==================== design 1
design_1/met2.png
(1.5 px per µm)
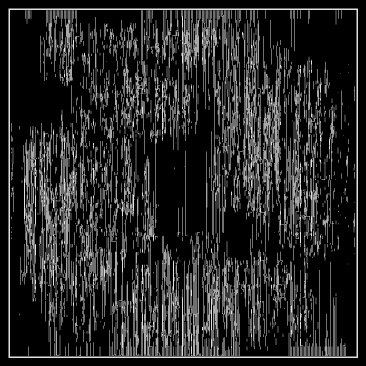
design_1/density.png
(1.5 px per µm) 23 x 23 tiles, from black (low) to pale yellow (high), 0 to 100% covered.
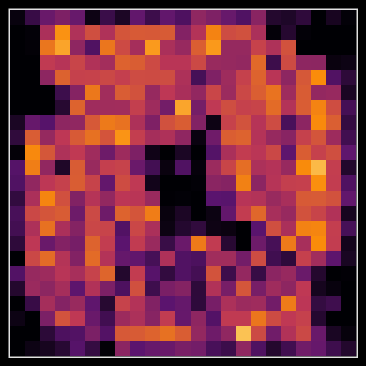
===== src/rtl/pp_loop_monitor.sv =====
// ============================================================================
// Module      : pp_loop_monitor
// Description : Performance monitor for one pipelined loop of an HLS FSM.
//               Detects loop entry/exit from the one-hot state vector,
//               counts activations and retired iterations, tracks iterations
//               in flight and measures per-activation latency. All counters
//               saturate at their maximum value.
//               Optional feature macro: PP_LOOP_II_STATS_EN adds min/max
//               initiation-interval statistics; without it min_ii/max_ii = 0.
// Revision    : 1.0 - initial release
// ============================================================================
`default_nettype none

module pp_loop_monitor #(
  parameter int STATE_W = 16,
  parameter int CNT_W   = 32
) (
  input  logic               clock,
  input  logic               reset,
  input  logic               finish,
  input  logic [STATE_W-1:0] cur_state,
  input  logic [STATE_W-1:0] pre_loop_state0,
  input  logic               pre_states_valid,
  input  logic [STATE_W-1:0] post_loop_state0,
  input  logic               post_states_valid,
  input  logic [STATE_W-1:0] iter_start_state,
  input  logic               iter_start_enable,
  input  logic               iter_start_block,
  input  logic [STATE_W-1:0] iter_end_state,
  input  logic               iter_end_enable,
  input  logic               iter_end_block,
  input  logic [STATE_W-1:0] loop_quit_state,
  input  logic               quit_at_end,
  output logic               loop_active,
  output logic [CNT_W-1:0]   loop_count,
  output logic [CNT_W-1:0]   iter_count,
  output logic [CNT_W-1:0]   inflight,
  output logic [CNT_W-1:0]   last_latency,
  output logic [CNT_W-1:0]   max_latency,
  output logic               err_flag,
  output logic               stats_frozen,
  output logic [CNT_W-1:0]   min_ii,
  output logic [CNT_W-1:0]   max_ii
);

  localparam logic [CNT_W-1:0] c_cnt_one = {{(CNT_W-1){1'b0}}, 1'b1};

  typedef enum logic [0:0] {
    ST_IDLE   = 1'b0,
    ST_ACTIVE = 1'b1
  } state_t;

  // Saturating increment shared by every counter.
  function automatic logic [CNT_W-1:0] sat_inc(input logic [CNT_W-1:0] v);
    return (&v) ? v : (v + c_cnt_one);
  endfunction

  state_t             r_state;
  state_t             w_state_nxt;
  logic [STATE_W-1:0] r_prev_state;
  logic               w_start_ev;
  logic               w_end_ev;
  logic               w_enter;
  logic               w_exit;
  logic               w_freeze;

  logic [CNT_W-1:0]   r_loop_count;
  logic [CNT_W-1:0]   r_iter_count;
  logic [CNT_W-1:0]   r_inflight;
  logic [CNT_W-1:0]   r_latency;
  logic [CNT_W-1:0]   r_last_latency;
  logic [CNT_W-1:0]   r_max_latency;
  logic               r_err;
  logic               r_frozen;

  // Iteration issue/retire events, qualified by the stage enables and blocks.
  assign w_start_ev = (cur_state == iter_start_state) & iter_start_enable & ~iter_start_block;
  assign w_end_ev   = (cur_state == iter_end_state) & iter_end_enable & ~iter_end_block;

  // The cycle finish is sampled already holds everything.
  assign w_freeze   = finish | r_frozen;

  // Registered copy of the kernel state for edge-style entry/exit detection.
  always_ff @(posedge clock) begin
    if (reset) begin
      r_prev_state <= '0;
    end else begin
      r_prev_state <= cur_state;
    end
  end

  // FSM state register.
  always_ff @(posedge clock) begin
    if (reset) begin
      r_state <= ST_IDLE;
    end else begin
      r_state <= w_state_nxt;
    end
  end

  // Next-state logic: entry on pre->start transition, exit on quit->post.
  always_comb begin
    w_state_nxt = r_state;
    w_enter     = 1'b0;
    w_exit      = 1'b0;
    if (!w_freeze) begin
      case (r_state)
        ST_IDLE: begin
          if (pre_states_valid && (r_prev_state == pre_loop_state0) &&
              (cur_state == iter_start_state)) begin
            w_state_nxt = ST_ACTIVE;
            w_enter     = 1'b1;
          end
        end
        ST_ACTIVE: begin
          if (post_states_valid && (r_prev_state == loop_quit_state) &&
              (cur_state == post_loop_state0)) begin
            w_state_nxt = ST_IDLE;
            w_exit      = 1'b1;
          end
        end
        default: w_state_nxt = ST_IDLE;
      endcase
    end
  end

  // Statistics counters. The entry cycle counts its own issue so that the
  // first iteration of the pipeline is in flight when it later retires.
  always_ff @(posedge clock) begin
    if (reset) begin
      r_loop_count   <= '0;
      r_iter_count   <= '0;
      r_inflight     <= '0;
      r_latency      <= '0;
      r_last_latency <= '0;
      r_max_latency  <= '0;
      r_err          <= 1'b0;
    end else if (!w_freeze) begin
      if (w_enter) begin
        r_latency  <= c_cnt_one;
        r_inflight <= w_start_ev ? c_cnt_one : '0;
      end else if (r_state == ST_ACTIVE) begin
        if (w_exit) begin
          // Latency excludes the post-state cycle.
          r_last_latency <= r_latency;
          if (r_latency > r_max_latency) begin
            r_max_latency <= r_latency;
          end
          r_loop_count <= sat_inc(r_loop_count);
          if (quit_at_end) begin
            if (r_inflight != '0) begin
              r_err <= 1'b1;
            end
          end else begin
            r_inflight <= '0;
          end
        end else begin
          r_latency <= sat_inc(r_latency);
          if (w_end_ev) begin
            r_iter_count <= sat_inc(r_iter_count);
          end
          case ({w_start_ev, w_end_ev})
            2'b10: r_inflight <= sat_inc(r_inflight);
            2'b01: begin
              // Retire with nothing in flight is a protocol error.
              if (r_inflight == '0) begin
                r_err <= 1'b1;
              end else begin
                r_inflight <= r_inflight - c_cnt_one;
              end
            end
            default: r_inflight <= r_inflight;
          endcase
        end
      end
    end
  end

  // Sticky freeze flag, released only by reset.
  always_ff @(posedge clock) begin
    if (reset) begin
      r_frozen <= 1'b0;
    end else if (finish) begin
      r_frozen <= 1'b1;
    end
  end

`ifdef PP_LOOP_II_STATS_EN
  logic [CNT_W-1:0] r_ii_cnt;
  logic             r_ii_armed;
  logic [CNT_W-1:0] r_min_ii;
  logic [CNT_W-1:0] r_max_ii;
  logic [CNT_W-1:0] w_ii_interval;

  // Distance from the previous issue, counting the current cycle.
  assign w_ii_interval = sat_inc(r_ii_cnt);

  // Initiation-interval tracker; the first issue of an activation only arms it.
  always_ff @(posedge clock) begin
    if (reset) begin
      r_ii_cnt   <= '0;
      r_ii_armed <= 1'b0;
      r_min_ii   <= '1;
      r_max_ii   <= '0;
    end else if (!w_freeze) begin
      if (w_enter) begin
        r_ii_armed <= w_start_ev;
        r_ii_cnt   <= '0;
      end else if (r_state == ST_ACTIVE) begin
        if (w_exit) begin
          r_ii_armed <= 1'b0;
          r_ii_cnt   <= '0;
        end else if (w_start_ev) begin
          if (r_ii_armed) begin
            if (w_ii_interval < r_min_ii) begin
              r_min_ii <= w_ii_interval;
            end
            if (w_ii_interval > r_max_ii) begin
              r_max_ii <= w_ii_interval;
            end
          end
          r_ii_armed <= 1'b1;
          r_ii_cnt   <= '0;
        end else begin
          r_ii_cnt <= sat_inc(r_ii_cnt);
        end
      end
    end
  end

  assign min_ii = r_min_ii;
  assign max_ii = r_max_ii;
`else
  assign min_ii = '0;
  assign max_ii = '0;
`endif

  assign loop_active  = (r_state == ST_ACTIVE);
  assign loop_count   = r_loop_count;
  assign iter_count   = r_iter_count;
  assign inflight     = r_inflight;
  assign last_latency = r_last_latency;
  assign max_latency  = r_max_latency;
  assign err_flag     = r_err;
  assign stats_frozen = r_frozen;

endmodule

`default_nettype wire


===== config.mk =====
export PLATFORM = sky130hd
export DESIGN_NAME = pp_loop_monitor
export DESIGN_NICKNAME = d
export VERILOG_FILES = /design/src/rtl/pp_loop_monitor.sv
export SDC_FILE = /design/constraint.sdc
export NUM_CORES = 1
export LEC_CHECK = 0
export ABC_AREA = 1
export CAP_MARGIN = 20
export CORE_MARGIN = 5
export CORE_UTILIZATION = 33
export CTS_CLUSTER_DIAMETER = 60
export DETAILED_ROUTE_END_ITERATION = 8
export MAX_ROUTING_LAYER = met4
export PLACE_DENSITY_LB_ADDON = 0.2
export SKIP_LAST_GASP = 1
export SYNTH_ARGS = -nofsm -noshare
export SYNTH_HDL_FRONTEND = slang
export SYNTH_SLANG_ARGS = --single-unit
export TNS_END_PERCENT = 50

===== constraint.sdc =====
create_clock -name clock -period 5.85 [get_ports clock]
set_clock_uncertainty 0.15 [all_clocks]
set_input_delay 0.585 -clock clock [delete_from_list [all_inputs] [get_ports clock]]
set_output_delay 0.585 -clock clock [all_outputs]
set_load 0.02 [all_outputs]

==> notes.md <==
The flow run is done. The worst setup path is captured at a flip-flop. On the critical path, the stage with the largest delay is an instance of clkdlybuf4s50_1. Area share of xor/xnor cells in the synthesized design landed at 0.0457.

Critical path arrival landed at 4.89 ns. Detailed placement reports a standard cell area of approximately 19,000 µm². The synthesis report gives the async set-or-reset register share as 0.

The run finished with clean final reports. Gate count of the mapped netlist landed at approximately 2,700. Antenna cell count landed at 2. Wire length on met1 landed at between 20,000 and 30,000 µm.

Overall routing resource usage landed at 0.224. Routed length on met2 landed at roughly 28,000 µm. Worst hold path stage count landed at 2. Final hold analysis gives a worst-case slack of approximately 0.30 ns. The synthesis run identifies the leading combinational cell family as simple AND/OR/NAND/NOR gates. Counting both buffers and inverters, the worst setup path holds a total of 4.

The number of setup buffers added after CTS is 0. Post-route standard cell area excluding fillers landed at roughly 20,000 µm².
## Picture notes: design_1/met2.png
nets with wire on the layer = 2,386
wire length on this layer = 28.0 mm
share of all routed wire = 46%
vias after detailed routing: 17,200
M2 GR Usage: 0.359

## Picture notes: design_1/density.png
emptiest ninth of the die = center
mean over tiles = 36%
nearly empty tiles = 9.8%
tiles over 75% full = 1.9%
fullest tile = 87%
effective utilization at floorplan: 0.331
Core ar.: 48,600 µm²
core utilization of the finished layout: 0.415

-- cells in the final DEF, fill, tap and decap left out, types with 6 or more instances in the layout --
cell type        count
a21oi_1            123
clkbuf_16           35
nand2_1            727
buf_4               10
xor2_1              48
clkdlybuf4s50_1    267
nor2_2              11
ha_1                67
inv_2               22
nor4_1               9
nor3_1              86
nand3b_1            19
xnor2_1             36
inv_1              324
a21oi_2             30
o21bai_1             9
nor2_1             418
clkbuf_1             7
o21ai_1             10
clkinv_2             6
nand3_2              7
nand3_1            106
dfxtp_1            211
conb_1              64
o21ai_0             86
nand2_2             37
nand4_1             87

==================== design 2
design_2/drive_strength.png
(12 px per µm)
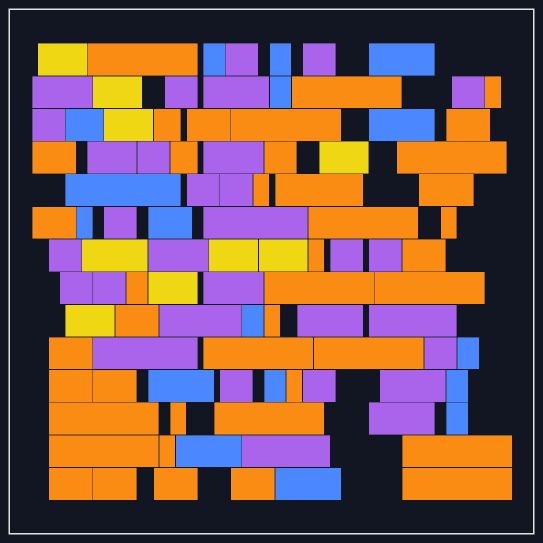
design_2/met2.png
(8 px per µm)
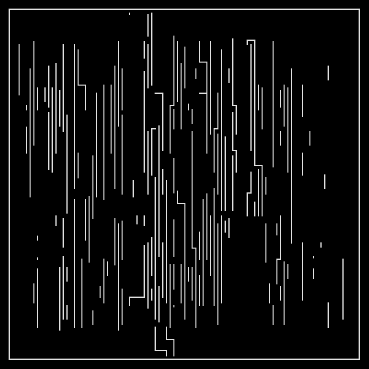
design_2/zoom.png
Region (9, 9) to (34, 34) µm. Cells in gray, sequential cells in the stronger gray; small squares are vias.
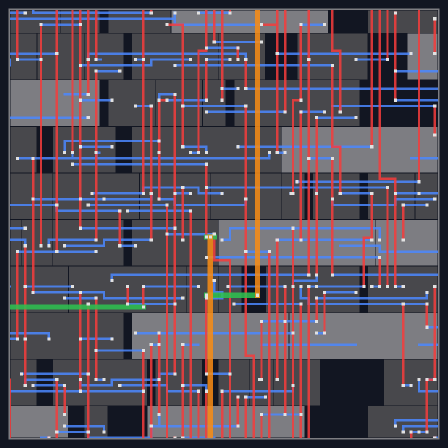
$ cat config.mk
export PLATFORM = sky130hd
export DESIGN_NAME = serial_add3
export DESIGN_NICKNAME = d
export VERILOG_FILES = /design/src/rtl/serial_add3.sv
export SDC_FILE = /design/constraint.sdc
export NUM_CORES = 1
export LEC_CHECK = 0
export CAP_MARGIN = 20
export CORE_MARGIN = 1.5
export CORE_UTILIZATION = 45
export CTS_BUF_LIST = sky130_fd_sc_hd__clkbuf_2
export CTS_CLUSTER_SIZE = 24
export DETAILED_ROUTE_END_ITERATION = 16
export HOLD_SLACK_MARGIN = 0.06
export PLACE_DENSITY_LB_ADDON = 0.12
export REMOVE_ABC_BUFFERS = 1
export SYNTH_ARGS = -nofsm -noshare
export SYNTH_HDL_FRONTEND = slang
export SYNTH_SLANG_ARGS = --single-unit
$ cat constraint.sdc
create_clock -name clk -period 1.2 [get_ports clk]
set_input_delay 0.18 -clock clk [delete_from_list [all_inputs] [get_ports clk]]
set_output_delay 0.18 -clock clk [all_outputs]
set_load 0.02 [all_outputs]
$ cat src/rtl/serial_add3.sv
// Bit-serial adder: one shared full-adder cell with a registered carry walks
// the operands LSB first and returns {co, s} = a + b + ci over valid/ready.
module serial_add3 #(
  parameter int WIDTH = 3
) (
  input  logic             clk,
  input  logic             rst,
  input  logic             in_valid,
  output logic             in_ready,
  input  logic [WIDTH-1:0] a,
  input  logic [WIDTH-1:0] b,
  input  logic             ci,
  output logic             out_valid,
  input  logic             out_ready,
  output logic [WIDTH-1:0] s,
  output logic             co
);

  localparam int CW = (WIDTH > 1) ? $clog2(WIDTH) : 1;

  typedef enum logic [1:0] {IDLE, ADD, DONE} state_e;

  state_e           state_q, state_d;
  logic [WIDTH-1:0] a_q, a_d, b_q, b_d, s_q, s_d, msb;
  logic [CW-1:0]    cnt_q, cnt_d;
  logic             carry_q, carry_d, co_q, co_d, sum_bit;

  always_comb begin
    state_d = state_q;
    a_d     = a_q;
    b_d     = b_q;
    s_d     = s_q;
    cnt_d   = cnt_q;
    carry_d = carry_q;
    co_d    = co_q;
    sum_bit = a_q[0] ^ b_q[0] ^ carry_q;
    msb     = '0;
    msb[WIDTH-1] = sum_bit;
    case (state_q)
      IDLE: begin
        if (in_valid) begin
          a_d     = a;
          b_d     = b;
          carry_d = ci;
          cnt_d   = '0;
          state_d = ADD;
        end
      end
      ADD: begin
        carry_d = (a_q[0] & b_q[0]) | (a_q[0] & carry_q) | (b_q[0] & carry_q);
        // New bit enters at the MSB so bit 0 lands in s[0] after WIDTH shifts.
        s_d     = (s_q >> 1) | msb;
        a_d     = a_q >> 1;
        b_d     = b_q >> 1;
        cnt_d   = cnt_q + CW'(1);
        if (cnt_q == CW'(WIDTH - 1)) begin
          co_d    = carry_d;
          state_d = DONE;
        end
      end
      DONE: begin
        if (out_ready) state_d = IDLE;
      end
      default: state_d = IDLE;
    endcase
  end

  always_ff @(posedge clk or posedge rst) begin
    if (rst) begin
      state_q <= IDLE;
      a_q     <= '0;
      b_q     <= '0;
      s_q     <= '0;
      cnt_q   <= '0;
      carry_q <= 1'b0;
      co_q    <= 1'b0;
    end else begin
      state_q <= state_d;
      a_q     <= a_d;
      b_q     <= b_d;
      s_q     <= s_d;
      cnt_q   <= cnt_d;
      carry_q <= carry_d;
      co_q    <= co_d;
    end
  end

  assign in_ready  = (state_q == IDLE);
  assign out_valid = (state_q == DONE);
  assign s         = s_q;
  assign co        = co_q;

endmodule

==> notes.md <==
The flow run is done. The run finished, with violations left. The final reports fail on negative setup slack. Endpoints with negative setup slack in the final report add up to 15. Compound-cell area share of the yosys netlist landed at 0.157. Per the synthesis report, the XOR/XNOR share of the synthesized area is 0. Warning total across the stage logs landed at 27. The share of total power dissipated in combinational logic is 0.662.

Post-CTS timing repair inserted 8 buffers for setup. STA on the placed design reports a worst setup slack of -0.174 ns. Number of detailed-routing iterations run before antenna repair landed at 4. The most common logic cell in the final layout is buf_4. Share of synthesized cell area in and, or, nand and nor gates landed at 0.130. The number of different library cells used by synthesis comes to 24. The final report gives the core utilization as 0.799. During I/O placement, the number of pins put on the boundary was 17. The die is 43.6 µm wide. On the final layout, the worst hold slack is between 0.15 and 0.2 ns. Final worst setup slack landed at -0.216 ns. The biggest slice of the total power is consumed by combinational logic. Combinational cell power landed at 2.34 mW. TritonCTS built the clock tree. Of the post-synthesis cell area, the dominant cell type holds 0.507.

CTS placed an instance of clkbuf_2 at the clock tree root. For this run, the detailed router reports a per-instance via density of roughly 5.4. Clock network power share landed at 0.070. STA classifies the critical path startpoint as a flip-flop. Per the cell usage report, the commonest logic cells after layout are buf_4, dfrtp_1, clkdlybuf4s50_1, buf_6, clkbuf_2. The highest supply drop recorded on VDD is 1840 µV.

The script logs the mean routed wire length per placed instance as 16.6 µm.
## Picture notes: design_2/drive_strength.png
orange -> drive 1 or less  # cells 41, share 42%, most used dfrtp_1
blue -> drive 2  # cells 17, share 17%, most used clkbuf_2
yellow -> drive 6 and up  # cells 9, share 9.2%, most used buf_6
purple -> drive 3 to 4  # cells 31, share 32%, most used buf_4
Layout area overhead: 64.4%
design area: 1220 µm²
setup slack after layout: -0.216 ns
Non-CTS buffers: 40

## Picture notes: design_2/met2.png
nets with wire on the layer = 103
wire length on this layer = 959 µm
main direction = vertical
longest straight run = 21.8 µm
share of all routed wire = 51%
M2 GR Usage: 0.312
vias after detailed routing: 620
Final Routed Wirelength: 1900 µm

## Picture notes: design_2/zoom.png
red -> met2
green -> met3
orange -> met4
blue -> met1
netlist names of flops here include = a_q (2), b_q (2)
sequential cells in the window = 6
cells with their middle in the window = 42
most frequent = buf_4 (8), dfrtp_1 (5), buf_6 (4)

==> final cells by class <==
type	count	area, µm²
inverters	6	22.5
multi-input cells	33	425
repair buffers	40	353
flip-flops and latches	15	377
well taps	16	20.0
fillers	87	307
clock inverters	1	5.00
clock buffers	3	15.0
==> per-layer routing <==
layer | share of wire | GRT usage | routed length [µm]
met3 | 0.034 | 0.0375 | 64
met4 | 0.024 | 0.109 | 45
met2 | 0.51 | 0.312 | 959
met5 | 0 | 0 | 0
met1 | 0.44 | 0.248 | 827

==================== design 3
design_3/drive_strength.png
(4 px per µm)
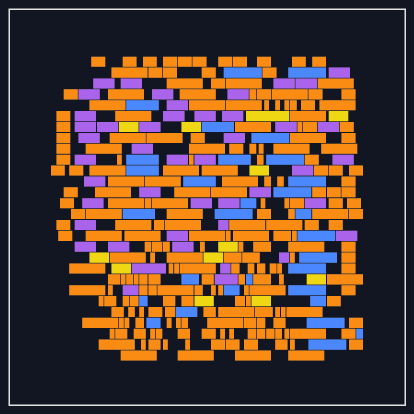
**src/rtl/seg7_pkg.sv**
```systemverilog
// seg7_pkg: shared widths, segment constants and digit slice helper for the 7-segment display path.
package seg7_pkg;
  localparam int DIGITS = 6;
  localparam int SEG_W = 7;
  localparam int DISP_W = 42;
  localparam logic [SEG_W-1:0] SEG_MINUS = 7'b0000001;
  localparam logic [SEG_W-1:0] SEG_OFF = 7'b0000000;
  function automatic logic [SEG_W-1:0] digit_slice(input logic [DISP_W-1:0] disp, input logic [2:0] idx);
    return disp[SEG_W*int'(idx) +: SEG_W];
  endfunction
endpackage

```
**src/rtl/seg7_scan_driver_prescaler.sv**
```systemverilog
// scan_prescaler: per-digit slot counter; tick on the last cycle of a slot, last_cycles over the blanking tail.
module scan_prescaler
  import seg7_pkg::*;
#(
  parameter int CLK_DIV = 50000,
  parameter int BLANK_CYCLES = 2
) (
  input  logic clk,
  input  logic rst_n,
  input  logic en,
  output logic tick,
  output logic last_cycles
);
  localparam int CW = CLK_DIV > 1 ? $clog2(CLK_DIV) : 1;
  localparam logic [CW-1:0] LAST = CW'(CLK_DIV - 1);
  logic [CW-1:0] div_cnt_q, div_cnt_d;
  always_comb begin
    tick = en && div_cnt_q == LAST;
    last_cycles = int'(div_cnt_q) >= CLK_DIV - BLANK_CYCLES;
    div_cnt_d = (!en || div_cnt_q == LAST) ? '0 : div_cnt_q + 1'b1;
  end
  always_ff @(posedge clk or negedge rst_n)
    if (!rst_n) div_cnt_q <= '0;
    else div_cnt_q <= div_cnt_d;
endmodule

```
**src/rtl/seg7_scan_driver.sv**
```systemverilog
// seg7_scan_driver: time-multiplexed six-digit 7-segment driver with per-frame shadow latch.
// Optional SEG_GHOST_BLANK_EN blanks the last BLANK_CYCLES cycles of every digit slot.
module seg7_scan_driver
  import seg7_pkg::*;
#(
  parameter int CLK_DIV = 50000,
  parameter int SEG_ACTIVE_LOW = 1,
  parameter int DIG_ACTIVE_LOW = 1,
  parameter int BLANK_CYCLES = 2
) (
  input  logic              clk,
  input  logic              rst_n,
  input  logic [DISP_W-1:0] display,
  input  logic              en,
  output logic [SEG_W-1:0]  seg,
  output logic [DIGITS-1:0] dig_sel,
  output logic              frame_done
);
`ifdef SEG_GHOST_BLANK_EN
  localparam bit GHOST = 1'b1;
`else
  localparam bit GHOST = 1'b0;
`endif
  localparam logic [SEG_W-1:0] SEG_IDLE = SEG_ACTIVE_LOW != 0 ? '1 : '0;
  localparam logic [DIGITS-1:0] DIG_IDLE = DIG_ACTIVE_LOW != 0 ? '1 : '0;
  logic tick, last_cycles, frame_end, lit;
  logic [2:0] idx_q, idx_d;
  logic [DISP_W-1:0] shadow_q, shadow_d;
  logic [SEG_W-1:0] seg_q, seg_d;
  logic [DIGITS-1:0] dig_q, dig_d;
  logic frame_done_q, frame_done_d;
  scan_prescaler #(.CLK_DIV(CLK_DIV), .BLANK_CYCLES(BLANK_CYCLES)) u_pre (
    .clk(clk), .rst_n(rst_n), .en(en), .tick(tick), .last_cycles(last_cycles)
  );
  // outputs are XORed with the idle level so internal logic stays active-high
  always_comb begin
    frame_end = tick && idx_q == 3'(DIGITS - 1);
    idx_d = !en ? 3'd0 : tick ? (frame_end ? 3'd0 : idx_q + 3'd1) : idx_q;
    shadow_d = (!en || frame_end) ? display : shadow_q;
    lit = en && !(GHOST && last_cycles);
    seg_d = (lit ? digit_slice(shadow_q, idx_q) : SEG_OFF) ^ SEG_IDLE;
    dig_d = (lit ? DIGITS'(1) << idx_q : '0) ^ DIG_IDLE;
    frame_done_d = frame_end;
  end
  always_ff @(posedge clk or negedge rst_n)
    if (!rst_n) begin
      idx_q <= '0;
      shadow_q <= '0;
      seg_q <= SEG_IDLE;
      dig_q <= DIG_IDLE;
      frame_done_q <= 1'b0;
    end else begin
      idx_q <= idx_d;
      shadow_q <= shadow_d;
      seg_q <= seg_d;
      dig_q <= dig_d;
      frame_done_q <= frame_done_d;
    end
  assign seg = seg_q;
  assign dig_sel = dig_q;
  assign frame_done = frame_done_q;
endmodule

```
**config.mk**
```make
export PLATFORM = sky130hd
export DESIGN_NAME = seg7_scan_driver
export DESIGN_NICKNAME = d
export VERILOG_FILES = /design/src/rtl/seg7_pkg.sv /design/src/rtl/seg7_scan_driver_prescaler.sv /design/src/rtl/seg7_scan_driver.sv
export SDC_FILE = /design/constraint.sdc
export NUM_CORES = 1
export LEC_CHECK = 0
export ABC_AREA = 0
export CORE_MARGIN = 10
export CORE_UTILIZATION = 57
export CTS_CLUSTER_DIAMETER = 40
export DETAILED_ROUTE_END_ITERATION = 7
export PLACE_DENSITY_LB_ADDON = 0.25
export SLEW_MARGIN = 10
export SYNTH_ARGS = -nofsm -noshare
export SYNTH_HDL_FRONTEND = slang
export SYNTH_SLANG_ARGS = --single-unit
```
**constraint.sdc**
```tcl
create_clock -name clk -period 4.4 [get_ports clk]
set_clock_uncertainty 0.2 [all_clocks]
set_input_delay 0.44 -clock clk [delete_from_list [all_inputs] [get_ports clk]]
set_output_delay 0.44 -clock clk [all_outputs]
set_load 0.05 [all_outputs]
```
==> notes.md <==
The flow run is done. The flow ran to the end, and the final reports show no timing, DRC or antenna violations. Count of library flops with an enable pin landed at 0. The critical path is of the reg2reg type. Yosys synthesis chip area landed at 3520 µm². The power report attributes to the clock group a share of 0.353. Sequential share of cell area landed at 0.439. Final critical-path required period landed at about 2.8 ns.

The switching component of the power was reported as between 0.3 and 0.4 mW. The largest cell class by area is registers. The register with the most flip-flops in the final layout is shadow_q.

Looking at the cell usage after synthesis, the top flip-flop cell is dfrtp_1. Final number of max-transition violations landed at 0. In the layout the commonest cells are dfrtp_1, clkdlybuf4s50_1, mux2_4, nor2_1, dfstp_2. The power report lists the sequential group at between 0.7 and 0.8 mW. The synthesis report lists the most area-consuming cells as dfrtp_1, mux2_4, dfstp_2. For reference, the top cells by count after synthesis are dfrtp_1, mux2_4, nor2_1, dfstp_2, nand2_1.

Per the placement report, the placed cell count is roughly 370. Number of detailed-routing iterations run before antenna repair landed at 4. The most common logic cell in the final layout is dfrtp_1. In this run the critical register-to-register path is captured at shadow_q[35].

Total clock network power landed at 0.525 mW. The worst-case max-slew headroom was logged as 0.475. Clock latency on the worst-skew pair, taken at its later pin, is roughly 0.34 ns. Die span in y landed at ~99 µm.
## Picture notes: design_3/drive_strength.png
yellow -> drive 6 and up  # cells 12, share 3.8%, most used clkbuf_8
orange -> drive 1 or less  # cells 227, share 72%, most used dfrtp_1
blue -> drive 2  # cells 30, share 9.6%, most used dfstp_2
purple -> drive 3 to 4  # cells 45, share 14%, most used mux2_4
setup slack after layout: 1.64 ns
Layout area overhead: 22.4%
design area: 4310 µm²
Non-CTS buffers: 62

-- worst min path at each step --
| stage | end | cells past startpoint |
|---|---|---|
| 4_1_cts | u_pre.div_cnt_q[0] | 1 |
| 3_3_place_gp | u_pre.div_cnt_q[0] | 1 |
| 2_1_floorplan | frame_done | 0 |
| 6_report | u_pre.div_cnt_q[0] | 1 |
| 3_5_place_dp | shadow_q[4] | 1 |
| 5_1_grt | u_pre.div_cnt_q[0] | 1 |

==================== design 4
File: src/rtl/satswarmv2_pkg.sv
// Shared NoC types for the SAT-swarm fabric: message kinds, the 80-bit
// packet layout and the field widths the receive path depends on.
package satswarmv2_pkg;

    localparam int CORE_ID_W = 4;
    localparam int LBD_W     = 4;

    typedef enum logic [1:0] {
        MSG_DIVERGE = 2'b00,
        MSG_CLAUSE  = 2'b01,
        MSG_STATUS  = 2'b10
    } msg_type_t;

    // Reserved encoding; never stored, always filtered on receive.
    localparam logic [1:0] MSG_INVALID = 2'b11;

    typedef struct packed {
        msg_type_t              msg_type;
        logic [CORE_ID_W-1:0]   dst_id;
        logic [CORE_ID_W-1:0]   src_id;
        logic [1:0]             virtual_channel;
        logic [LBD_W-1:0]       quality_metric;
        logic [63:0]            payload;
    } noc_packet_t;

    localparam int NOC_PKT_W = $bits(noc_packet_t);

endpackage

File: src/rtl/sync_fifo.sv
// Single-clock FIFO with occupancy counter; full/empty come from the count,
// pointers wrap naturally because DEPTH is a power of two.
module sync_fifo #(
    parameter int WIDTH = 8,
    parameter int DEPTH = 4,
    localparam int PTR_W = (DEPTH > 1) ? $clog2(DEPTH) : 1,
    localparam int CNT_W = $clog2(DEPTH) + 1
) (
    input  logic             clk,
    input  logic             rst,
    input  logic             push,
    input  logic             pop,
    input  logic [WIDTH-1:0] wdata,
    output logic [WIDTH-1:0] rdata,
    output logic             full,
    output logic             empty,
    output logic [CNT_W-1:0] count
);

    logic [WIDTH-1:0] mem [DEPTH];
    logic [PTR_W-1:0] wptr_q, wptr_d;
    logic [PTR_W-1:0] rptr_q, rptr_d;
    logic [CNT_W-1:0] count_q, count_d;
    logic             do_push, do_pop;

    assign full    = (count_q == CNT_W'(DEPTH));
    assign empty   = (count_q == '0);
    assign count   = count_q;
    assign rdata   = mem[rptr_q];
    assign do_push = push && !full;
    assign do_pop  = pop && !empty;

    always_comb begin
        wptr_d  = wptr_q;
        rptr_d  = rptr_q;
        count_d = count_q;
        if (do_push) wptr_d = wptr_q + PTR_W'(1);
        if (do_pop)  rptr_d = rptr_q + PTR_W'(1);
        case ({do_push, do_pop})
            2'b10:   count_d = count_q + CNT_W'(1);
            2'b01:   count_d = count_q - CNT_W'(1);
            default: count_d = count_q;
        endcase
    end

    always_ff @(posedge clk) begin
        if (rst) begin
            wptr_q  <= '0;
            rptr_q  <= '0;
            count_q <= '0;
        end else begin
            wptr_q  <= wptr_d;
            rptr_q  <= rptr_d;
            count_q <= count_d;
        end
    end

    // Storage is deliberately not reset; readers gate it with empty.
    always_ff @(posedge clk) begin
        if (do_push) mem[wptr_q] <= wdata;
    end

endmodule

File: src/rtl/noc_rx_dispatch.sv
// Receive side of a core's NoC port: filters unwanted packets, buffers the
// rest in order and presents the head on the port chosen by its msg_type.
module noc_rx_dispatch
    import satswarmv2_pkg::*;
#(
    parameter int                   FIFO_DEPTH = 4,
    parameter logic [CORE_ID_W-1:0] CORE_ID    = '0,
    parameter int                   LBD_MAX    = 6,
    localparam int                  OCC_W      = $clog2(FIFO_DEPTH) + 1
) (
    input  logic                 clk,
    input  logic                 rst,
    input  logic                 in_valid,
    output logic                 in_ready,
    input  noc_packet_t          in_pkt,
    output logic                 div_valid,
    input  logic                 div_ready,
    output logic [31:0]          div_lit,
    output logic                 cls_valid,
    input  logic                 cls_ready,
    output logic [63:0]          cls_lits,
    output logic [LBD_W-1:0]     cls_lbd,
    output logic                 sts_valid,
    input  logic                 sts_ready,
    output logic [63:0]          sts_payload,
    output logic [CORE_ID_W-1:0] out_src_id,
    output logic [15:0]          drop_cnt,
    output logic [OCC_W-1:0]     occupancy
);

    logic                 fifo_full, fifo_empty;
    logic [NOC_PKT_W-1:0] fifo_rdata;
    noc_packet_t          head_pkt;
    logic                 accept, filtered, push, pop;
    logic [15:0]          drop_cnt_q, drop_cnt_d;
    logic                 unused_head_bits;

    sync_fifo #(
        .WIDTH (NOC_PKT_W),
        .DEPTH (FIFO_DEPTH)
    ) u_fifo (
        .clk   (clk),
        .rst   (rst),
        .push  (push),
        .pop   (pop),
        .wdata (in_pkt),
        .rdata (fifo_rdata),
        .full  (fifo_full),
        .empty (fifo_empty),
        .count (occupancy)
    );

    assign in_ready = !fifo_full;
    assign accept   = in_valid && in_ready;

    always_comb begin
        filtered = 1'b0;
        if (in_pkt.msg_type == MSG_INVALID) filtered = 1'b1;
        if (in_pkt.msg_type == MSG_CLAUSE &&
            (in_pkt.src_id == CORE_ID || int'(in_pkt.quality_metric) > LBD_MAX))
            filtered = 1'b1;
    end

    assign push = accept && !filtered;

    // Zero the head when empty so uninitialised storage never reaches a port.
    assign head_pkt = fifo_empty ? '0 : noc_packet_t'(fifo_rdata);

    assign div_valid = !fifo_empty && (head_pkt.msg_type == MSG_DIVERGE);
    assign cls_valid = !fifo_empty && (head_pkt.msg_type == MSG_CLAUSE);
    assign sts_valid = !fifo_empty && (head_pkt.msg_type == MSG_STATUS);

    assign pop = (div_valid && div_ready) ||
                 (cls_valid && cls_ready) ||
                 (sts_valid && sts_ready);

    assign div_lit     = head_pkt.payload[31:0];
    assign cls_lits    = head_pkt.payload;
    assign cls_lbd     = head_pkt.quality_metric;
    assign sts_payload = head_pkt.payload;
    assign out_src_id  = head_pkt.src_id;

    // Routing fields travel with the packet but are not consumed here.
    assign unused_head_bits = ^{head_pkt.dst_id, head_pkt.virtual_channel};

    always_comb begin
        drop_cnt_d = drop_cnt_q;
        if (accept && filtered && drop_cnt_q != 16'hFFFF)
            drop_cnt_d = drop_cnt_q + 16'd1;
    end

    always_ff @(posedge clk) begin
        if (rst) drop_cnt_q <= '0;
        else     drop_cnt_q <= drop_cnt_d;
    end

    assign drop_cnt = drop_cnt_q;

endmodule

File: config.mk
export PLATFORM = sky130hd
export DESIGN_NAME = noc_rx_dispatch
export DESIGN_NICKNAME = d
export VERILOG_FILES = /design/src/rtl/satswarmv2_pkg.sv /design/src/rtl/sync_fifo.sv /design/src/rtl/noc_rx_dispatch.sv
export SDC_FILE = /design/constraint.sdc
export NUM_CORES = 1
export LEC_CHECK = 0
export ABC_AREA = 1
export CORE_MARGIN = 1.5
export CORE_UTILIZATION = 33
export CTS_CLUSTER_DIAMETER = 30
export DETAILED_ROUTE_END_ITERATION = 8
export PLACE_DENSITY = 0.55
export SKIP_LAST_GASP = 1
export SLEW_MARGIN = 20
export SYNTH_ARGS = -nofsm -noshare
export SYNTH_HDL_FRONTEND = slang
export SYNTH_HIERARCHICAL = 1
export SYNTH_SLANG_ARGS = --single-unit
File: constraint.sdc
create_clock -name clk -period 8.4 [get_ports clk]
set_input_delay 1.68 -clock clk [delete_from_list [all_inputs] [get_ports clk]]
set_output_delay 1.68 -clock clk [all_outputs]
set_load 0.02 [all_outputs]
design_4/drive_strength.png
(2 px per µm)
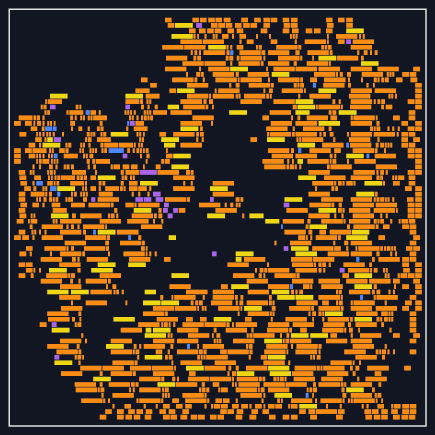
yellow -> drive 6 and up  # cells 95, share 6.5%, most used clkbuf_16
purple -> drive 3 to 4  # cells 24, share 1.6%, most used buf_4
orange -> drive 1 or less  # cells 1,325, share 90%, most used edfxtp_1
blue -> drive 2  # cells 22, share 1.5%, most used clkinv_2
design area: 18,700 µm²
Non-CTS buffers: 280

==> notes.md <==
The flow run is done. The run finished with clean final reports. Vias per cell landed at 4.67. Summed over all cells, the static leakage comes to between 6 and 7 nW. The placement summary gives the final routability congestion estimate as approximately 0.78. After detailed routing, no signal wire sits above met5.

The flow measured a signed area growth from synthesis to layout of 35.4%. Number of inverters outside the clock class in the layout landed at around 110. The cell area that synthesis handed to floorplanning was about 14,000 µm².

The most critical min-delay path falls under reg2reg. Of the total power, registers draw 0.324. Combinational group share of total power landed at 0.182. Per STA, the highest per-stage delay on the worst path measures around 0.70 ns. Net count of the mapped netlist landed at about 1,300. The clock drives between 300 and 400 sinks. During placement, the flow inserted port buffers numbering 270. Detailed route wirelength on metal3 landed at between 2000 and 2500 µm. Number of setup buffers added after CTS landed at 0. Pins over their slew limit in the final report were tallied at 0.
design_4/registers.png
(2 px per µm)
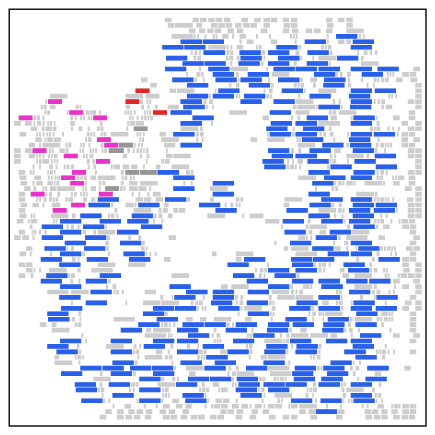
red -> u_fifo/count  # flops 3
magenta -> drop_cnt  # flops 16
blue -> u_fifo/mem  # flops 296, where widely spread

## power groups by stage
stage / Combinational [mW] / Sequential [mW] / Clock [mW]
after global routing: 1.10 / 1.83 / 2.93
final: 1.03 / 1.83 / 2.78
after global placement: 1.03 / 1.86 / 0
after floorplan: 0.677 / 1.86 / 0
after CTS: 1.04 / 1.83 / 2.84
after detailed placement: 1.04 / 1.86 / 0
## state kept, by name, indices dropped and copies added, names as in the netlist, named ones only
| register | count |
|---|---|
| u_fifo/rptr_q | 2 |
| u_fifo/wptr_q | 2 |
| u_fifo/mem | 296 |
| drop_cnt | 16 |
| u_fifo/count | 3 |

==================== design 5
### src/rtl/ac_motor_pwm_scheduler.sv
// ---------------------------------------------------------------------------
// ac_motor_pwm_scheduler
//
// Three-phase PWM controller for the AC motor inverter. Each phase compares its
// active duty reference against the registered triangle carrier and drives a
// complementary high/low switch pair with dead time inserted on every change.
// Duty references are double-buffered: software fills a shadow set through a
// valid/ready handshake and the set becomes active at the next carrier valley.
// Switching is gated by enable, carrier lock and a latched fault.
//
// Ports:
//   clk, reset_n           clock, synchronous active-low reset
//   enable, lock           run request, carrier-locked flag
//   triangle               signed carrier sample (W bits)
//   duty_u/v/w             signed duty references for the shadow load
//   duty_valid/duty_ready  shadow load handshake
//   fault, fault_clr       hardware trip input, latch clear
//   pwm_hi, pwm_lo         switch commands [0]=U [1]=V [2]=W
//   valley                 one-cycle pulse at the carrier valley
//   fault_latched          latched fault status
// ---------------------------------------------------------------------------
module ac_motor_pwm_scheduler #(
  parameter int W        = 24,
  parameter int TRI_AMP  = 4194303,
  parameter int DEADTIME = 10
) (
  input  logic                clk,
  input  logic                reset_n,
  input  logic                enable,
  input  logic                lock,
  input  logic signed [W-1:0] triangle,
  input  logic signed [W-1:0] duty_u,
  input  logic signed [W-1:0] duty_v,
  input  logic signed [W-1:0] duty_w,
  input  logic                duty_valid,
  output logic                duty_ready,
  input  logic                fault,
  input  logic                fault_clr,
  output logic [2:0]          pwm_hi,
  output logic [2:0]          pwm_lo,
  output logic                valley,
  output logic                fault_latched
);

  localparam int CW = $clog2(DEADTIME + 1);
  localparam logic [CW-1:0]       DT_LOAD = CW'(DEADTIME);
  localparam logic signed [W-1:0] AMP_POS = W'(TRI_AMP);
  localparam logic signed [W-1:0] AMP_NEG = -AMP_POS;

  typedef enum logic [1:0] {IDLE, DT, HIGH, LOW} phase_state_t;

  logic signed [W-1:0] triangle_q;
  logic                slope_down;
  logic                valley_cond;
  logic                pending;
  logic                run;
  logic signed [W-1:0] duty_in [3];
  logic signed [W-1:0] shadow  [3];
  logic signed [W-1:0] active  [3];
  logic [2:0]          demand;

  phase_state_t  state   [3];
  phase_state_t  state_n [3];
  logic          target  [3];
  logic          target_n[3];
  logic [CW-1:0] count   [3];
  logic [CW-1:0] count_n [3];

  assign duty_in[0] = duty_u;
  assign duty_in[1] = duty_v;
  assign duty_in[2] = duty_w;

  function automatic logic signed [W-1:0] saturate(input logic signed [W-1:0] d);
    if (d > AMP_POS)      return AMP_POS;
    else if (d < AMP_NEG) return AMP_NEG;
    else                  return d;
  endfunction

  // Valley: the carrier was falling and the new sample is above the last one.
  assign valley_cond = slope_down && (triangle > triangle_q);

  // NOTE: sequential state uses non-blocking assignments so every register
  // samples the pre-edge values regardless of statement order.
  always_ff @(posedge clk) begin
    if (!reset_n) begin
      triangle_q <= '0;
      slope_down <= 1'b0;
      valley     <= 1'b0;
    end else begin
      triangle_q <= triangle;
      if (triangle < triangle_q)      slope_down <= 1'b1;
      else if (triangle > triangle_q) slope_down <= 1'b0;
      valley <= valley_cond;
    end
  end

  assign duty_ready = !pending;

  // NOTE: the duty buffers are only six words of flops, so they take reset
  // like the rest of the state; the inverter must come up at zero duty.
  // Transfer needs pending=1 and a load needs pending=0, so the two never
  // collide; a load accepted in the valley cycle waits for the next valley.
  always_ff @(posedge clk) begin
    if (!reset_n) begin
      pending <= 1'b0;
      for (int i = 0; i < 3; i++) begin
        shadow[i] <= '0;
        active[i] <= '0;
      end
    end else if (valley && pending) begin
      pending <= 1'b0;
      for (int i = 0; i < 3; i++) active[i] <= shadow[i];
    end else if (duty_valid && duty_ready) begin
      pending <= 1'b1;
      for (int i = 0; i < 3; i++) shadow[i] <= saturate(duty_in[i]);
    end
  end

  // A live fault wins over a clear request.
  always_ff @(posedge clk) begin
    if (!reset_n)       fault_latched <= 1'b0;
    else if (fault)     fault_latched <= 1'b1;
    else if (fault_clr) fault_latched <= 1'b0;
  end

  // The raw fault is included so outputs drop in the same edge that latches it.
  assign run = enable && lock && !fault_latched && !fault;

  // NOTE: every variable gets its hold value first, so no path through the
  // case statement leaves one unassigned and no latch is inferred.
  always_comb begin
    demand = '0;
    for (int i = 0; i < 3; i++) begin
      state_n[i]  = state[i];
      target_n[i] = target[i];
      count_n[i]  = count[i];
      demand[i]   = (active[i] > triangle_q);
      if (!run) begin
        state_n[i] = IDLE;
      end else begin
        case (state[i])
          IDLE: begin
            target_n[i] = demand[i];
            count_n[i]  = DT_LOAD;
            state_n[i]  = DT;
          end
          DT: begin
            // Any demand change restarts the full dead-time window.
            if (demand[i] != target[i]) begin
              target_n[i] = demand[i];
              count_n[i]  = DT_LOAD;
            end else if (count[i] == CW'(1)) begin
              state_n[i] = target[i] ? HIGH : LOW;
            end else begin
              count_n[i] = count[i] - CW'(1);
            end
          end
          HIGH: begin
            if (!demand[i]) begin
              target_n[i] = 1'b0;
              count_n[i]  = DT_LOAD;
              state_n[i]  = DT;
            end
          end
          LOW: begin
            if (demand[i]) begin
              target_n[i] = 1'b1;
              count_n[i]  = DT_LOAD;
              state_n[i]  = DT;
            end
          end
          default: state_n[i] = IDLE;
        endcase
      end
    end
  end

  // Switch commands are registered from the next state, so they change in
  // the same edge as the phase state and are one-hot by construction.
  always_ff @(posedge clk) begin
    if (!reset_n) begin
      pwm_hi <= '0;
      pwm_lo <= '0;
      for (int i = 0; i < 3; i++) begin
        state[i]  <= IDLE;
        target[i] <= 1'b0;
        count[i]  <= '0;
      end
    end else begin
      for (int i = 0; i < 3; i++) begin
        state[i]  <= state_n[i];
        target[i] <= target_n[i];
        count[i]  <= count_n[i];
        pwm_hi[i] <= (state_n[i] == HIGH);
        pwm_lo[i] <= (state_n[i] == LOW);
      end
    end
  end

endmodule

### config.mk
export PLATFORM = sky130hd
export DESIGN_NAME = ac_motor_pwm_scheduler
export DESIGN_NICKNAME = d
export VERILOG_FILES = /design/src/rtl/ac_motor_pwm_scheduler.sv
export SDC_FILE = /design/constraint.sdc
export NUM_CORES = 1
export LEC_CHECK = 0
export CAP_MARGIN = 10
export CORE_UTILIZATION = 30
export DETAILED_ROUTE_END_ITERATION = 7
export SETUP_SLACK_MARGIN = 0.5
export SYNTH_ARGS = -nofsm -noshare
export SYNTH_HDL_FRONTEND = slang
export SYNTH_SLANG_ARGS = --single-unit
### constraint.sdc
create_clock -name clk -period 21.3 [get_ports clk]
set_clock_uncertainty 0.05 [all_clocks]
set_input_delay 4.26 -clock clk [delete_from_list [all_inputs] [get_ports clk]]
set_output_delay 4.26 -clock clk [all_outputs]
set_load 0.005 [all_outputs]
design_5/drive_strength.png
(2 px per µm)
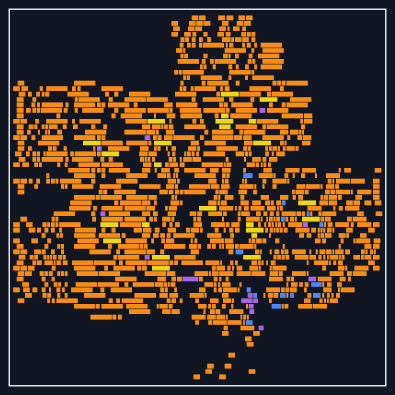
orange -> drive 1 or less  # cells 1,007, share 95%, most used edfxtp_1
yellow -> drive 6 and up  # cells 24, share 2.3%, most used clkbuf_16
purple -> drive 3 to 4  # cells 14, share 1.3%, most used buf_4
blue -> drive 2  # cells 14, share 1.3%, most used or2_2

design_5/met2.png
(2 px per µm)
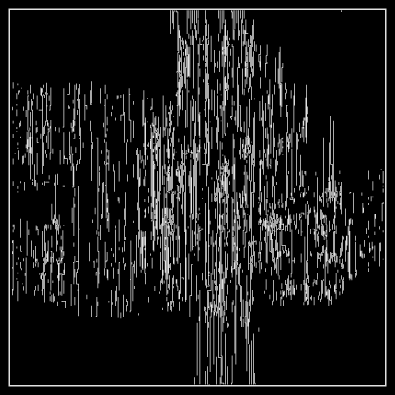
longest straight run = 68.0 µm
main direction = vertical
share of all routed wire = 45%
nets with wire on the layer = 1,035
vias after detailed routing: 7,286
M2 GR Usage: 0.215
Final Routed Wirelength: 23,800 µm

design_5/final_congestion.png
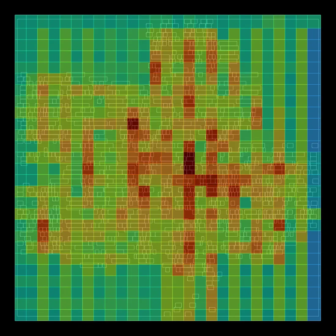
GR Layer Usage met1: 0.188
GR Util All Layers: 0.136
fraction of met3 tracks used by global routing: 0.0253
most used routing layer in global routing: met2
average routed wire per standard cell: 15.8 µm

==> notes.md <==
The flow run is done. The run finished with clean final reports. Looking at the cell usage after synthesis, the top flip-flop cell is edfxtp_1. The script computed the net switching share of total power as 0.259. After synthesis, the design contains about 940 cells according to Yosys.

Number of max-cap violations landed at 0. Final hold slack landed at between 0.4 and 0.5 ns. According to the floorplan report, the total die area is between 30,000 and 40,000 µm². Net count of the mapped netlist landed at 1,152. Share of synthesized area spent on multiplexers landed at 0.0109. Core outline area landed at 33,700 µm². Pre-CTS setup slack landed at 14.44 ns.

Clock network power for this build is 0.310 mW. Per the layout area report, the register area comes to 5430 µm². For the finished layout, the period the worst path requires is 6.41 ns. Clock transition at the register clock pins on the worst setup and hold paths after CTS landed at approximately 0.080 ns.
==> state kept, by name, indices dropped and copies added (netlist names) <==
signal / cells
target: 3
triangle_q: 24
pwm_lo: 3
slope_down: 1
pwm_hi: 3
fault_latched: 1
pending: 1
valley: 1
count: 12
state: 6
active: 72
shadow: 72
==> tightest hold or removal path: cells and delay by family, from the launching register on <==
| kind | cells | cell delay [ns] |
|---|---|---|
| mux | 1 | 0.06 |
| flops | 1 | 0.31 |
| simple gates | 1 | 0.05 |

==================== design 6
design_6/drive_strength.png
(3 px per µm)
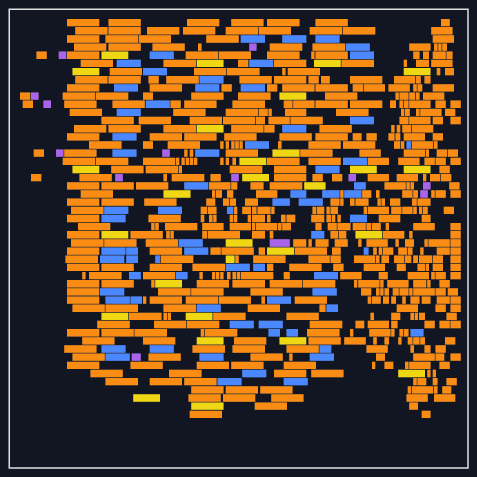
design_6/zoom.png
Region (64, 64) to (89, 89) µm. Cells in gray, sequential cells in the stronger gray; small squares are vias.
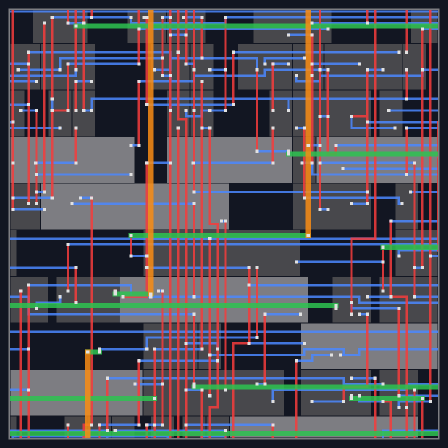
$ cat src/rtl/trig_dly_pkg.sv
// Shared constants for the trigger delay pipeline: ring geometry, kill codes,
// flush length and the two-state FSM encoding.
package trig_dly_pkg;

   localparam int RING_DEPTH = 32;
   localparam int PTR_W      = 5;
   localparam int FLUSH_LEN  = 32;

   localparam logic [2:0] KILL_NONE = 3'd0;
   localparam logic [2:0] KILL_L1A  = 3'd6;
   localparam logic [2:0] KILL_ALL  = 3'd7;

   localparam logic [0:0] ST_FLUSH = 1'b0;
   localparam logic [0:0] ST_RUN   = 1'b1;

endpackage

$ cat src/rtl/trig_dly_ring.sv
// 32 x 6 circular buffer holding {L1A, LCT[4:0]} history. One write port and
// two independently addressed read ports with registered data, small enough
// to map onto distributed RAM or shift-register primitives.
module trig_dly_ring
   import trig_dly_pkg::*;
#(
   parameter int DEPTH = RING_DEPTH
)
(
   input  logic             CLKCMS,
   input  logic [PTR_W-1:0] wr_ptr,
   input  logic [5:0]       wr_data,
   input  logic [PTR_W-1:0] rd_ptr_l1a,
   input  logic [PTR_W-1:0] rd_ptr_lct,
   output logic             rd_l1a,
   output logic [4:0]       rd_lct
);

   logic [5:0] mem [DEPTH];

   // Storage is deliberately not reset; stale entries are hidden by the flush.
   always_ff @(posedge CLKCMS) begin
      mem[wr_ptr] <= wr_data;
   end

   // Registered read ports; the read pointers never equal the write pointer.
   always_ff @(posedge CLKCMS) begin
      rd_l1a <= mem[rd_ptr_l1a][5];
      rd_lct <= mem[rd_ptr_lct][4:0];
   end

endmodule

$ cat src/rtl/trig_dly_pipe.sv
// Trigger delay pipeline: delays L1A and the five LCT bits by programmable
// amounts through a shared ring buffer, applies a kill mask, counts issued
// L1As and blanks everything for a 32-cycle flush after reset or reconfig.
// With TMR=1 the FSM state, flush counter and write pointer are triplicated
// and majority voted.
module trig_dly_pipe
   import trig_dly_pkg::*;
#(
   parameter int TMR   = 0,
   parameter int DEPTH = 32
)
(
   input  logic        CLKCMS,
   input  logic        RST,
   input  logic        CFG_STB,
   input  logic [7:0]  CABLEDLY,
   input  logic [3:0]  L1FDLY,
   input  logic [2:0]  KILLIN,
   input  logic        L1A_IN,
   input  logic [4:0]  LCT_IN,
   output logic        L1A_DLY,
   output logic [4:0]  LCT_DLY,
   output logic        BUSY,
   output logic [15:0] L1A_CNT
);

   localparam int NCOPY = (TMR != 0) ? 3 : 1;

   logic [PTR_W-1:0] wp_q [NCOPY];
   logic [PTR_W-1:0] fc_q [NCOPY];
   logic [0:0]       st_q [NCOPY];

   logic [PTR_W-1:0] wp, fc;
   logic [0:0]       st;
   logic [PTR_W-1:0] wp_nxt, fc_nxt;
   logic [0:0]       st_nxt;

   logic [4:0] d_l1a;
   logic [3:0] d_lct;
   logic [2:0] kill;

   logic [PTR_W-1:0] rd_ptr_l1a, rd_ptr_lct;
   logic             rd_l1a;
   logic [4:0]       rd_lct;
   logic             l1a_masked;
   logic [4:0]       lct_masked;
   logic             run_out;

   if (TMR != 0) begin : g_vote
      assign wp = (wp_q[0] & wp_q[1]) | (wp_q[0] & wp_q[2]) | (wp_q[1] & wp_q[2]);
      assign fc = (fc_q[0] & fc_q[1]) | (fc_q[0] & fc_q[2]) | (fc_q[1] & fc_q[2]);
      assign st = (st_q[0] & st_q[1]) | (st_q[0] & st_q[2]) | (st_q[1] & st_q[2]);
   end else begin : g_single
      assign wp = wp_q[0];
      assign fc = fc_q[0];
      assign st = st_q[0];
   end

   // Next pointer / flush count / state; any config strobe restarts the flush.
   always_comb begin
      wp_nxt = wp + PTR_W'(1);
      fc_nxt = '0;
      st_nxt = st;
      if (CFG_STB) begin
         st_nxt = ST_FLUSH;
         fc_nxt = '0;
      end else if (st == ST_FLUSH) begin
         fc_nxt = fc + PTR_W'(1);
         st_nxt = (fc == PTR_W'(FLUSH_LEN - 1)) ? ST_RUN : ST_FLUSH;
      end
   end

   // Every redundant copy reloads from the voted next value, scrubbing upsets.
   always_ff @(posedge CLKCMS) begin
      for (int i = 0; i < NCOPY; i++) begin
         if (RST) begin
            wp_q[i] <= '0;
            fc_q[i] <= '0;
            st_q[i] <= ST_FLUSH;
         end else begin
            wp_q[i] <= wp_nxt;
            fc_q[i] <= fc_nxt;
            st_q[i] <= st_nxt;
         end
      end
   end

   // Shadow delay and kill settings; reset beats a simultaneous strobe.
   always_ff @(posedge CLKCMS) begin
      if (RST) begin
         d_l1a <= '0;
         d_lct <= '0;
         kill  <= KILL_NONE;
      end else if (CFG_STB) begin
         d_l1a <= {1'b0, CABLEDLY[3:0]} + {1'b0, L1FDLY};
         d_lct <= CABLEDLY[7:4];
         kill  <= KILLIN;
      end
   end

   // Reads are offset from the most recently written slot, so with the
   // registered read and registered output a delay of D costs D+2 clocks.
   assign rd_ptr_l1a = wp - PTR_W'(1) - d_l1a;
   assign rd_ptr_lct = wp - PTR_W'(1) - {1'b0, d_lct};

   trig_dly_ring #(
      .DEPTH (DEPTH)
   ) u_ring (
      .CLKCMS     (CLKCMS),
      .wr_ptr     (wp),
      .wr_data    ({L1A_IN, LCT_IN}),
      .rd_ptr_l1a (rd_ptr_l1a),
      .rd_ptr_lct (rd_ptr_lct),
      .rd_l1a     (rd_l1a),
      .rd_lct     (rd_lct)
   );

   // Kill mask applied to the buffer read data.
   always_comb begin
      l1a_masked = rd_l1a;
      if (kill == KILL_L1A || kill == KILL_ALL) begin
         l1a_masked = 1'b0;
      end
      lct_masked = rd_lct;
      for (int i = 0; i < 5; i++) begin
         if (kill == KILL_ALL || kill == 3'(i + 1)) begin
            lct_masked[i] = 1'b0;
         end
      end
   end

   assign run_out = (st == ST_RUN) && !CFG_STB;

   // Registered outputs, blanked while flushing; BUSY tracks the next state.
   always_ff @(posedge CLKCMS) begin
      if (RST) begin
         L1A_DLY <= 1'b0;
         LCT_DLY <= '0;
         L1A_CNT <= '0;
         BUSY    <= 1'b1;
      end else begin
         L1A_DLY <= run_out ? l1a_masked : 1'b0;
         LCT_DLY <= run_out ? lct_masked : 5'd0;
         if (st == ST_RUN && L1A_DLY) begin
            L1A_CNT <= L1A_CNT + 16'd1;
         end
         BUSY    <= (st_nxt == ST_FLUSH);
      end
   end

endmodule

$ cat config.mk
export PLATFORM = sky130hd
export DESIGN_NAME = trig_dly_pipe
export DESIGN_NICKNAME = d
export VERILOG_FILES = /design/src/rtl/trig_dly_pkg.sv /design/src/rtl/trig_dly_ring.sv /design/src/rtl/trig_dly_pipe.sv
export SDC_FILE = /design/constraint.sdc
export NUM_CORES = 1
export LEC_CHECK = 0
export CAP_MARGIN = 20
export CORE_MARGIN = 2
export CORE_UTILIZATION = 45
export DETAILED_ROUTE_END_ITERATION = 6
export PLACE_DENSITY = 0.66
export SYNTH_ARGS = -nofsm -noshare
export SYNTH_HDL_FRONTEND = slang
export SYNTH_SLANG_ARGS = --single-unit
$ cat constraint.sdc
create_clock -name CLKCMS -period 4.05 [get_ports CLKCMS]
set_clock_uncertainty 0.2 [all_clocks]
set_input_delay 1.215 -clock CLKCMS [delete_from_list [all_inputs] [get_ports CLKCMS]]
set_output_delay 1.215 -clock CLKCMS [all_outputs]
set_load 0.01 [all_outputs]
==> notes.md <==
The flow run is done. In this run the worst path has a maximum fanout of 21. Looking at the reg2reg group, the worst path ends at u_ring.rd_lct[3]. Total stage count of the critical path landed at 8.

Proportion of layout cells with a drive suffix above 1 landed at 0.168. Cell total after placement landed at roughly 900. Share of synthesized area spent on multiplexers landed at 0.148.

The most critical hold endpoint after final layout shows a slack of between 0.2 and 0.25 ns. Yosys attributes the largest share of cell area to edfxtp_1, mux4_2, dfxtp_1. For reference, the final report shows the max-slew violation count at 0. The library cells used most frequently in the layout, excluding fill and tap cells, are edfxtp_1, nor2_1, dfxtp_1, mux4_2, clkdlybuf4s50_1. The flow ran to the end, and the final reports show no timing, DRC or antenna violations.

Adder and majority gate portion of the synthesized area landed at 0.0313. The critical path in this run is classified as reg2reg. The floorplan step records an initial core utilization of 0.456. The detailed router finished its first iteration with roughly 390 violations.
## Picture notes: design_6/drive_strength.png
blue -> drive 2  # cells 71, share 11%, most used mux4_2
orange -> drive 1 or less  # cells 553, share 83%, most used edfxtp_1
yellow -> drive 6 and up  # cells 28, share 4.2%, most used clkbuf_16
purple -> drive 3 to 4  # cells 13, share 2.0%, most used buf_4
Layout area overhead: 15.2%
Non-CTS buffers: 57

## Picture notes: design_6/zoom.png
red -> met2
orange -> met4
green -> met3
blue -> met1
netlist names of flops here include = u_ring.mem (4), wp_q (3)
sequential cells in the window = 7
cells with their middle in the window = 39
most frequent = nand2_1 (5)

[registers in the layout, indices dropped and copies added (netlist names)]
signal         flops
BUSY               1
L1A_CNT           16
L1A_DLY            1
LCT_DLY            5
d_l1a              5
d_lct              4
fc_q               5
kill               3
st_q               1
u_ring.mem       192
u_ring.rd_l1a      1
u_ring.rd_lct      5
wp_q               5
[area by class of cell]
class	count	area [µm²]
clock buffer	29	641
clock inverter	14	96.3
multi-input combinational	305	2910
inverter	16	60.1
sequential	244	6810
fill	1728	10300
tap	280	350
timing repair buffer	57	556

==================== design 7
## config.mk

```make
export PLATFORM = sky130hd
export DESIGN_NAME = call_scheduler
export DESIGN_NICKNAME = d
export VERILOG_FILES = /design/src/rtl/elevator_pkg.sv /design/src/rtl/next_floor_picker.sv /design/src/rtl/call_scheduler.sv
export SDC_FILE = /design/constraint.sdc
export NUM_CORES = 1
export LEC_CHECK = 0
export CAP_MARGIN = 20
export CORE_MARGIN = 2
export CORE_UTILIZATION = 50
export DETAILED_ROUTE_END_ITERATION = 12
export PLACE_DENSITY = 0.71
export SETUP_SLACK_MARGIN = 0.15
export SLEW_MARGIN = 0
export SYNTH_ARGS = -nofsm -noshare
export SYNTH_HDL_FRONTEND = slang
export SYNTH_HIERARCHICAL = 1
export SYNTH_SLANG_ARGS = --single-unit
```

## constraint.sdc

```tcl
create_clock -name clk -period 2.9 [get_ports clk]
set_input_delay 0.435 -clock clk [delete_from_list [all_inputs] [get_ports clk]]
set_output_delay 0.435 -clock clk [all_outputs]
set_load 0.05 [all_outputs]
```

## src/rtl/elevator_pkg.sv

```systemverilog
// Shared definitions for the elevator control slice.
//   FLOOR_W / N_FLOORS : default floor encoding width and floor count
//   state_t            : call scheduler states (IDLE, MOVE, DWELL)
//   dir_t              : SCAN travel direction (UP, DOWN)
package elevator_pkg;

    localparam int FLOOR_W  = 2;
    localparam int N_FLOORS = 2 ** FLOOR_W;

    typedef enum logic [1:0] {
        IDLE,
        MOVE,
        DWELL
    } state_t;

    typedef enum logic {
        UP,
        DOWN
    } dir_t;

endpackage

```

## src/rtl/next_floor_picker.sv

```systemverilog
// Combinational SCAN target selection.
// Finds the nearest pending floor strictly beyond the current floor in the
// current direction; if there is none, it reverses and looks the other way.
// The current floor itself is never a pick.
//   pending    in  : outstanding-request set, bit i = floor i
//   floor      in  : current floor
//   dir        in  : current travel direction
//   pick_valid out : a pick exists
//   pick_floor out : chosen floor (0 when no pick)
//   pick_dir   out : direction toward pick_floor (dir when no pick)
module next_floor_picker
    import elevator_pkg::*;
#(
    parameter int FLOOR_W = elevator_pkg::FLOOR_W
) (
    input  logic [2**FLOOR_W-1:0] pending,
    input  logic [FLOOR_W-1:0]    floor,
    input  dir_t                  dir,
    output logic                  pick_valid,
    output logic [FLOOR_W-1:0]    pick_floor,
    output dir_t                  pick_dir
);

    localparam int N_FLOORS = 2 ** FLOOR_W;

    logic                up_valid;
    logic [FLOOR_W-1:0]  up_floor;
    logic                dn_valid;
    logic [FLOOR_W-1:0]  dn_floor;

    // Scan above from the top down so the last hit is the nearest one; scan
    // below from the bottom up for the same reason.
    always_comb begin
        up_valid = 1'b0;
        up_floor = '0;
        dn_valid = 1'b0;
        dn_floor = '0;
        for (int i = N_FLOORS - 1; i >= 0; i--) begin
            if (pending[i] && (FLOOR_W'(i) > floor)) begin
                up_valid = 1'b1;
                up_floor = FLOOR_W'(i);
            end
        end
        for (int i = 0; i < N_FLOORS; i++) begin
            if (pending[i] && (FLOOR_W'(i) < floor)) begin
                dn_valid = 1'b1;
                dn_floor = FLOOR_W'(i);
            end
        end
    end

    always_comb begin
        pick_valid = 1'b0;
        pick_floor = '0;
        pick_dir   = dir;
        if (dir == UP) begin
            if (up_valid) begin
                pick_valid = 1'b1;
                pick_floor = up_floor;
                pick_dir   = UP;
            end else if (dn_valid) begin
                pick_valid = 1'b1;
                pick_floor = dn_floor;
                pick_dir   = DOWN;
            end
        end else begin
            if (dn_valid) begin
                pick_valid = 1'b1;
                pick_floor = dn_floor;
                pick_dir   = DOWN;
            end else if (up_valid) begin
                pick_valid = 1'b1;
                pick_floor = up_floor;
                pick_dir   = UP;
            end
        end
    end

endmodule

```

## src/rtl/call_scheduler.sv

```systemverilog
// Elevator call scheduler: latches call buttons into a pending set, picks the
// next target with a direction-preserving SCAN policy, and times the door
// dwell at each served floor. All outputs are registered.
//   clk       in  : rising-edge clock
//   rst       in  : asynchronous active-low reset
//   call_req  in  : per-floor call buttons
//   floor     in  : current floor from the elevator FSM
//   target    out : target floor to the elevator FSM
//   stop      out : hold the car
//   door_open out : dwelling at a served floor
//   pending   out : outstanding-request set
//   busy      out : scheduler not IDLE
module call_scheduler
    import elevator_pkg::*;
#(
    parameter int FLOOR_W      = elevator_pkg::FLOOR_W,
    parameter int DWELL_CYCLES = 8
) (
    input  logic                  clk,
    input  logic                  rst,
    input  logic [2**FLOOR_W-1:0] call_req,
    input  logic [FLOOR_W-1:0]    floor,
    output logic [FLOOR_W-1:0]    target,
    output logic                  stop,
    output logic                  door_open,
    output logic [2**FLOOR_W-1:0] pending,
    output logic                  busy
);

    localparam int N_FLOORS = 2 ** FLOOR_W;
    localparam int CNT_W    = $clog2(DWELL_CYCLES) + 1;
    localparam logic [CNT_W-1:0] DWELL_LOAD = CNT_W'(DWELL_CYCLES - 1);

    state_t               state;
    state_t               state_next;
    dir_t                 dir;
    dir_t                 dir_next;
    logic [FLOOR_W-1:0]   target_next;
    logic [N_FLOORS-1:0]  pending_next;
    logic [N_FLOORS-1:0]  clear_mask;
    logic [CNT_W-1:0]     dwell_cnt;
    logic [CNT_W-1:0]     dwell_next;

    logic                 pick_valid;
    logic [FLOOR_W-1:0]   pick_floor;
    dir_t                 pick_dir;
    logic                 intercept;

    next_floor_picker #(
        .FLOOR_W (FLOOR_W)
    ) u_picker (
        .pending    (pending),
        .floor      (floor),
        .dir        (dir),
        .pick_valid (pick_valid),
        .pick_floor (pick_floor),
        .pick_dir   (pick_dir)
    );

    // While moving, the picker's nearest-ahead floor in the travel direction
    // is an intercept only if it lies short of the current target.
    always_comb begin
        intercept = 1'b0;
        if (pick_valid && (pick_dir == dir)) begin
            if (dir == UP) begin
                intercept = (pick_floor < target);
            end else begin
                intercept = (pick_floor > target);
            end
        end
    end

    always_comb begin
        state_next  = state;
        dir_next    = dir;
        target_next = target;
        dwell_next  = dwell_cnt;
        clear_mask  = '0;
        case (state)
            IDLE: begin
                if (pending[floor]) begin
                    state_next        = DWELL;
                    clear_mask[floor] = 1'b1;
                    dwell_next        = DWELL_LOAD;
                end else if (pick_valid) begin
                    state_next  = MOVE;
                    target_next = pick_floor;
                    dir_next    = pick_dir;
                end
            end
            MOVE: begin
                if (floor == target) begin
                    state_next         = DWELL;
                    clear_mask[target] = 1'b1;
                    dwell_next         = DWELL_LOAD;
                end else if (intercept) begin
                    target_next = pick_floor;
                end
            end
            DWELL: begin
                // A press for the floor being served keeps the door open
                // instead of queueing a second visit.
                clear_mask[floor] = 1'b1;
                if (call_req[floor]) begin
                    dwell_next = DWELL_LOAD;
                end else if (dwell_cnt != '0) begin
                    dwell_next = dwell_cnt - CNT_W'(1);
                end else if (pick_valid) begin
                    state_next  = MOVE;
                    target_next = pick_floor;
                    dir_next    = pick_dir;
                end else begin
                    state_next = IDLE;
                end
            end
            default: begin
                state_next = IDLE;
            end
        endcase
    end

    assign pending_next = (pending | call_req) & ~clear_mask;

    // Outputs are derived from the next state so they line up with the
    // state register.
    always_ff @(posedge clk or negedge rst) begin
        if (!rst) begin
            state     <= IDLE;
            dir       <= UP;
            pending   <= '0;
            target    <= '0;
            dwell_cnt <= '0;
            stop      <= 1'b1;
            door_open <= 1'b0;
            busy      <= 1'b0;
        end else begin
            state     <= state_next;
            dir       <= dir_next;
            pending   <= pending_next;
            target    <= target_next;
            dwell_cnt <= dwell_next;
            stop      <= (state_next != MOVE);
            door_open <= (state_next == DWELL);
            busy      <= (state_next != IDLE);
        end
    end

endmodule
```

design_7/zoom.png
Region (13, 13) to (38, 38) µm. Cells in gray, sequential cells in the stronger gray; small squares are vias.
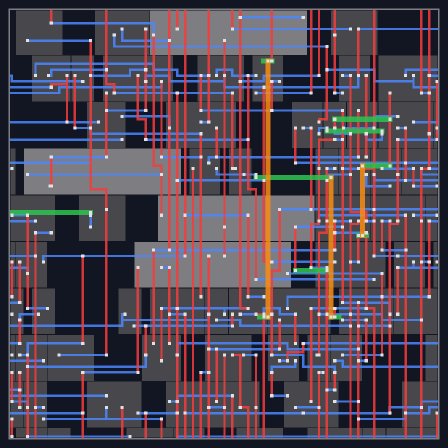
red -> met2
orange -> met4
green -> met3
blue -> met1
most frequent = o21ai_0 (5), inv_1 (4), dfrtp_1 (4)
netlist names of flops here include = pending (2)
sequential cells in the window = 4
cells with their middle in the window = 53

==> notes.md <==
The flow run is done. The flow ran to the end, and the final reports show no timing, DRC or antenna violations. Per STA, the worst path is made up of clkdlybuf4s50_1, o21ai_0, a221oi_1, ha_1, a21oi_1, mux2i_1, a211oi_2, mux2_1. At the later pin of the worst-skew pair, clock insertion delay measures about 0.28 ns. The mapped netlist covers around 1100 µm². Clock transition at the register clock pins on the worst setup and hold paths after CTS landed at roughly 0.1 ns. For the worst setup path, the data required time is slightly above 3 ns.

For the final routed database, the setup TNS stands at 0 ns. Sum of buffers and inverters on the critical path landed at 1. Clock skew after layout landed at between 0.01 and 0.015 ns. Share of the clock period used by the worst path landed at 0.853.

Summed over all layers, the global routing overflow is 0. Total via count in the routed design landed at just under 1,000. In the final report, the number of endpoints failing setup comes to 0.

The critical path ends at target[1]. Final critical-path required period landed at 2.47 ns. Post-layout total power landed at about 0.76 mW.
design_7/final_congestion.png
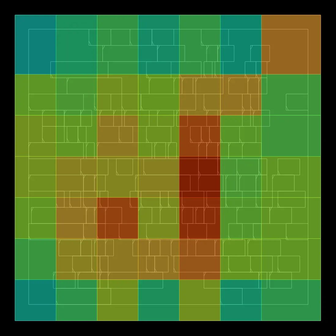
GR Layer Usage met1: 0.258
average routed wire per standard cell: 14.4 µm
GR Util All Layers: 0.211

report_power, final:
part / internal [mW] / total [mW] / switching, mW
sequential: 0.257 / 0.319 / 0.0613
combinational: 0.131 / 0.322 / 0.191
clock: 0.0533 / 0.120 / 0.0663
final cells by class:
class                           count  share of cell area
Clock buffer                        4              0.0195
Inverter                           10              0.0279
Multi-Input combinational cell     90               0.469
Sequential cell                    16               0.298
Tap cell                           28              0.0260
Timing Repair Buffer               23               0.160
registers in the layout (all words and copies together) (netlist names):
signal / flops
stop: 1
target: 2
busy: 1
state: 2
dwell_cnt: 4
pending: 4
door_open: 1
dir: 1

==================== design 8
design_8/final_congestion.png
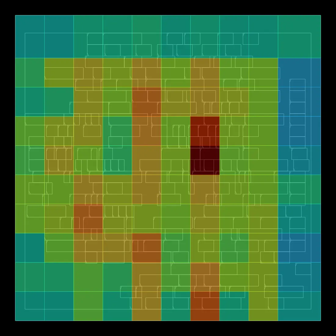
design_8/registers.png
(4 px per µm)
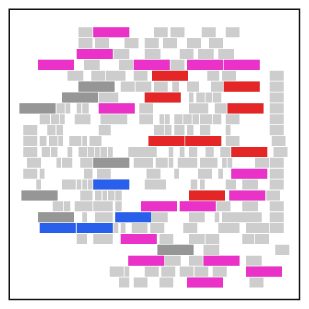
`src/rtl/bitty_pkg.sv`:
```
// bitty_pkg: shared encodings for the Bitty fetch unit and its branch evaluator
package bitty_pkg;
  typedef enum logic [2:0] {IDLE, FETCH, ISSUE, WAIT_DONE, UPDATE} fetch_state_t;
  localparam logic [1:0] FMT_R   = 2'b00;
  localparam logic [1:0] FMT_I   = 2'b01;
  localparam logic [1:0] FMT_BR  = 2'b10;
  localparam logic [1:0] COND_EQ = 2'b00;
  localparam logic [1:0] COND_GT = 2'b01;
  localparam logic [1:0] COND_LT = 2'b10;
  localparam logic [1:0] COND_NV = 2'b11;
  localparam logic [1:0] CMP_EQ  = 2'b00;
  localparam logic [1:0] CMP_GT  = 2'b01;
  localparam logic [1:0] CMP_LT  = 2'b10;
endpackage

```
`src/rtl/bitty_fetch_unit_if.sv`:
```
// bitty_fetch_unit_if: instruction-memory request/valid bus
interface bitty_fetch_unit_if #(parameter int ADDR_W = 8) ();
  logic              mem_req;
  logic [ADDR_W-1:0] mem_addr;
  logic [15:0]       mem_rdata;
  logic              mem_valid;
  modport master (output mem_req, mem_addr, input mem_rdata, mem_valid);
  modport slave  (input mem_req, mem_addr, output mem_rdata, mem_valid);
endinterface

```
`src/rtl/bitty_branch_eval.sv`:
```
// bitty_branch_eval: resolves branch-format instructions against the compare flags
module bitty_branch_eval import bitty_pkg::*; #(
  parameter int ADDR_W = 8
) (
  input  logic [15:0]       d_inst,
  input  logic [1:0]        cmp_result,
  output logic              taken,
  output logic [ADDR_W-1:0] target
);
  assign taken  = d_inst[1:0] == FMT_BR && d_inst[3:2] != COND_NV && d_inst[3:2] == cmp_result;
  assign target = ADDR_W'(d_inst[15:4]);
endmodule

```
`src/rtl/bitty_fetch_unit.sv`:
```
// bitty_fetch_unit: PC, instruction fetch handshake and issue/branch sequencing
module bitty_fetch_unit import bitty_pkg::*; #(
  parameter int ADDR_W      = 8,
  parameter int RESET_PC    = 0,
  parameter int MEM_TIMEOUT = 15
) (
  input  logic                clk,
  input  logic                reset,
  input  logic                start,
  input  logic                done,
  input  logic [1:0]          cmp_result,
  bitty_fetch_unit_if.master  mem,
  output logic [15:0]         d_inst,
  output logic                run,
  output logic [ADDR_W-1:0]   pc,
  output logic                busy,
  output logic                fault
);
  localparam int CW = $clog2(MEM_TIMEOUT + 1);
  localparam logic [ADDR_W-1:0] PC0 = ADDR_W'(RESET_PC);
  localparam logic [CW-1:0] LAST = CW'(MEM_TIMEOUT - 1);
  fetch_state_t state;
  logic [CW-1:0] cnt;
  logic taken;
  logic [ADDR_W-1:0] target;
  bitty_branch_eval #(.ADDR_W(ADDR_W)) u_br (
    .d_inst(d_inst), .cmp_result(cmp_result), .taken(taken), .target(target)
  );
  assign mem.mem_addr = pc;
  always_ff @(posedge clk or posedge reset) begin
    if (reset) begin
      state       <= IDLE;
      pc          <= PC0;
      d_inst      <= '0;
      mem.mem_req <= 1'b0;
      run         <= 1'b0;
      busy        <= 1'b0;
      fault       <= 1'b0;
      cnt         <= '0;
    end else begin
      run <= 1'b0;
      case (state)
        IDLE: if (start && !fault) begin
          state       <= FETCH;
          mem.mem_req <= 1'b1;
          busy        <= 1'b1;
        end
        FETCH: if (mem.mem_valid) begin
          d_inst      <= mem.mem_rdata;
          cnt         <= '0;
          mem.mem_req <= 1'b0;
          run         <= 1'b1;
          state       <= ISSUE;
        end else if (cnt == LAST) begin
          fault       <= 1'b1;
          cnt         <= '0;
          mem.mem_req <= 1'b0;
          busy        <= 1'b0;
          state       <= IDLE;
        end else begin
          cnt <= cnt + 1'b1;
        end
        ISSUE: state <= WAIT_DONE;
        WAIT_DONE: if (done) state <= UPDATE;
        UPDATE: begin
          pc          <= taken ? target : pc + 1'b1;
          state       <= start ? FETCH : IDLE;
          mem.mem_req <= start;
          busy        <= start;
        end
        default: state <= IDLE;
      endcase
    end
  end
endmodule
```
`src/flat_wrapper.sv`:
```
// flat-port wrapper written by rule: the top's interface ports become plain ports
module bitty_fetch_unit_flat import bitty_pkg::*;
#(
  parameter int ADDR_W      = 8,
  parameter int RESET_PC    = 0,
  parameter int MEM_TIMEOUT = 15
)
  (clk, reset, start, done, cmp_result, d_inst, run, pc, busy, fault, mem_mem_req, mem_mem_addr, mem_mem_rdata, mem_mem_valid);
  bitty_fetch_unit_if #(.ADDR_W(ADDR_W)) mem_i ();
  input  logic clk;
  input  logic reset;
  input  logic start;
  input  logic done;
  input  logic [1:0] cmp_result;
  output logic [15:0] d_inst;
  output logic run;
  output logic [ADDR_W-1:0] pc;
  output logic busy;
  output logic fault;
  output wire logic [$bits(mem_i.mem_req)-1:0] mem_mem_req;
  output wire logic [$bits(mem_i.mem_addr)-1:0] mem_mem_addr;
  input wire logic [$bits(mem_i.mem_rdata)-1:0] mem_mem_rdata;
  input wire logic [$bits(mem_i.mem_valid)-1:0] mem_mem_valid;
  assign mem_mem_req = mem_i.mem_req;
  assign mem_mem_addr = mem_i.mem_addr;
  assign mem_i.mem_rdata = mem_mem_rdata;
  assign mem_i.mem_valid = mem_mem_valid;
  bitty_fetch_unit #(.ADDR_W(ADDR_W), .RESET_PC(RESET_PC), .MEM_TIMEOUT(MEM_TIMEOUT)) u_core (.clk(clk), .reset(reset), .start(start), .done(done), .cmp_result(cmp_result), .mem(mem_i), .d_inst(d_inst), .run(run), .pc(pc), .busy(busy), .fault(fault));
endmodule
```
`config.mk`:
```
export PLATFORM = sky130hd
export DESIGN_NAME = bitty_fetch_unit_flat
export DESIGN_NICKNAME = d
export VERILOG_FILES = /design/src/rtl/bitty_pkg.sv /design/src/rtl/bitty_fetch_unit_if.sv /design/src/rtl/bitty_branch_eval.sv /design/src/rtl/bitty_fetch_unit.sv /design/src/flat_wrapper.sv
export SDC_FILE = /design/constraint.sdc
export NUM_CORES = 1
export LEC_CHECK = 0
export CAP_MARGIN = 20
export CORE_MARGIN = 2
export CORE_UTILIZATION = 40
export CTS_CLUSTER_SIZE = 30
export DETAILED_ROUTE_END_ITERATION = 12
export HOLD_SLACK_MARGIN = 0.05
export PLACE_DENSITY = 0.71
export SLEW_MARGIN = 5
export SYNTH_ARGS = -nofsm -noshare
export SYNTH_HDL_FRONTEND = slang
export SYNTH_SLANG_ARGS = --single-unit
```
`constraint.sdc`:
```
create_clock -name clk -period 2.45 [get_ports clk]
set_input_delay 0.49 -clock clk [delete_from_list [all_inputs] [get_ports clk]]
set_output_delay 0.49 -clock clk [all_outputs]
set_load 0.02 [all_outputs]
```
==> notes.md <==
The flow run is done. Looking at the max-slew report, the worst-margin pin has a slew of just under 0.5 ns. Antenna cell count landed at 0. Total half-perimeter wirelength after legalization and detailed placement landed at roughly 2600 µm. Across all checked pins, the minimum headroom to the slew limit is 0.677.

The synthesis report names the predominant flop master as dfrtp_1. Per the OpenROAD floorplan log, the area of the die is around 5200 µm². On the final layout, the worst clock skew is 0.00818 ns. After the first detailed-routing iteration, the DRC count stood at between 100 and 150.

Compound-cell area share of the yosys netlist landed at 0.133. The synthesis stats list as the most numerous cell dfrtp_1. Number of top-level pins landed at 59. Power density relative to cell area landed at about 1200 nW/µm². Last weighted congestion value of the routability-driven placer landed at around 0.79. The first global-routing pass estimated roughly 6000 µm of wire.

IR analysis of the VDD net gives a maximum drop of 556 µV. Sum of buffers and inverters on the critical path landed at 1. The run finished with clean final reports. Setup repair after global routing left no endpoint under its margin. After synthesis the cells add up to ~1900 µm². The area growth from synthesis to layout is 35.0%. The final report gives the standard cell area, fillers excluded, as approximately 2500 µm². Count of buffers inserted at the top-level ports landed at approximately 58. STA classifies the critical path endpoint as a primary output.
Notes on design_8/final_congestion.png above:
core utilization of the finished layout: 0.569
average routed wire per standard cell: 13.3 µm
GR Layer Usage met1: 0.191
fraction of met3 tracks used by global routing: 0.0472

Notes on design_8/registers.png above:
red -> u_core.mem.mem_addr  # flops 8
magenta -> u_core.d_inst  # flops 16
blue -> u_core.cnt  # flops 4
power consumed by sequential cells: 1.10 mW
sequential share of cell area: 0.349
Reg area: 876 µm²

## sequential cells by signal, summed over array words and instances (netlist names)
signal and flops:
u_core.busy 1, u_core.cnt 4, u_core.d_inst 16, u_core.fault 1, u_core.mem.mem_addr 8, u_core.mem.mem_req 1, u_core.run 1, u_core.state 3
## final cells by class
type | instances | area [µm²] | share of cell area
multi-input cells | 110 | 837 | 0.333
inverters | 5 | 18.8 | 0.00747
well taps | 52 | 65.1 | 0.0259
repair buffers | 61 | 616 | 0.245
flip-flops and latches | 35 | 876 | 0.349
clock buffers | 8 | 100 | 0.0398

==================== design 9
design_9/registers.png
(2 px per µm)
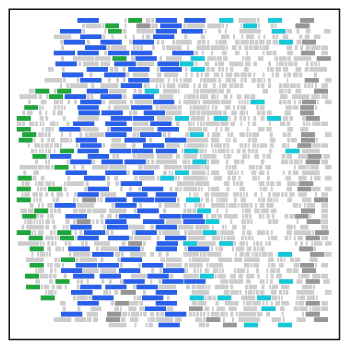
design_9/drive_strength.png
(3 px per µm)
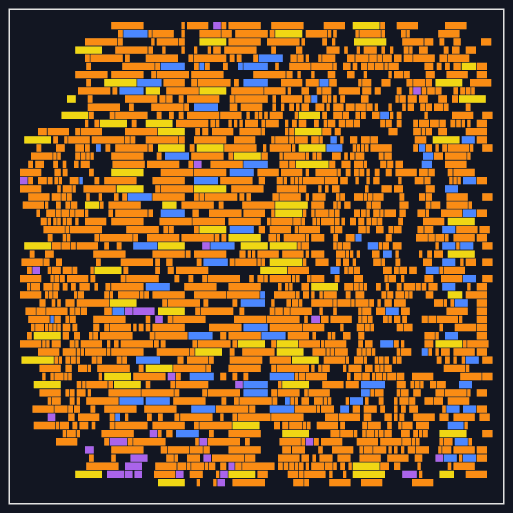
$ cat config.mk
export PLATFORM = sky130hd
export DESIGN_NAME = tap_tempo_estimator
export DESIGN_NICKNAME = d
export VERILOG_FILES = /design/src/rtl/tempo_pkg.sv /design/src/rtl/tap_interval_counter.sv /design/src/rtl/tap_tempo_estimator.sv
export SDC_FILE = /design/constraint.sdc
export NUM_CORES = 1
export LEC_CHECK = 0
export CAP_MARGIN = 0
export CORE_MARGIN = 3
export CORE_UTILIZATION = 55
export CTS_CLUSTER_DIAMETER = 30
export DETAILED_ROUTE_END_ITERATION = 6
export PLACE_DENSITY_LB_ADDON = 0.08
export SLEW_MARGIN = 10
export SYNTH_ARGS = -nofsm -noshare
export SYNTH_HDL_FRONTEND = slang
export SYNTH_SLANG_ARGS = --single-unit
$ cat constraint.sdc
create_clock -name clk -period 13.41 [get_ports clk]
set_input_delay 2.0115 -clock clk [delete_from_list [all_inputs] [get_ports clk]]
set_output_delay 2.0115 -clock clk [all_outputs]
set_load 0.02 [all_outputs]
$ cat src/rtl/tempo_pkg.sv
// Shared definitions for the tap tempo estimator.
//   tempo_state_e : estimator FSM states
//   HIST_DEPTH    : number of intervals averaged
//   SUM_W         : width of the running interval sum
//   CNT_W         : width of the interval counter and divider count
//   divider_count : running sum -> eighth-note divider terminal count
package tempo_pkg;

  typedef enum logic [1:0] {
    IDLE,
    FIRST,
    ACCUM,
    LOCKED
  } tempo_state_e;

  localparam int unsigned HIST_DEPTH = 4;
  localparam int unsigned SUM_W      = 34;
  localparam int unsigned CNT_W      = 32;
  localparam logic [2:0]  HIST_FULL  = 3'(HIST_DEPTH);

  // floor(floor(sum/4)/2) == sum >> 3; result is that minus 1, never below 1.
  function automatic logic [CNT_W-1:0] divider_count(input logic [SUM_W-1:0] sum);
    logic [CNT_W-1:0] half;
    half = CNT_W'(sum >> 3);
    return (half > CNT_W'(2)) ? half - CNT_W'(1) : CNT_W'(1);
  endfunction

endpackage

$ cat src/rtl/tap_interval_counter.sv
// Interval counter between accepted taps.
//   clk, reset : clock, synchronous active-high reset (counter -> 0)
//   load_i     : accepted tap; counter restarts at 1
//   count_o    : current interval count, saturates at MAX_PERIOD
//   sat_o      : counter is at MAX_PERIOD (timeout candidate)
module tap_interval_counter
  import tempo_pkg::*;
#(
  parameter int unsigned MAX_PERIOD = 200_000_000
) (
  input  logic             clk,
  input  logic             reset,
  input  logic             load_i,
  output logic [CNT_W-1:0] count_o,
  output logic             sat_o
);

  localparam logic [CNT_W-1:0] MAX_CNT = CNT_W'(MAX_PERIOD);

  logic [CNT_W-1:0] cnt_q, cnt_d;

  always_comb begin
    if (load_i)
      cnt_d = CNT_W'(1);
    else if (cnt_q >= MAX_CNT)
      cnt_d = MAX_CNT;
    else
      cnt_d = cnt_q + CNT_W'(1);
  end

  always_ff @(posedge clk) begin
    if (reset)
      cnt_q <= '0;
    else
      cnt_q <= cnt_d;
  end

  assign count_o = cnt_q;
  assign sat_o   = (cnt_q == MAX_CNT);

endmodule

$ cat src/rtl/tap_tempo_estimator.sv
// Tap tempo estimator: averages the last four tap intervals and produces an
// eighth-note divider terminal count.
//   clk, reset      : clock, synchronous active-high reset (priority over tap)
//   tap             : single-cycle debounced beat tap
//   load_tempo      : one-cycle pulse, count_to_output freshly updated
//   count_to_output : eighth-note period minus 1 (held across timeouts)
//   locked          : four-interval average held
//   interval_count  : valid intervals in history, 0..4
// MIN_PERIOD must be at least 2 so accepted taps are never adjacent cycles.
module tap_tempo_estimator
  import tempo_pkg::*;
#(
  parameter int unsigned MIN_PERIOD = 2_500_000,
  parameter int unsigned MAX_PERIOD = 200_000_000
) (
  input  logic        clk,
  input  logic        reset,
  input  logic        tap,
  output logic        load_tempo,
  output logic [31:0] count_to_output,
  output logic        locked,
  output logic [2:0]  interval_count
);

  tempo_state_e     state_q;
  logic [CNT_W-1:0] hist_q [HIST_DEPTH];
  logic [1:0]       wp_q;
  logic [2:0]       count_q;
  logic [SUM_W-1:0] sum_q;
  logic [CNT_W-1:0] cto_q;
  logic             load_q;
  logic             locked_q;

  logic [CNT_W-1:0] cnt;
  logic             sat;
  logic             accept;
  logic             timeout;
  logic             cnt_load;
  logic [CNT_W-1:0] evicted;
  logic [SUM_W-1:0] sum_d;
  logic [CNT_W-1:0] cto_d;

  tap_interval_counter #(
    .MAX_PERIOD(MAX_PERIOD)
  ) u_counter (
    .clk    (clk),
    .reset  (reset),
    .load_i (cnt_load),
    .count_o(cnt),
    .sat_o  (sat)
  );

  always_comb begin
    // Counter saturates at MAX_PERIOD, so the upper bound always holds.
    accept   = tap && (state_q != IDLE) && (cnt >= MIN_PERIOD);
    // A tap landing on the saturated count is a valid interval, not a timeout.
    timeout  = !tap && (state_q != IDLE) && sat;
    cnt_load = tap && ((state_q == IDLE) || accept);
    evicted  = (count_q == HIST_FULL) ? hist_q[wp_q] : '0;
    sum_d    = sum_q + SUM_W'(cnt) - SUM_W'(evicted);
    cto_d    = divider_count(sum_d);
  end

  always_ff @(posedge clk) begin
    if (reset) begin
      state_q  <= IDLE;
      for (int unsigned i = 0; i < HIST_DEPTH; i++) hist_q[i] <= '0;
      wp_q     <= '0;
      count_q  <= '0;
      sum_q    <= '0;
      cto_q    <= '0;
      load_q   <= 1'b0;
      locked_q <= 1'b0;
    end else begin
      load_q <= 1'b0;
      if (state_q == IDLE) begin
        locked_q <= 1'b0;
        if (tap) state_q <= FIRST;
      end else if (accept) begin
        hist_q[wp_q] <= cnt;
        wp_q         <= wp_q + 2'd1;
        sum_q        <= sum_d;
        if (count_q != HIST_FULL) count_q <= count_q + 3'd1;
        if (count_q >= HIST_FULL - 3'd1) begin
          state_q  <= LOCKED;
          locked_q <= 1'b1;
          cto_q    <= cto_d;
          load_q   <= 1'b1;
        end else begin
          state_q  <= ACCUM;
          locked_q <= 1'b0;
        end
      end else if (timeout) begin
        state_q  <= IDLE;
        locked_q <= 1'b0;
        for (int unsigned i = 0; i < HIST_DEPTH; i++) hist_q[i] <= '0;
        wp_q     <= '0;
        count_q  <= '0;
        sum_q    <= '0;
      end
    end
  end

  assign load_tempo      = load_q;
  assign count_to_output = cto_q;
  assign locked          = locked_q;
  assign interval_count  = count_q;

endmodule

==> notes.md <==
The flow run is done. The run finished with clean final reports. The worst setup path is of the reg2reg kind. Count of library flops with an enable pin landed at 128. The most critical setup path has its endpoint at count_to_output[22]. Summed over all routing layers, the global router reports a total usage of 0.277.

The most common logic cells in the final layout are nor3_1, edfxtp_1, inv_1, nor2_1, dfxtp_1. The commonest cells after synthesis are nor3_1, edfxtp_1, inv_1, nor2_1, dfxtp_1. Of the total synthesized cell area, the portion taken by full adders, half adders and majority gates is 0.0873. Final critical-path required period landed at 6.43 ns. Total via count in the routed design landed at around 11,000. Setup repair after global routing left no endpoint under its margin. The most used flip-flop cell after synthesis is edfxtp_1. Met3 demand-to-capacity share in global routing landed at 0.0419. Mapped cell area landed at 13,800 µm². In this run the number of cells on the critical path is 16. The timing report gives the biggest stage delay along the critical path as 0.66 ns. Share of flip-flops with an asynchronous set or reset landed at 0. The layout report gives the multi-input gate share of total cell area as 0.430.

Per the area breakdown, the dominant cell category is logic gates. Antenna cell count landed at 0. Measured along the x axis, the die boundary spans 164 µm.

Area of the die landed at between 20,000 and 30,000 µm². Met2 demand-to-capacity share in global routing landed at 0.440. Per the timing report, the achievable frequency comes out to approximately 160 MHz. Number of clock buffers in the layout landed at between 50 and 60.
About design_9/registers.png:
blue -> hist_q  # flops 128
green -> u_counter.count_o  # flops 32
cyan -> sum_q  # flops 34
not colored = 43

About design_9/drive_strength.png:
purple -> drive 3 to 4  # cells 30, share 2.1%, most used buf_4
orange -> drive 1 or less  # cells 1,274, share 88%, most used nor3_1
blue -> drive 2  # cells 82, share 5.6%, most used mux4_2
yellow -> drive 6 and up  # cells 69, share 4.7%, most used clkbuf_16

routing by layer:
metal  wire length, µm  vias up
li1                  -     5060
met1             16200     5180
met2             16800      401
met3              2470       50
met4               749        0
met5                 0        -
registers in the layout, indices dropped and copies added, names as in the netlist, named ones only:
signal             flops
hist_q               128
sum_q                 34
count_to_output       32
u_counter.count_o     32
interval_count         3
state_q                2
wp_q                   2
load_tempo             1
locked                 1
report_power, final:
| part | total (mW) | internal [mW] | switching [mW] |
|---|---|---|---|
| Clock | 1.30 | 0.904 | 0.399 |
| Sequential | 0.830 | 0.806 | 0.0238 |
| Combinational | 1.02 | 0.353 | 0.667 |

==================== design 10
==> src/rtl/shift_seq_ctrl.sv <==
// Command-driven sequencer for a WIDTH-bit bidirectional rotate register.
// Optional abort input enabled by defining SHIFT_SEQ_ABORT_EN.
module shift_seq_ctrl #(
   parameter int WIDTH = 4,
   parameter int CNT_W = 3
) (
   input  logic             clk,
   input  logic             reset,
   input  logic             cmd_valid,
   output logic             cmd_ready,
   input  logic [WIDTH-1:0] cmd_data,
   input  logic             cmd_dir,
   input  logic [CNT_W-1:0] cmd_count,
   output logic             res_valid,
   input  logic             res_ready,
`ifdef SHIFT_SEQ_ABORT_EN
   input  logic             abort,
`endif
   output logic [WIDTH-1:0] res_data,
   output logic             busy
);

   typedef enum logic [1:0] {
      ST_IDLE  = 2'd0,
      ST_SHIFT = 2'd1,
      ST_DONE  = 2'd2
   } state_t;

   state_t             state_q, state_d;
   logic [WIDTH-1:0]   data_q, data_d;
   logic [CNT_W-1:0]   cnt_q, cnt_d;
   logic               dir_q, dir_d;
   logic [WIDTH-1:0]   rot_r, rot_l;

   // Single-step rotations of the working register, bit by bit.
   for (genvar gi = 0; gi < WIDTH; gi++) begin : g_rot
      assign rot_r[gi] = data_q[(gi + 1) % WIDTH];
      assign rot_l[gi] = data_q[(gi + WIDTH - 1) % WIDTH];
   end

   always_comb begin
      state_d = state_q;
      data_d  = data_q;
      cnt_d   = cnt_q;
      dir_d   = dir_q;
      case (state_q)
         ST_IDLE: begin
            if (cmd_valid) begin
               data_d  = cmd_data;
               cnt_d   = cmd_count;
               dir_d   = cmd_dir;
               state_d = (cmd_count != '0) ? ST_SHIFT : ST_DONE;
            end
         end
         ST_SHIFT: begin
            data_d = dir_q ? rot_l : rot_r;
            cnt_d  = cnt_q - CNT_W'(1);
            if (cnt_q == CNT_W'(1)) begin
               state_d = ST_DONE;
            end
         end
         ST_DONE: begin
            if (res_ready) begin
               state_d = ST_IDLE;
            end
         end
         default: begin
            state_d = ST_IDLE;
         end
      endcase
`ifdef SHIFT_SEQ_ABORT_EN
      // Abort wins over a same-cycle result handshake; the result is dropped.
      if (abort && (state_q != ST_IDLE)) begin
         state_d = ST_IDLE;
         data_d  = '0;
         cnt_d   = '0;
      end
`endif
   end

   always_ff @(posedge clk) begin
      if (reset) begin
         state_q <= ST_IDLE;
         data_q  <= '0;
         cnt_q   <= '0;
         dir_q   <= 1'b0;
      end else begin
         state_q <= state_d;
         data_q  <= data_d;
         cnt_q   <= cnt_d;
         dir_q   <= dir_d;
      end
   end

   assign cmd_ready = (state_q == ST_IDLE);
   assign res_valid = (state_q == ST_DONE);
   assign busy      = (state_q != ST_IDLE);
   assign res_data  = data_q;

endmodule

==> config.mk <==
export PLATFORM = sky130hd
export DESIGN_NAME = shift_seq_ctrl
export DESIGN_NICKNAME = d
export VERILOG_FILES = /design/src/rtl/shift_seq_ctrl.sv
export SDC_FILE = /design/constraint.sdc
export NUM_CORES = 1
export LEC_CHECK = 0
export CELL_PAD_IN_SITES_DETAIL_PLACEMENT = 1
export CELL_PAD_IN_SITES_GLOBAL_PLACEMENT = 1
export CORE_UTILIZATION = 32
export DETAILED_ROUTE_END_ITERATION = 12
export HOLD_SLACK_MARGIN = 0.06
export PLACE_DENSITY_LB_ADDON = 0.1
export SYNTH_ARGS = -nofsm -noshare
export SYNTH_HDL_FRONTEND = slang
export SYNTH_SLANG_ARGS = --single-unit
==> constraint.sdc <==
create_clock -name clk -period 1.6 [get_ports clk]
set_input_delay 0.4 -clock clk [delete_from_list [all_inputs] [get_ports clk]]
set_output_delay 0.4 -clock clk [all_outputs]
set_load 0.01 [all_outputs]
design_10/zoom.png
Region (10, 10) to (35, 35) µm. Cells in gray, sequential cells in the stronger gray; small squares are vias.
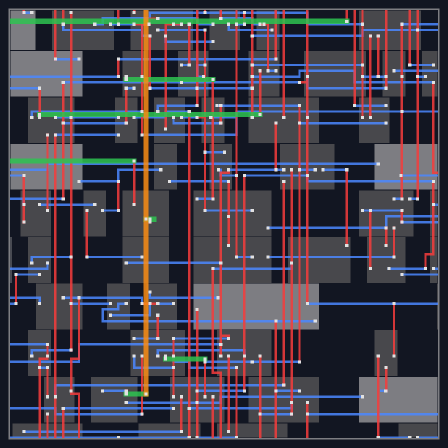
red -> met2
blue -> met1
green -> met3
orange -> met4
netlist names of flops here include = cnt_q (2)
most frequent = nor2_1 (6), dfxtp_1 (5)
sequential cells in the window = 5
cells with their middle in the window = 45

design_10/final_congestion.png
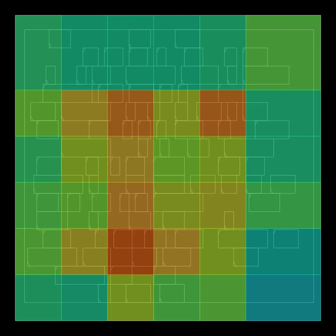
core utilization of the finished layout: 0.482
fraction of met3 tracks used by global routing: 0.0238
M2 GR Usage: 0.283
GR Util All Layers: 0.186

design_10/registers.png
(8 px per µm)
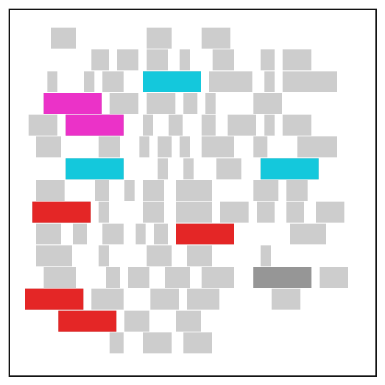
red -> res_data  # flops 4
magenta -> state_q  # flops 2
cyan -> cnt_q  # flops 3
not colored = 1
Reg area: 200 µm²
sequential share of cell area: 0.235
power consumed by sequential cells: 0.304 mW

[routing by layer]
| layer | routed length [µm] | part of all wire | vias to the layer above | global-route usage |
|---|---|---|---|---|
| met5 | 0 | 0 | - | 0 |
| met1 | 739 | 0.46 | 281 | 0.248 |
| met2 | 750 | 0.47 | 18 | 0.283 |
| met4 | 36 | 0.022 | 0 | 0.109 |
| met3 | 84 | 0.052 | 5 | 0.0238 |
| li1 | - | - | 283 | - |
[final cells by class]
class,count,share of cell area
Clock buffer,3,0.0265
Timing Repair Buffer,23,0.250
Tap cell,25,0.0368
Inverter,5,0.0221
Sequential cell,10,0.235
Multi-Input combinational cell,48,0.429
==> notes.md <==
The flow run is done. The run finished with clean final reports. The cell-mix breakdown from Yosys lists the simple-gate area share as 0.260. The report puts the cell count of the worst reg-to-reg path at 3. Clock network power share landed at 0.239. Pin count of the biggest net entering global routing landed at 11.

Total via count in the routed design landed at around 600. Net count of the mapped netlist landed at approximately 80. Initial antenna violation count landed at 0. Slew at the pin with the worst max-slew slack landed at ~0.34 ns. Number of setup buffers added after CTS landed at 0. OpenSTA lists the critical path startpoint as state_q[1]. Last weighted congestion value of the routability-driven placer landed at 0.725. Vias per cell landed at ~5. Maximum clock frequency landed at around 700 MHz.

Adder and majority gate portion of the synthesized area landed at 0.0410.

==================== design 11
design_11/registers.png
(2 px per µm)
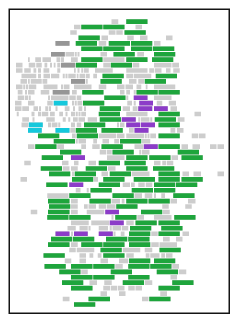
design_11/zoom.png
Region (42, 63) to (67, 88) µm. Cells in gray, sequential cells in the stronger gray; small squares are vias.
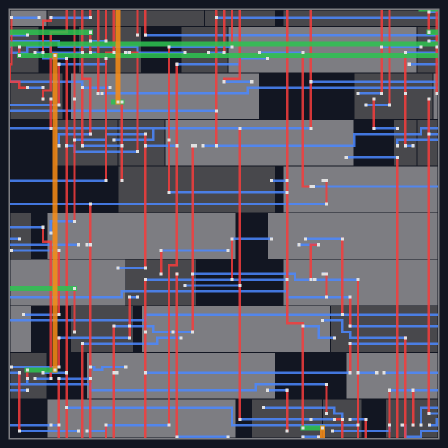
<file path="src/rtl/sync_fifo_pkg.sv">
// Shared sizing helpers and flag decode for the single-clock FIFO.
// Pointer and count values are carried at MAX_PTR_W bits when passed into the shared decode.
package sync_fifo_pkg;

   localparam int MAX_ADDR_WIDTH = 10;
   localparam int MAX_PTR_W      = MAX_ADDR_WIDTH + 1;

   typedef struct packed {
      logic empty;
      logic almost_empty;
      logic almost_full;
      logic full;
   } fifo_flags_t;

   function automatic int fifo_depth(input int addr_width);
      return 1 << addr_width;
   endfunction

   // One extra MSB separates the full and empty cases when the low bits match.
   function automatic int ptr_width(input int addr_width);
      return addr_width + 1;
   endfunction

   function automatic fifo_flags_t decode_flags(input logic [MAX_PTR_W-1:0] count,
                                                input int depth,
                                                input int ae_buf,
                                                input int af_buf);
      fifo_flags_t f;
      int c;
      c              = int'(count);
      f.empty        = (c == 0);
      f.full         = (c == depth);
      f.almost_empty = (c <= ae_buf);
      f.almost_full  = (c >= depth - af_buf);
      return f;
   endfunction

endpackage

</file>
<file path="src/rtl/sync_fifo_ctrl_if.sv">
// Producer/consumer bundle of the single-clock FIFO; _i/_o named from the FIFO side.
// SYNC_FIFO_CTRL_ERR_FLAGS_EN adds the sticky overflow_o/underflow_o signals.
interface sync_fifo_ctrl_if #(
   parameter int DATA_WIDTH = 16,
   parameter int ADDR_WIDTH = 3
);
   import sync_fifo_pkg::*;

   logic                             wr_en_i;
   logic [DATA_WIDTH-1:0]            wdata_i;
   logic                             full_o;
   logic                             almost_full_o;
   logic                             rd_en_i;
   logic [DATA_WIDTH-1:0]            rdata_o;
   logic                             rvalid_o;
   logic                             empty_o;
   logic                             almost_empty_o;
   logic [ptr_width(ADDR_WIDTH)-1:0] count_o;
`ifdef SYNC_FIFO_CTRL_ERR_FLAGS_EN
   logic                             overflow_o;
   logic                             underflow_o;
`endif

   modport master (
      output wr_en_i, wdata_i, rd_en_i,
      input  full_o, almost_full_o, rdata_o, rvalid_o, empty_o, almost_empty_o, count_o
`ifdef SYNC_FIFO_CTRL_ERR_FLAGS_EN
      , input overflow_o, underflow_o
`endif
   );

   modport slave (
      input  wr_en_i, wdata_i, rd_en_i,
      output full_o, almost_full_o, rdata_o, rvalid_o, empty_o, almost_empty_o, count_o
`ifdef SYNC_FIFO_CTRL_ERR_FLAGS_EN
      , output overflow_o, underflow_o
`endif
   );

endinterface

</file>
<file path="src/rtl/sync_fifo_mem.sv">
// FIFO storage: register array with synchronous write and a read port that is
// combinational (FWFT != 0) or registered with a reset-cleared output (FWFT == 0).
module sync_fifo_mem
   import sync_fifo_pkg::*;
#(
   parameter int DATA_WIDTH = 16,
   parameter int ADDR_WIDTH = 3,
   parameter int FWFT       = 0
) (
   input  logic                  clk_i,
   input  logic                  reset_i,
   input  logic                  wr_en_i,
   input  logic [ADDR_WIDTH-1:0] waddr_i,
   input  logic [DATA_WIDTH-1:0] wdata_i,
   input  logic                  rd_en_i,
   input  logic [ADDR_WIDTH-1:0] raddr_i,
   output logic [DATA_WIDTH-1:0] rdata_o
);

   localparam int DEPTH = fifo_depth(ADDR_WIDTH);

   // Storage is deliberately not reset; the pointers alone define valid contents.
   logic [DATA_WIDTH-1:0] mem_q [DEPTH];

   always_ff @(posedge clk_i) begin
      if (wr_en_i) begin
         mem_q[waddr_i] <= wdata_i;
      end
   end

   if (FWFT != 0) begin : g_comb_rd
      logic unused_rd_ctrl;
      assign unused_rd_ctrl = reset_i ^ rd_en_i;
      assign rdata_o        = mem_q[raddr_i];
   end else begin : g_reg_rd
      logic [DATA_WIDTH-1:0] rdata_q;
      logic [DATA_WIDTH-1:0] rdata_d;

      assign rdata_d = rd_en_i ? mem_q[raddr_i] : rdata_q;

      always_ff @(posedge clk_i) begin
         if (reset_i) begin
            rdata_q <= '0;
         end else begin
            rdata_q <= rdata_d;
         end
      end

      assign rdata_o = rdata_q;
   end

endmodule

</file>
<file path="src/rtl/sync_fifo_ctrl.sv">
// Single-clock FIFO controller: binary wrap pointers, fill count, almost flags, FWFT or registered read.
// Define SYNC_FIFO_CTRL_ERR_FLAGS_EN for sticky overflow_o/underflow_o.
module sync_fifo_ctrl
   import sync_fifo_pkg::*;
#(
   parameter int DATA_WIDTH          = 16,
   parameter int ADDR_WIDTH          = 3,
   parameter int ALMOST_EMPTY_BUFFER = 2,
   parameter int ALMOST_FULL_BUFFER  = 2,
   parameter int FWFT                = 0
) (
   input  logic            clk_i,
   input  logic            reset_i,
   sync_fifo_ctrl_if.slave fifo
);

   localparam int DEPTH = fifo_depth(ADDR_WIDTH);
   localparam int PW    = ptr_width(ADDR_WIDTH);

   logic [PW-1:0] wr_ptr_q, wr_ptr_d;
   logic [PW-1:0] rd_ptr_q, rd_ptr_d;
   logic [PW-1:0] count;
   fifo_flags_t   flags;
   logic          wr_accept;
   logic          rd_accept;

   assign count = wr_ptr_q - rd_ptr_q;
   assign flags = decode_flags(MAX_PTR_W'(count), DEPTH, ALMOST_EMPTY_BUFFER, ALMOST_FULL_BUFFER);

   // A pop in the same cycle frees the slot, so a write at full still goes in.
   assign rd_accept = fifo.rd_en_i & ~flags.empty;
   assign wr_accept = fifo.wr_en_i & (~flags.full | rd_accept);

   always_comb begin
      wr_ptr_d = wr_ptr_q;
      rd_ptr_d = rd_ptr_q;
      if (wr_accept) begin
         wr_ptr_d = wr_ptr_q + PW'(1);
      end
      if (rd_accept) begin
         rd_ptr_d = rd_ptr_q + PW'(1);
      end
   end

   always_ff @(posedge clk_i) begin
      if (reset_i) begin
         wr_ptr_q <= '0;
         rd_ptr_q <= '0;
      end else begin
         wr_ptr_q <= wr_ptr_d;
         rd_ptr_q <= rd_ptr_d;
      end
   end

   sync_fifo_mem #(
      .DATA_WIDTH (DATA_WIDTH),
      .ADDR_WIDTH (ADDR_WIDTH),
      .FWFT       (FWFT)
   ) u_mem (
      .clk_i   (clk_i),
      .reset_i (reset_i),
      .wr_en_i (wr_accept & ~reset_i),
      .waddr_i (wr_ptr_q[ADDR_WIDTH-1:0]),
      .wdata_i (fifo.wdata_i),
      .rd_en_i (rd_accept & ~reset_i),
      .raddr_i (rd_ptr_q[ADDR_WIDTH-1:0]),
      .rdata_o (fifo.rdata_o)
   );

   if (FWFT != 0) begin : g_fwft_valid
      assign fifo.rvalid_o = ~flags.empty;
   end else begin : g_reg_valid
      logic rvalid_q, rvalid_d;

      assign rvalid_d = rd_accept;

      always_ff @(posedge clk_i) begin
         if (reset_i) begin
            rvalid_q <= 1'b0;
         end else begin
            rvalid_q <= rvalid_d;
         end
      end

      assign fifo.rvalid_o = rvalid_q;
   end

   assign fifo.count_o        = count;
   assign fifo.empty_o        = flags.empty;
   assign fifo.almost_empty_o = flags.almost_empty;
   assign fifo.full_o         = flags.full;
   assign fifo.almost_full_o  = flags.almost_full;

`ifdef SYNC_FIFO_CTRL_ERR_FLAGS_EN
   logic overflow_q, overflow_d;
   logic underflow_q, underflow_d;

   assign overflow_d  = overflow_q | (fifo.wr_en_i & flags.full & ~rd_accept);
   assign underflow_d = underflow_q | (fifo.rd_en_i & flags.empty);

   always_ff @(posedge clk_i) begin
      if (reset_i) begin
         overflow_q  <= 1'b0;
         underflow_q <= 1'b0;
      end else begin
         overflow_q  <= overflow_d;
         underflow_q <= underflow_d;
      end
   end

   assign fifo.overflow_o  = overflow_q;
   assign fifo.underflow_o = underflow_q;
`endif

endmodule

</file>
<file path="src/flat_wrapper.sv">
// flat-port wrapper written by rule: the top's interface ports become plain ports
module sync_fifo_ctrl_flat import sync_fifo_pkg::*;
#(
   parameter int DATA_WIDTH          = 16,
   parameter int ADDR_WIDTH          = 3,
   parameter int ALMOST_EMPTY_BUFFER = 2,
   parameter int ALMOST_FULL_BUFFER  = 2,
   parameter int FWFT                = 0
)
  (clk_i, reset_i, fifo_wr_en_i, fifo_wdata_i, fifo_rd_en_i, fifo_full_o, fifo_almost_full_o, fifo_rdata_o, fifo_rvalid_o, fifo_empty_o, fifo_almost_empty_o, fifo_count_o);
  sync_fifo_ctrl_if #(.DATA_WIDTH(DATA_WIDTH), .ADDR_WIDTH(ADDR_WIDTH)) fifo_i ();
  input  logic clk_i;
  input  logic reset_i;
  input wire logic [$bits(fifo_i.wr_en_i)-1:0] fifo_wr_en_i;
  input wire logic [$bits(fifo_i.wdata_i)-1:0] fifo_wdata_i;
  input wire logic [$bits(fifo_i.rd_en_i)-1:0] fifo_rd_en_i;
  output wire logic [$bits(fifo_i.full_o)-1:0] fifo_full_o;
  output wire logic [$bits(fifo_i.almost_full_o)-1:0] fifo_almost_full_o;
  output wire logic [$bits(fifo_i.rdata_o)-1:0] fifo_rdata_o;
  output wire logic [$bits(fifo_i.rvalid_o)-1:0] fifo_rvalid_o;
  output wire logic [$bits(fifo_i.empty_o)-1:0] fifo_empty_o;
  output wire logic [$bits(fifo_i.almost_empty_o)-1:0] fifo_almost_empty_o;
  output wire logic [$bits(fifo_i.count_o)-1:0] fifo_count_o;
  assign fifo_i.wr_en_i = fifo_wr_en_i;
  assign fifo_i.wdata_i = fifo_wdata_i;
  assign fifo_i.rd_en_i = fifo_rd_en_i;
  assign fifo_full_o = fifo_i.full_o;
  assign fifo_almost_full_o = fifo_i.almost_full_o;
  assign fifo_rdata_o = fifo_i.rdata_o;
  assign fifo_rvalid_o = fifo_i.rvalid_o;
  assign fifo_empty_o = fifo_i.empty_o;
  assign fifo_almost_empty_o = fifo_i.almost_empty_o;
  assign fifo_count_o = fifo_i.count_o;
  sync_fifo_ctrl #(.DATA_WIDTH(DATA_WIDTH), .ADDR_WIDTH(ADDR_WIDTH), .ALMOST_EMPTY_BUFFER(ALMOST_EMPTY_BUFFER), .ALMOST_FULL_BUFFER(ALMOST_FULL_BUFFER), .FWFT(FWFT)) u_core (.clk_i(clk_i), .reset_i(reset_i), .fifo(fifo_i));
endmodule
</file>
<file path="config.mk">
export PLATFORM = sky130hd
export DESIGN_NAME = sync_fifo_ctrl_flat
export DESIGN_NICKNAME = d
export VERILOG_FILES = /design/src/rtl/sync_fifo_pkg.sv /design/src/rtl/sync_fifo_ctrl_if.sv /design/src/rtl/sync_fifo_mem.sv /design/src/rtl/sync_fifo_ctrl.sv /design/src/flat_wrapper.sv
export SDC_FILE = /design/constraint.sdc
export NUM_CORES = 1
export LEC_CHECK = 0
export CAP_MARGIN = 20
export CORE_ASPECT_RATIO = 1.4
export CORE_MARGIN = 2
export CORE_UTILIZATION = 40
export CTS_CLUSTER_SIZE = 30
export DETAILED_ROUTE_END_ITERATION = 12
export PLACE_DENSITY = 0.68
export SLEW_MARGIN = 10
export SYNTH_ARGS = -nofsm -noshare
export SYNTH_HDL_FRONTEND = slang
export SYNTH_HIERARCHICAL = 1
export SYNTH_SLANG_ARGS = --single-unit
export TNS_END_PERCENT = 1
</file>
<file path="constraint.sdc">
create_clock -name clk_i -period 5.4 [get_ports clk_i]
set_input_delay 1.08 -clock clk_i [delete_from_list [all_inputs] [get_ports clk_i]]
set_output_delay 1.08 -clock clk_i [all_outputs]
set_load 0.02 [all_outputs]
</file>
==> notes.md <==
The flow run is done. The run finished with clean final reports. Number of detailed-routing iterations run before antenna repair landed at 4. In the final layout, the fill cell count is between 1,000 and 1,500.

Synthesis-to-layout area growth landed at 20.4%. Of the total standard cell area in the layout, the sequential portion is 0.583. The critical path contains buffers and inverters numbering 3 combined. First-pass GRT wire length landed at between 15,000 and 20,000 µm. Of the post-synthesis cell area, the part taken by muxes is 0.115.

Per STA, the worst path accumulates the most delay in the family buffers and inverters. Post-detailed-routing wire length landed at 12,600 µm. Once layout is done, the placed cells without fillers occupy approximately 7500 µm². The worst setup path is launched from a flip-flop. Yosys reports a chip area of 6200 µm². Count of plain and timing-repair buffers in the layout landed at between 50 and 60. The initial antenna violation count was 0.
## Picture notes: design_11/registers.png
cyan -> u_core/wr_ptr_q  # flops 4, where middle left
green -> u_core/u_mem/mem_q  # flops 128
purple -> u_core/u_mem/rdata_o  # flops 16
not colored = 5

## Picture notes: design_11/zoom.png
orange -> met4
red -> met2
blue -> met1
green -> met3
cells with their middle in the window = 27
most frequent = edfxtp_1 (11), mux2_2 (3), o22ai_1 (3)
netlist names of flops here include = u_core/u_mem/mem_q (11)
sequential cells in the window = 11

logic make-up (layout without fill, tap and decap cells):
family                   Yosys count  after routing
XOR/XNOR                           5              5
adder cells (fa/ha/maj)            6              6
multiplexers                      67             67
AND/OR/NAND/NOR                   56             56
flip-flops                       153            153
buffers and inverters             31             99
AND-OR/OR-AND                     62             62
per-layer routing:
layer,vias up,track usage,wire length (µm)
met3,18,0.0409,628
met1,1722,0.193,5180
li1,1585,-,-
met5,-,0,0
met4,0,0.0639,214
met2,98,0.280,6570

==================== design 12
design_12/met2.png
(3 px per µm)
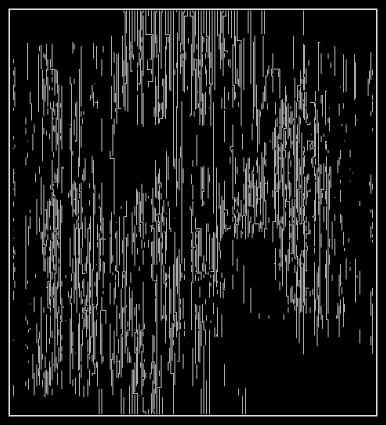
design_12/final_congestion.png
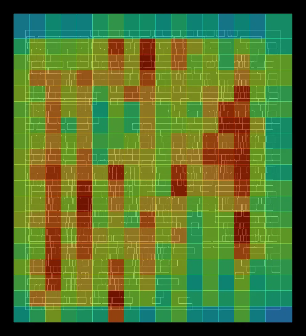
[src/rtl/mem_access_unit.sv]
// Load/store access unit: validates one load or store request, runs a single
// handshake on a 32-bit word bus with a bounded wait, extracts and extends
// load data, and reports completion with an error flag.
module mem_access_unit #(
  parameter int unsigned TIMEOUT = 16
) (
  input  logic        i_clk,
  input  logic        i_reset,
  input  logic        i_req,
  input  logic        i_mem_wren,
  input  logic [2:0]  i_ld_sel,
  input  logic [1:0]  i_st_sel,
  input  logic [31:0] i_addr,
  input  logic [31:0] i_st_data,
  output logic        o_busy,
  output logic        o_done,
  output logic        o_err,
  output logic [31:0] o_ld_data,
  output logic        o_bus_req,
  output logic        o_bus_we,
  output logic [31:0] o_bus_addr,
  output logic [31:0] o_bus_wdata,
  output logic [3:0]  o_bus_be,
  input  logic        i_bus_ack,
  input  logic [31:0] i_bus_rdata
);

  typedef enum logic [1:0] {
    S_IDLE = 2'd0,
    S_BUS  = 2'd1,
    S_DONE = 2'd2
  } state_t;

  // Access width codes after decoding the selects.
  typedef enum logic [1:0] {
    SZ_BYTE = 2'd0,
    SZ_HALF = 2'd1,
    SZ_WORD = 2'd2,
    SZ_NONE = 2'd3
  } size_t;

  // Last wait-count value at which a missing ack aborts the access.
  localparam logic [7:0] WAIT_LIMIT = 8'(TIMEOUT - 2);

  state_t      r_state;
  state_t      w_state_nxt;
  logic [7:0]  r_wait_cnt;
  logic [2:0]  r_ld_sel;
  logic [1:0]  r_lane;
  logic        r_is_load;

  size_t       w_size;
  logic        w_bad;
  logic        w_err_nxt;
  logic [3:0]  w_be;
  logic [31:0] w_wdata;
  logic [7:0]  w_ld_byte;
  logic [15:0] w_ld_half;
  logic [31:0] w_ld_ext;

  // Decode the incoming request: width, legality, byte enables, store lanes.
  always_comb begin
    // NOTE: every signal gets a default before the case so no latch is inferred.
    w_size  = SZ_NONE;
    w_be    = 4'b0000;
    w_wdata = i_st_data;
    if (i_mem_wren) begin
      case (i_st_sel)
        2'd0:    w_size = SZ_BYTE;
        2'd1:    w_size = SZ_HALF;
        2'd2:    w_size = SZ_WORD;
        default: w_size = SZ_NONE;
      endcase
    end else begin
      case (i_ld_sel)
        3'd0, 3'd3: w_size = SZ_BYTE;
        3'd1, 3'd4: w_size = SZ_HALF;
        3'd2:       w_size = SZ_WORD;
        default:    w_size = SZ_NONE;
      endcase
    end
    w_bad = (w_size == SZ_NONE) ||
            ((w_size == SZ_HALF) && i_addr[0]) ||
            ((w_size == SZ_WORD) && (i_addr[1:0] != 2'b00));
    case (w_size)
      SZ_BYTE: w_be = 4'b0001 << i_addr[1:0];
      SZ_HALF: w_be = i_addr[1] ? 4'b1100 : 4'b0011;
      SZ_WORD: w_be = 4'b1111;
      default: w_be = 4'b0000;
    endcase
    case (i_st_sel)
      2'd0:    w_wdata = {4{i_st_data[7:0]}};
      2'd1:    w_wdata = {2{i_st_data[15:0]}};
      default: w_wdata = i_st_data;
    endcase
  end

  // Next-state logic and the error flag that accompanies completion.
  always_comb begin
    w_state_nxt = r_state;
    w_err_nxt   = 1'b0;
    case (r_state)
      S_IDLE: begin
        if (i_req) begin
          w_state_nxt = w_bad ? S_DONE : S_BUS;
          w_err_nxt   = w_bad;
        end
      end
      S_BUS: begin
        if (i_bus_ack) begin
          w_state_nxt = S_DONE;
        end else if (r_wait_cnt == WAIT_LIMIT) begin
          w_state_nxt = S_DONE;
          w_err_nxt   = 1'b1;
        end
      end
      S_DONE:  w_state_nxt = S_IDLE;
      default: w_state_nxt = S_IDLE;
    endcase
  end

  // Select the addressed lane of the read word and extend it.
  always_comb begin
    case (r_lane)
      2'd0:    w_ld_byte = i_bus_rdata[7:0];
      2'd1:    w_ld_byte = i_bus_rdata[15:8];
      2'd2:    w_ld_byte = i_bus_rdata[23:16];
      default: w_ld_byte = i_bus_rdata[31:24];
    endcase
    w_ld_half = r_lane[1] ? i_bus_rdata[31:16] : i_bus_rdata[15:0];
    case (r_ld_sel)
      3'd0:    w_ld_ext = {{24{w_ld_byte[7]}}, w_ld_byte};
      3'd1:    w_ld_ext = {{16{w_ld_half[15]}}, w_ld_half};
      3'd3:    w_ld_ext = {24'd0, w_ld_byte};
      3'd4:    w_ld_ext = {16'd0, w_ld_half};
      default: w_ld_ext = i_bus_rdata;
    endcase
  end

  // State register.
  always_ff @(posedge i_clk or negedge i_reset) begin
    // NOTE: sequential state uses non-blocking assignments so all registers
    // update together from pre-edge values.
    if (!i_reset) begin
      r_state <= S_IDLE;
    end else begin
      r_state <= w_state_nxt;
    end
  end

  // Wait counter and the request fields the load path needs after IDLE.
  always_ff @(posedge i_clk or negedge i_reset) begin
    if (!i_reset) begin
      r_wait_cnt <= 8'd0;
      r_ld_sel   <= 3'd0;
      r_lane     <= 2'd0;
      r_is_load  <= 1'b0;
    end else if (r_state == S_IDLE && w_state_nxt == S_BUS) begin
      r_wait_cnt <= 8'd0;
      r_ld_sel   <= i_ld_sel;
      r_lane     <= i_addr[1:0];
      r_is_load  <= ~i_mem_wren;
    end else if (r_state == S_BUS && !i_bus_ack) begin
      r_wait_cnt <= r_wait_cnt + 8'd1;
    end
  end

  // Registered outputs, all derived from the upcoming state.
  always_ff @(posedge i_clk or negedge i_reset) begin
    if (!i_reset) begin
      o_busy      <= 1'b0;
      o_done      <= 1'b0;
      o_err       <= 1'b0;
      o_ld_data   <= 32'd0;
      o_bus_req   <= 1'b0;
      o_bus_we    <= 1'b0;
      o_bus_addr  <= 32'd0;
      o_bus_wdata <= 32'd0;
      o_bus_be    <= 4'b0000;
    end else begin
      o_busy    <= (w_state_nxt != S_IDLE);
      o_done    <= (w_state_nxt == S_DONE);
      o_err     <= w_err_nxt;
      o_bus_req <= (w_state_nxt == S_BUS);
      if (r_state == S_IDLE && w_state_nxt == S_BUS) begin
        o_bus_we    <= i_mem_wren;
        o_bus_addr  <= {i_addr[31:2], 2'b00};
        o_bus_wdata <= w_wdata;
        o_bus_be    <= w_be;
      end else if (w_state_nxt != S_BUS) begin
        o_bus_we    <= 1'b0;
        o_bus_addr  <= 32'd0;
        o_bus_wdata <= 32'd0;
        o_bus_be    <= 4'b0000;
      end
      if (r_state == S_BUS && i_bus_ack && r_is_load) begin
        o_ld_data <= w_ld_ext;
      end
    end
  end

endmodule

[config.mk]
export PLATFORM = sky130hd
export DESIGN_NAME = mem_access_unit
export DESIGN_NICKNAME = d
export VERILOG_FILES = /design/src/rtl/mem_access_unit.sv
export SDC_FILE = /design/constraint.sdc
export NUM_CORES = 1
export LEC_CHECK = 0
export CORE_AREA = 5 5 117 130
export CTS_BUF_LIST = sky130_fd_sc_hd__clkbuf_4 sky130_fd_sc_hd__clkbuf_8
export DETAILED_ROUTE_END_ITERATION = 12
export DIE_AREA = 0 0 122 135
export GPL_TIMING_DRIVEN = 0
export HOLD_SLACK_MARGIN = 0.06
export PLACE_DENSITY = 0.78
export SLEW_MARGIN = 20
export SYNTH_ARGS = -nofsm -noshare
export SYNTH_HDL_FRONTEND = slang
export SYNTH_SLANG_ARGS = --single-unit
[constraint.sdc]
create_clock -name i_clk -period 1.9 [get_ports i_clk]
set_clock_uncertainty 0.05 [all_clocks]
set_input_delay 0.19 -clock i_clk [delete_from_list [all_inputs] [get_ports i_clk]]
set_output_delay 0.19 -clock i_clk [all_outputs]
set_load 0.005 [all_outputs]
==> notes.md <==
The flow run is done. Per the synth stats, the flop cell with the highest instance count is dfrtp_1. The library cells used most frequently in the layout, excluding fill and tap cells, are clkdlybuf4s50_1, dfrtp_1, nand2_1, nor2_1, o21ai_0. The flow ran to the end, and the final reports show no timing, DRC or antenna violations. In this design, the stage delay of the slowest critical-path cell is 0.46 ns.

The number of cells on the worst hold path is listed as 2. In this run the worst setup path terminates at r_ld_sel[2]. Vias per cell landed at 5.23. Number of top-level pins landed at approximately 210. Sequential share of cell area landed at 0.355. The completed layout was analyzed and its total power is just over 9 mW. Share of flip-flops with an asynchronous set or reset landed at 1.00. The library cell used most frequently in the layout, excluding fill and tap cells, is clkdlybuf4s50_1. By area, registers come first. Per the final layout report, the fraction of cells sized above drive strength 1 comes to 0.141. Yosys cell count landed at 522. Final number of max-transition violations landed at 0. Clock distribution area overhead in the final layout landed at 0.0506.
About design_12/met2.png:
nets with wire on the layer = 770
share of all routed wire = 48%
longest straight run = 54.1 µm
main direction = vertical
wire length on this layer = 8,220 µm
vias after detailed routing: 4,993
Final Routed Wirelength: 17,200 µm

About design_12/final_congestion.png:
GR Layer Usage met1: 0.249
core utilization of the finished layout: 0.614
most used routing layer in global routing: met2
GR Util All Layers: 0.211
fraction of met3 tracks used by global routing: 0.0829

## flip-flops by register name (all words and copies together) (netlist names)
register     count
o_bus_wdata     32
o_ld_data       32
o_bus_addr      30
r_wait_cnt       8
o_bus_be         4
r_ld_sel         3
r_lane           2
r_state          2
o_bus_req        1
o_bus_we         1
o_busy           1
o_done           1
o_err            1
r_is_load        1
## metal layers
metal,vias up,track usage,wire length (µm)
met2,217,0.344,8220
met1,2422,0.249,6950
met3,26,0.0829,1560
li1,2328,-,-
met5,-,0,0
met4,0,0.0822,499


==> layout pictures side by side <==
Sizing map.
panel A
(4 px per µm)
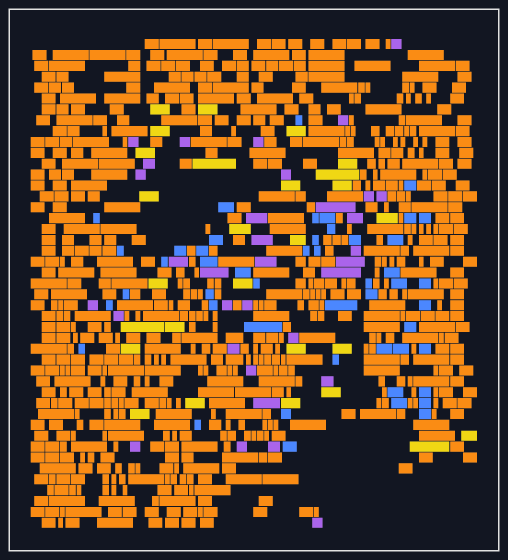
panel B
(2 px per µm)
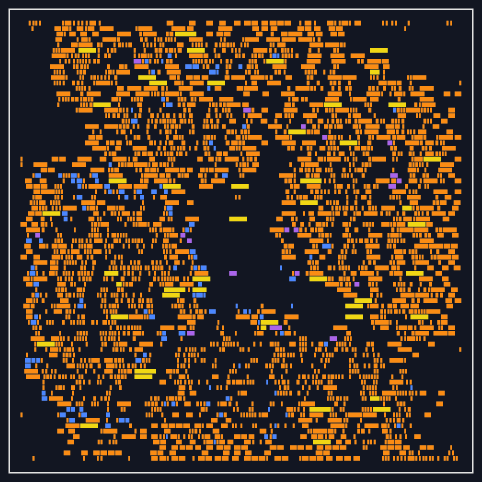
panel C
(10 px per µm)
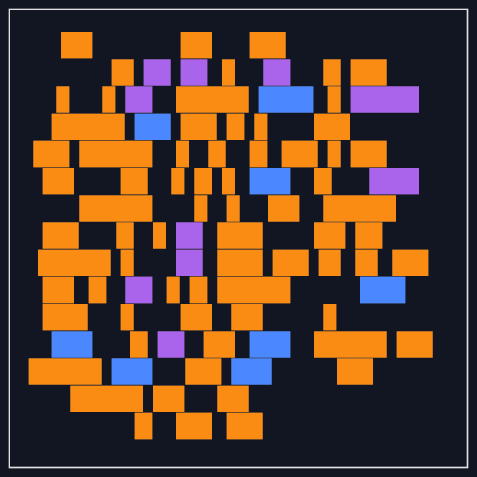
panel D
(6 px per µm)
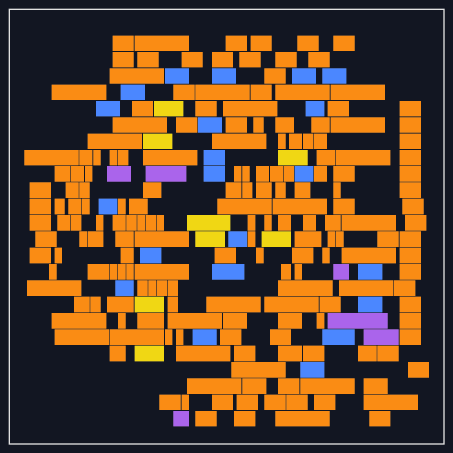
panel E
(10 px per µm)
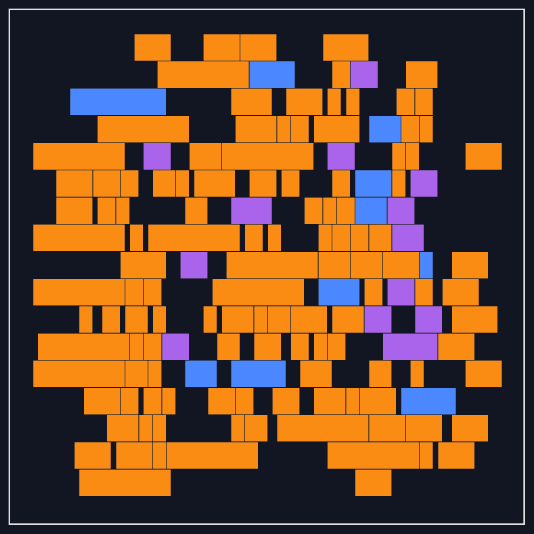
panel F
(3 px per µm)
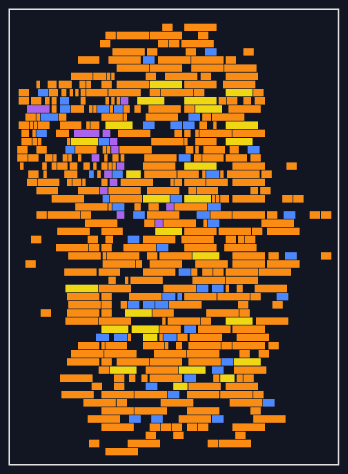
design 10 -> panel C
design 11 -> panel F
design 1 -> panel B
design 8 -> panel D
design 7 -> panel E
design 12 -> panel A


==> notes/layouts.md <==
Pictures saved along the way, in no particular order.

Where the registers sit.
shot_01.png
(2 px per µm)
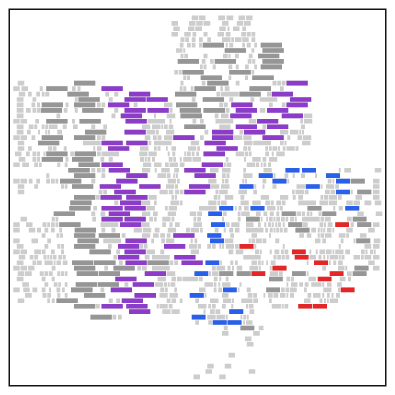
shot_02.png
(8 px per µm)
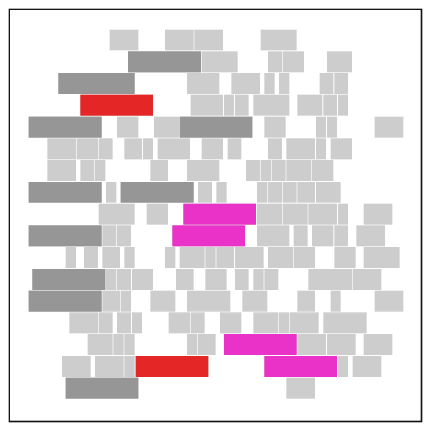
shot_03.png
(3 px per µm)
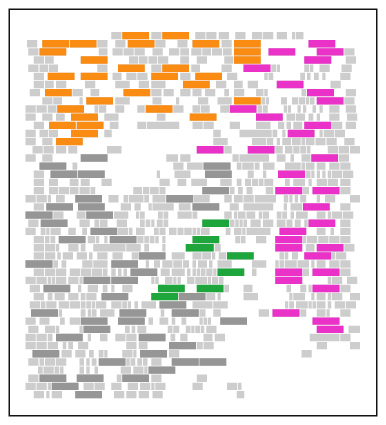
shot_04.png
(2 px per µm)
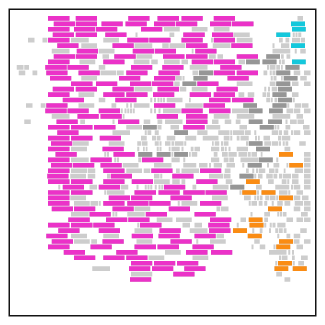
shot_05.png
(8 px per µm)
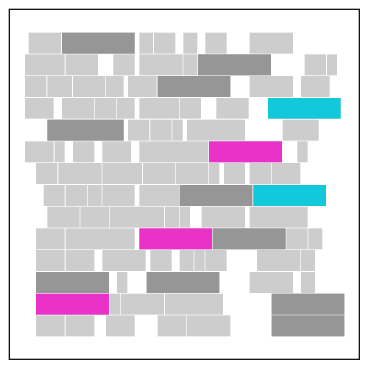
shot_06.png
(4 px per µm)
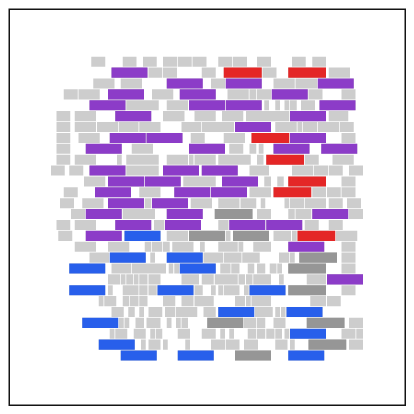
shot_01.png is design 5.
shot_03.png is design 12.
shot_04.png is design 6.
shot_02.png is design 7.
shot_05.png is design 2.
shot_06.png is design 3.

Power figures rest on the tool's default switching activity, not on a simulated workload.
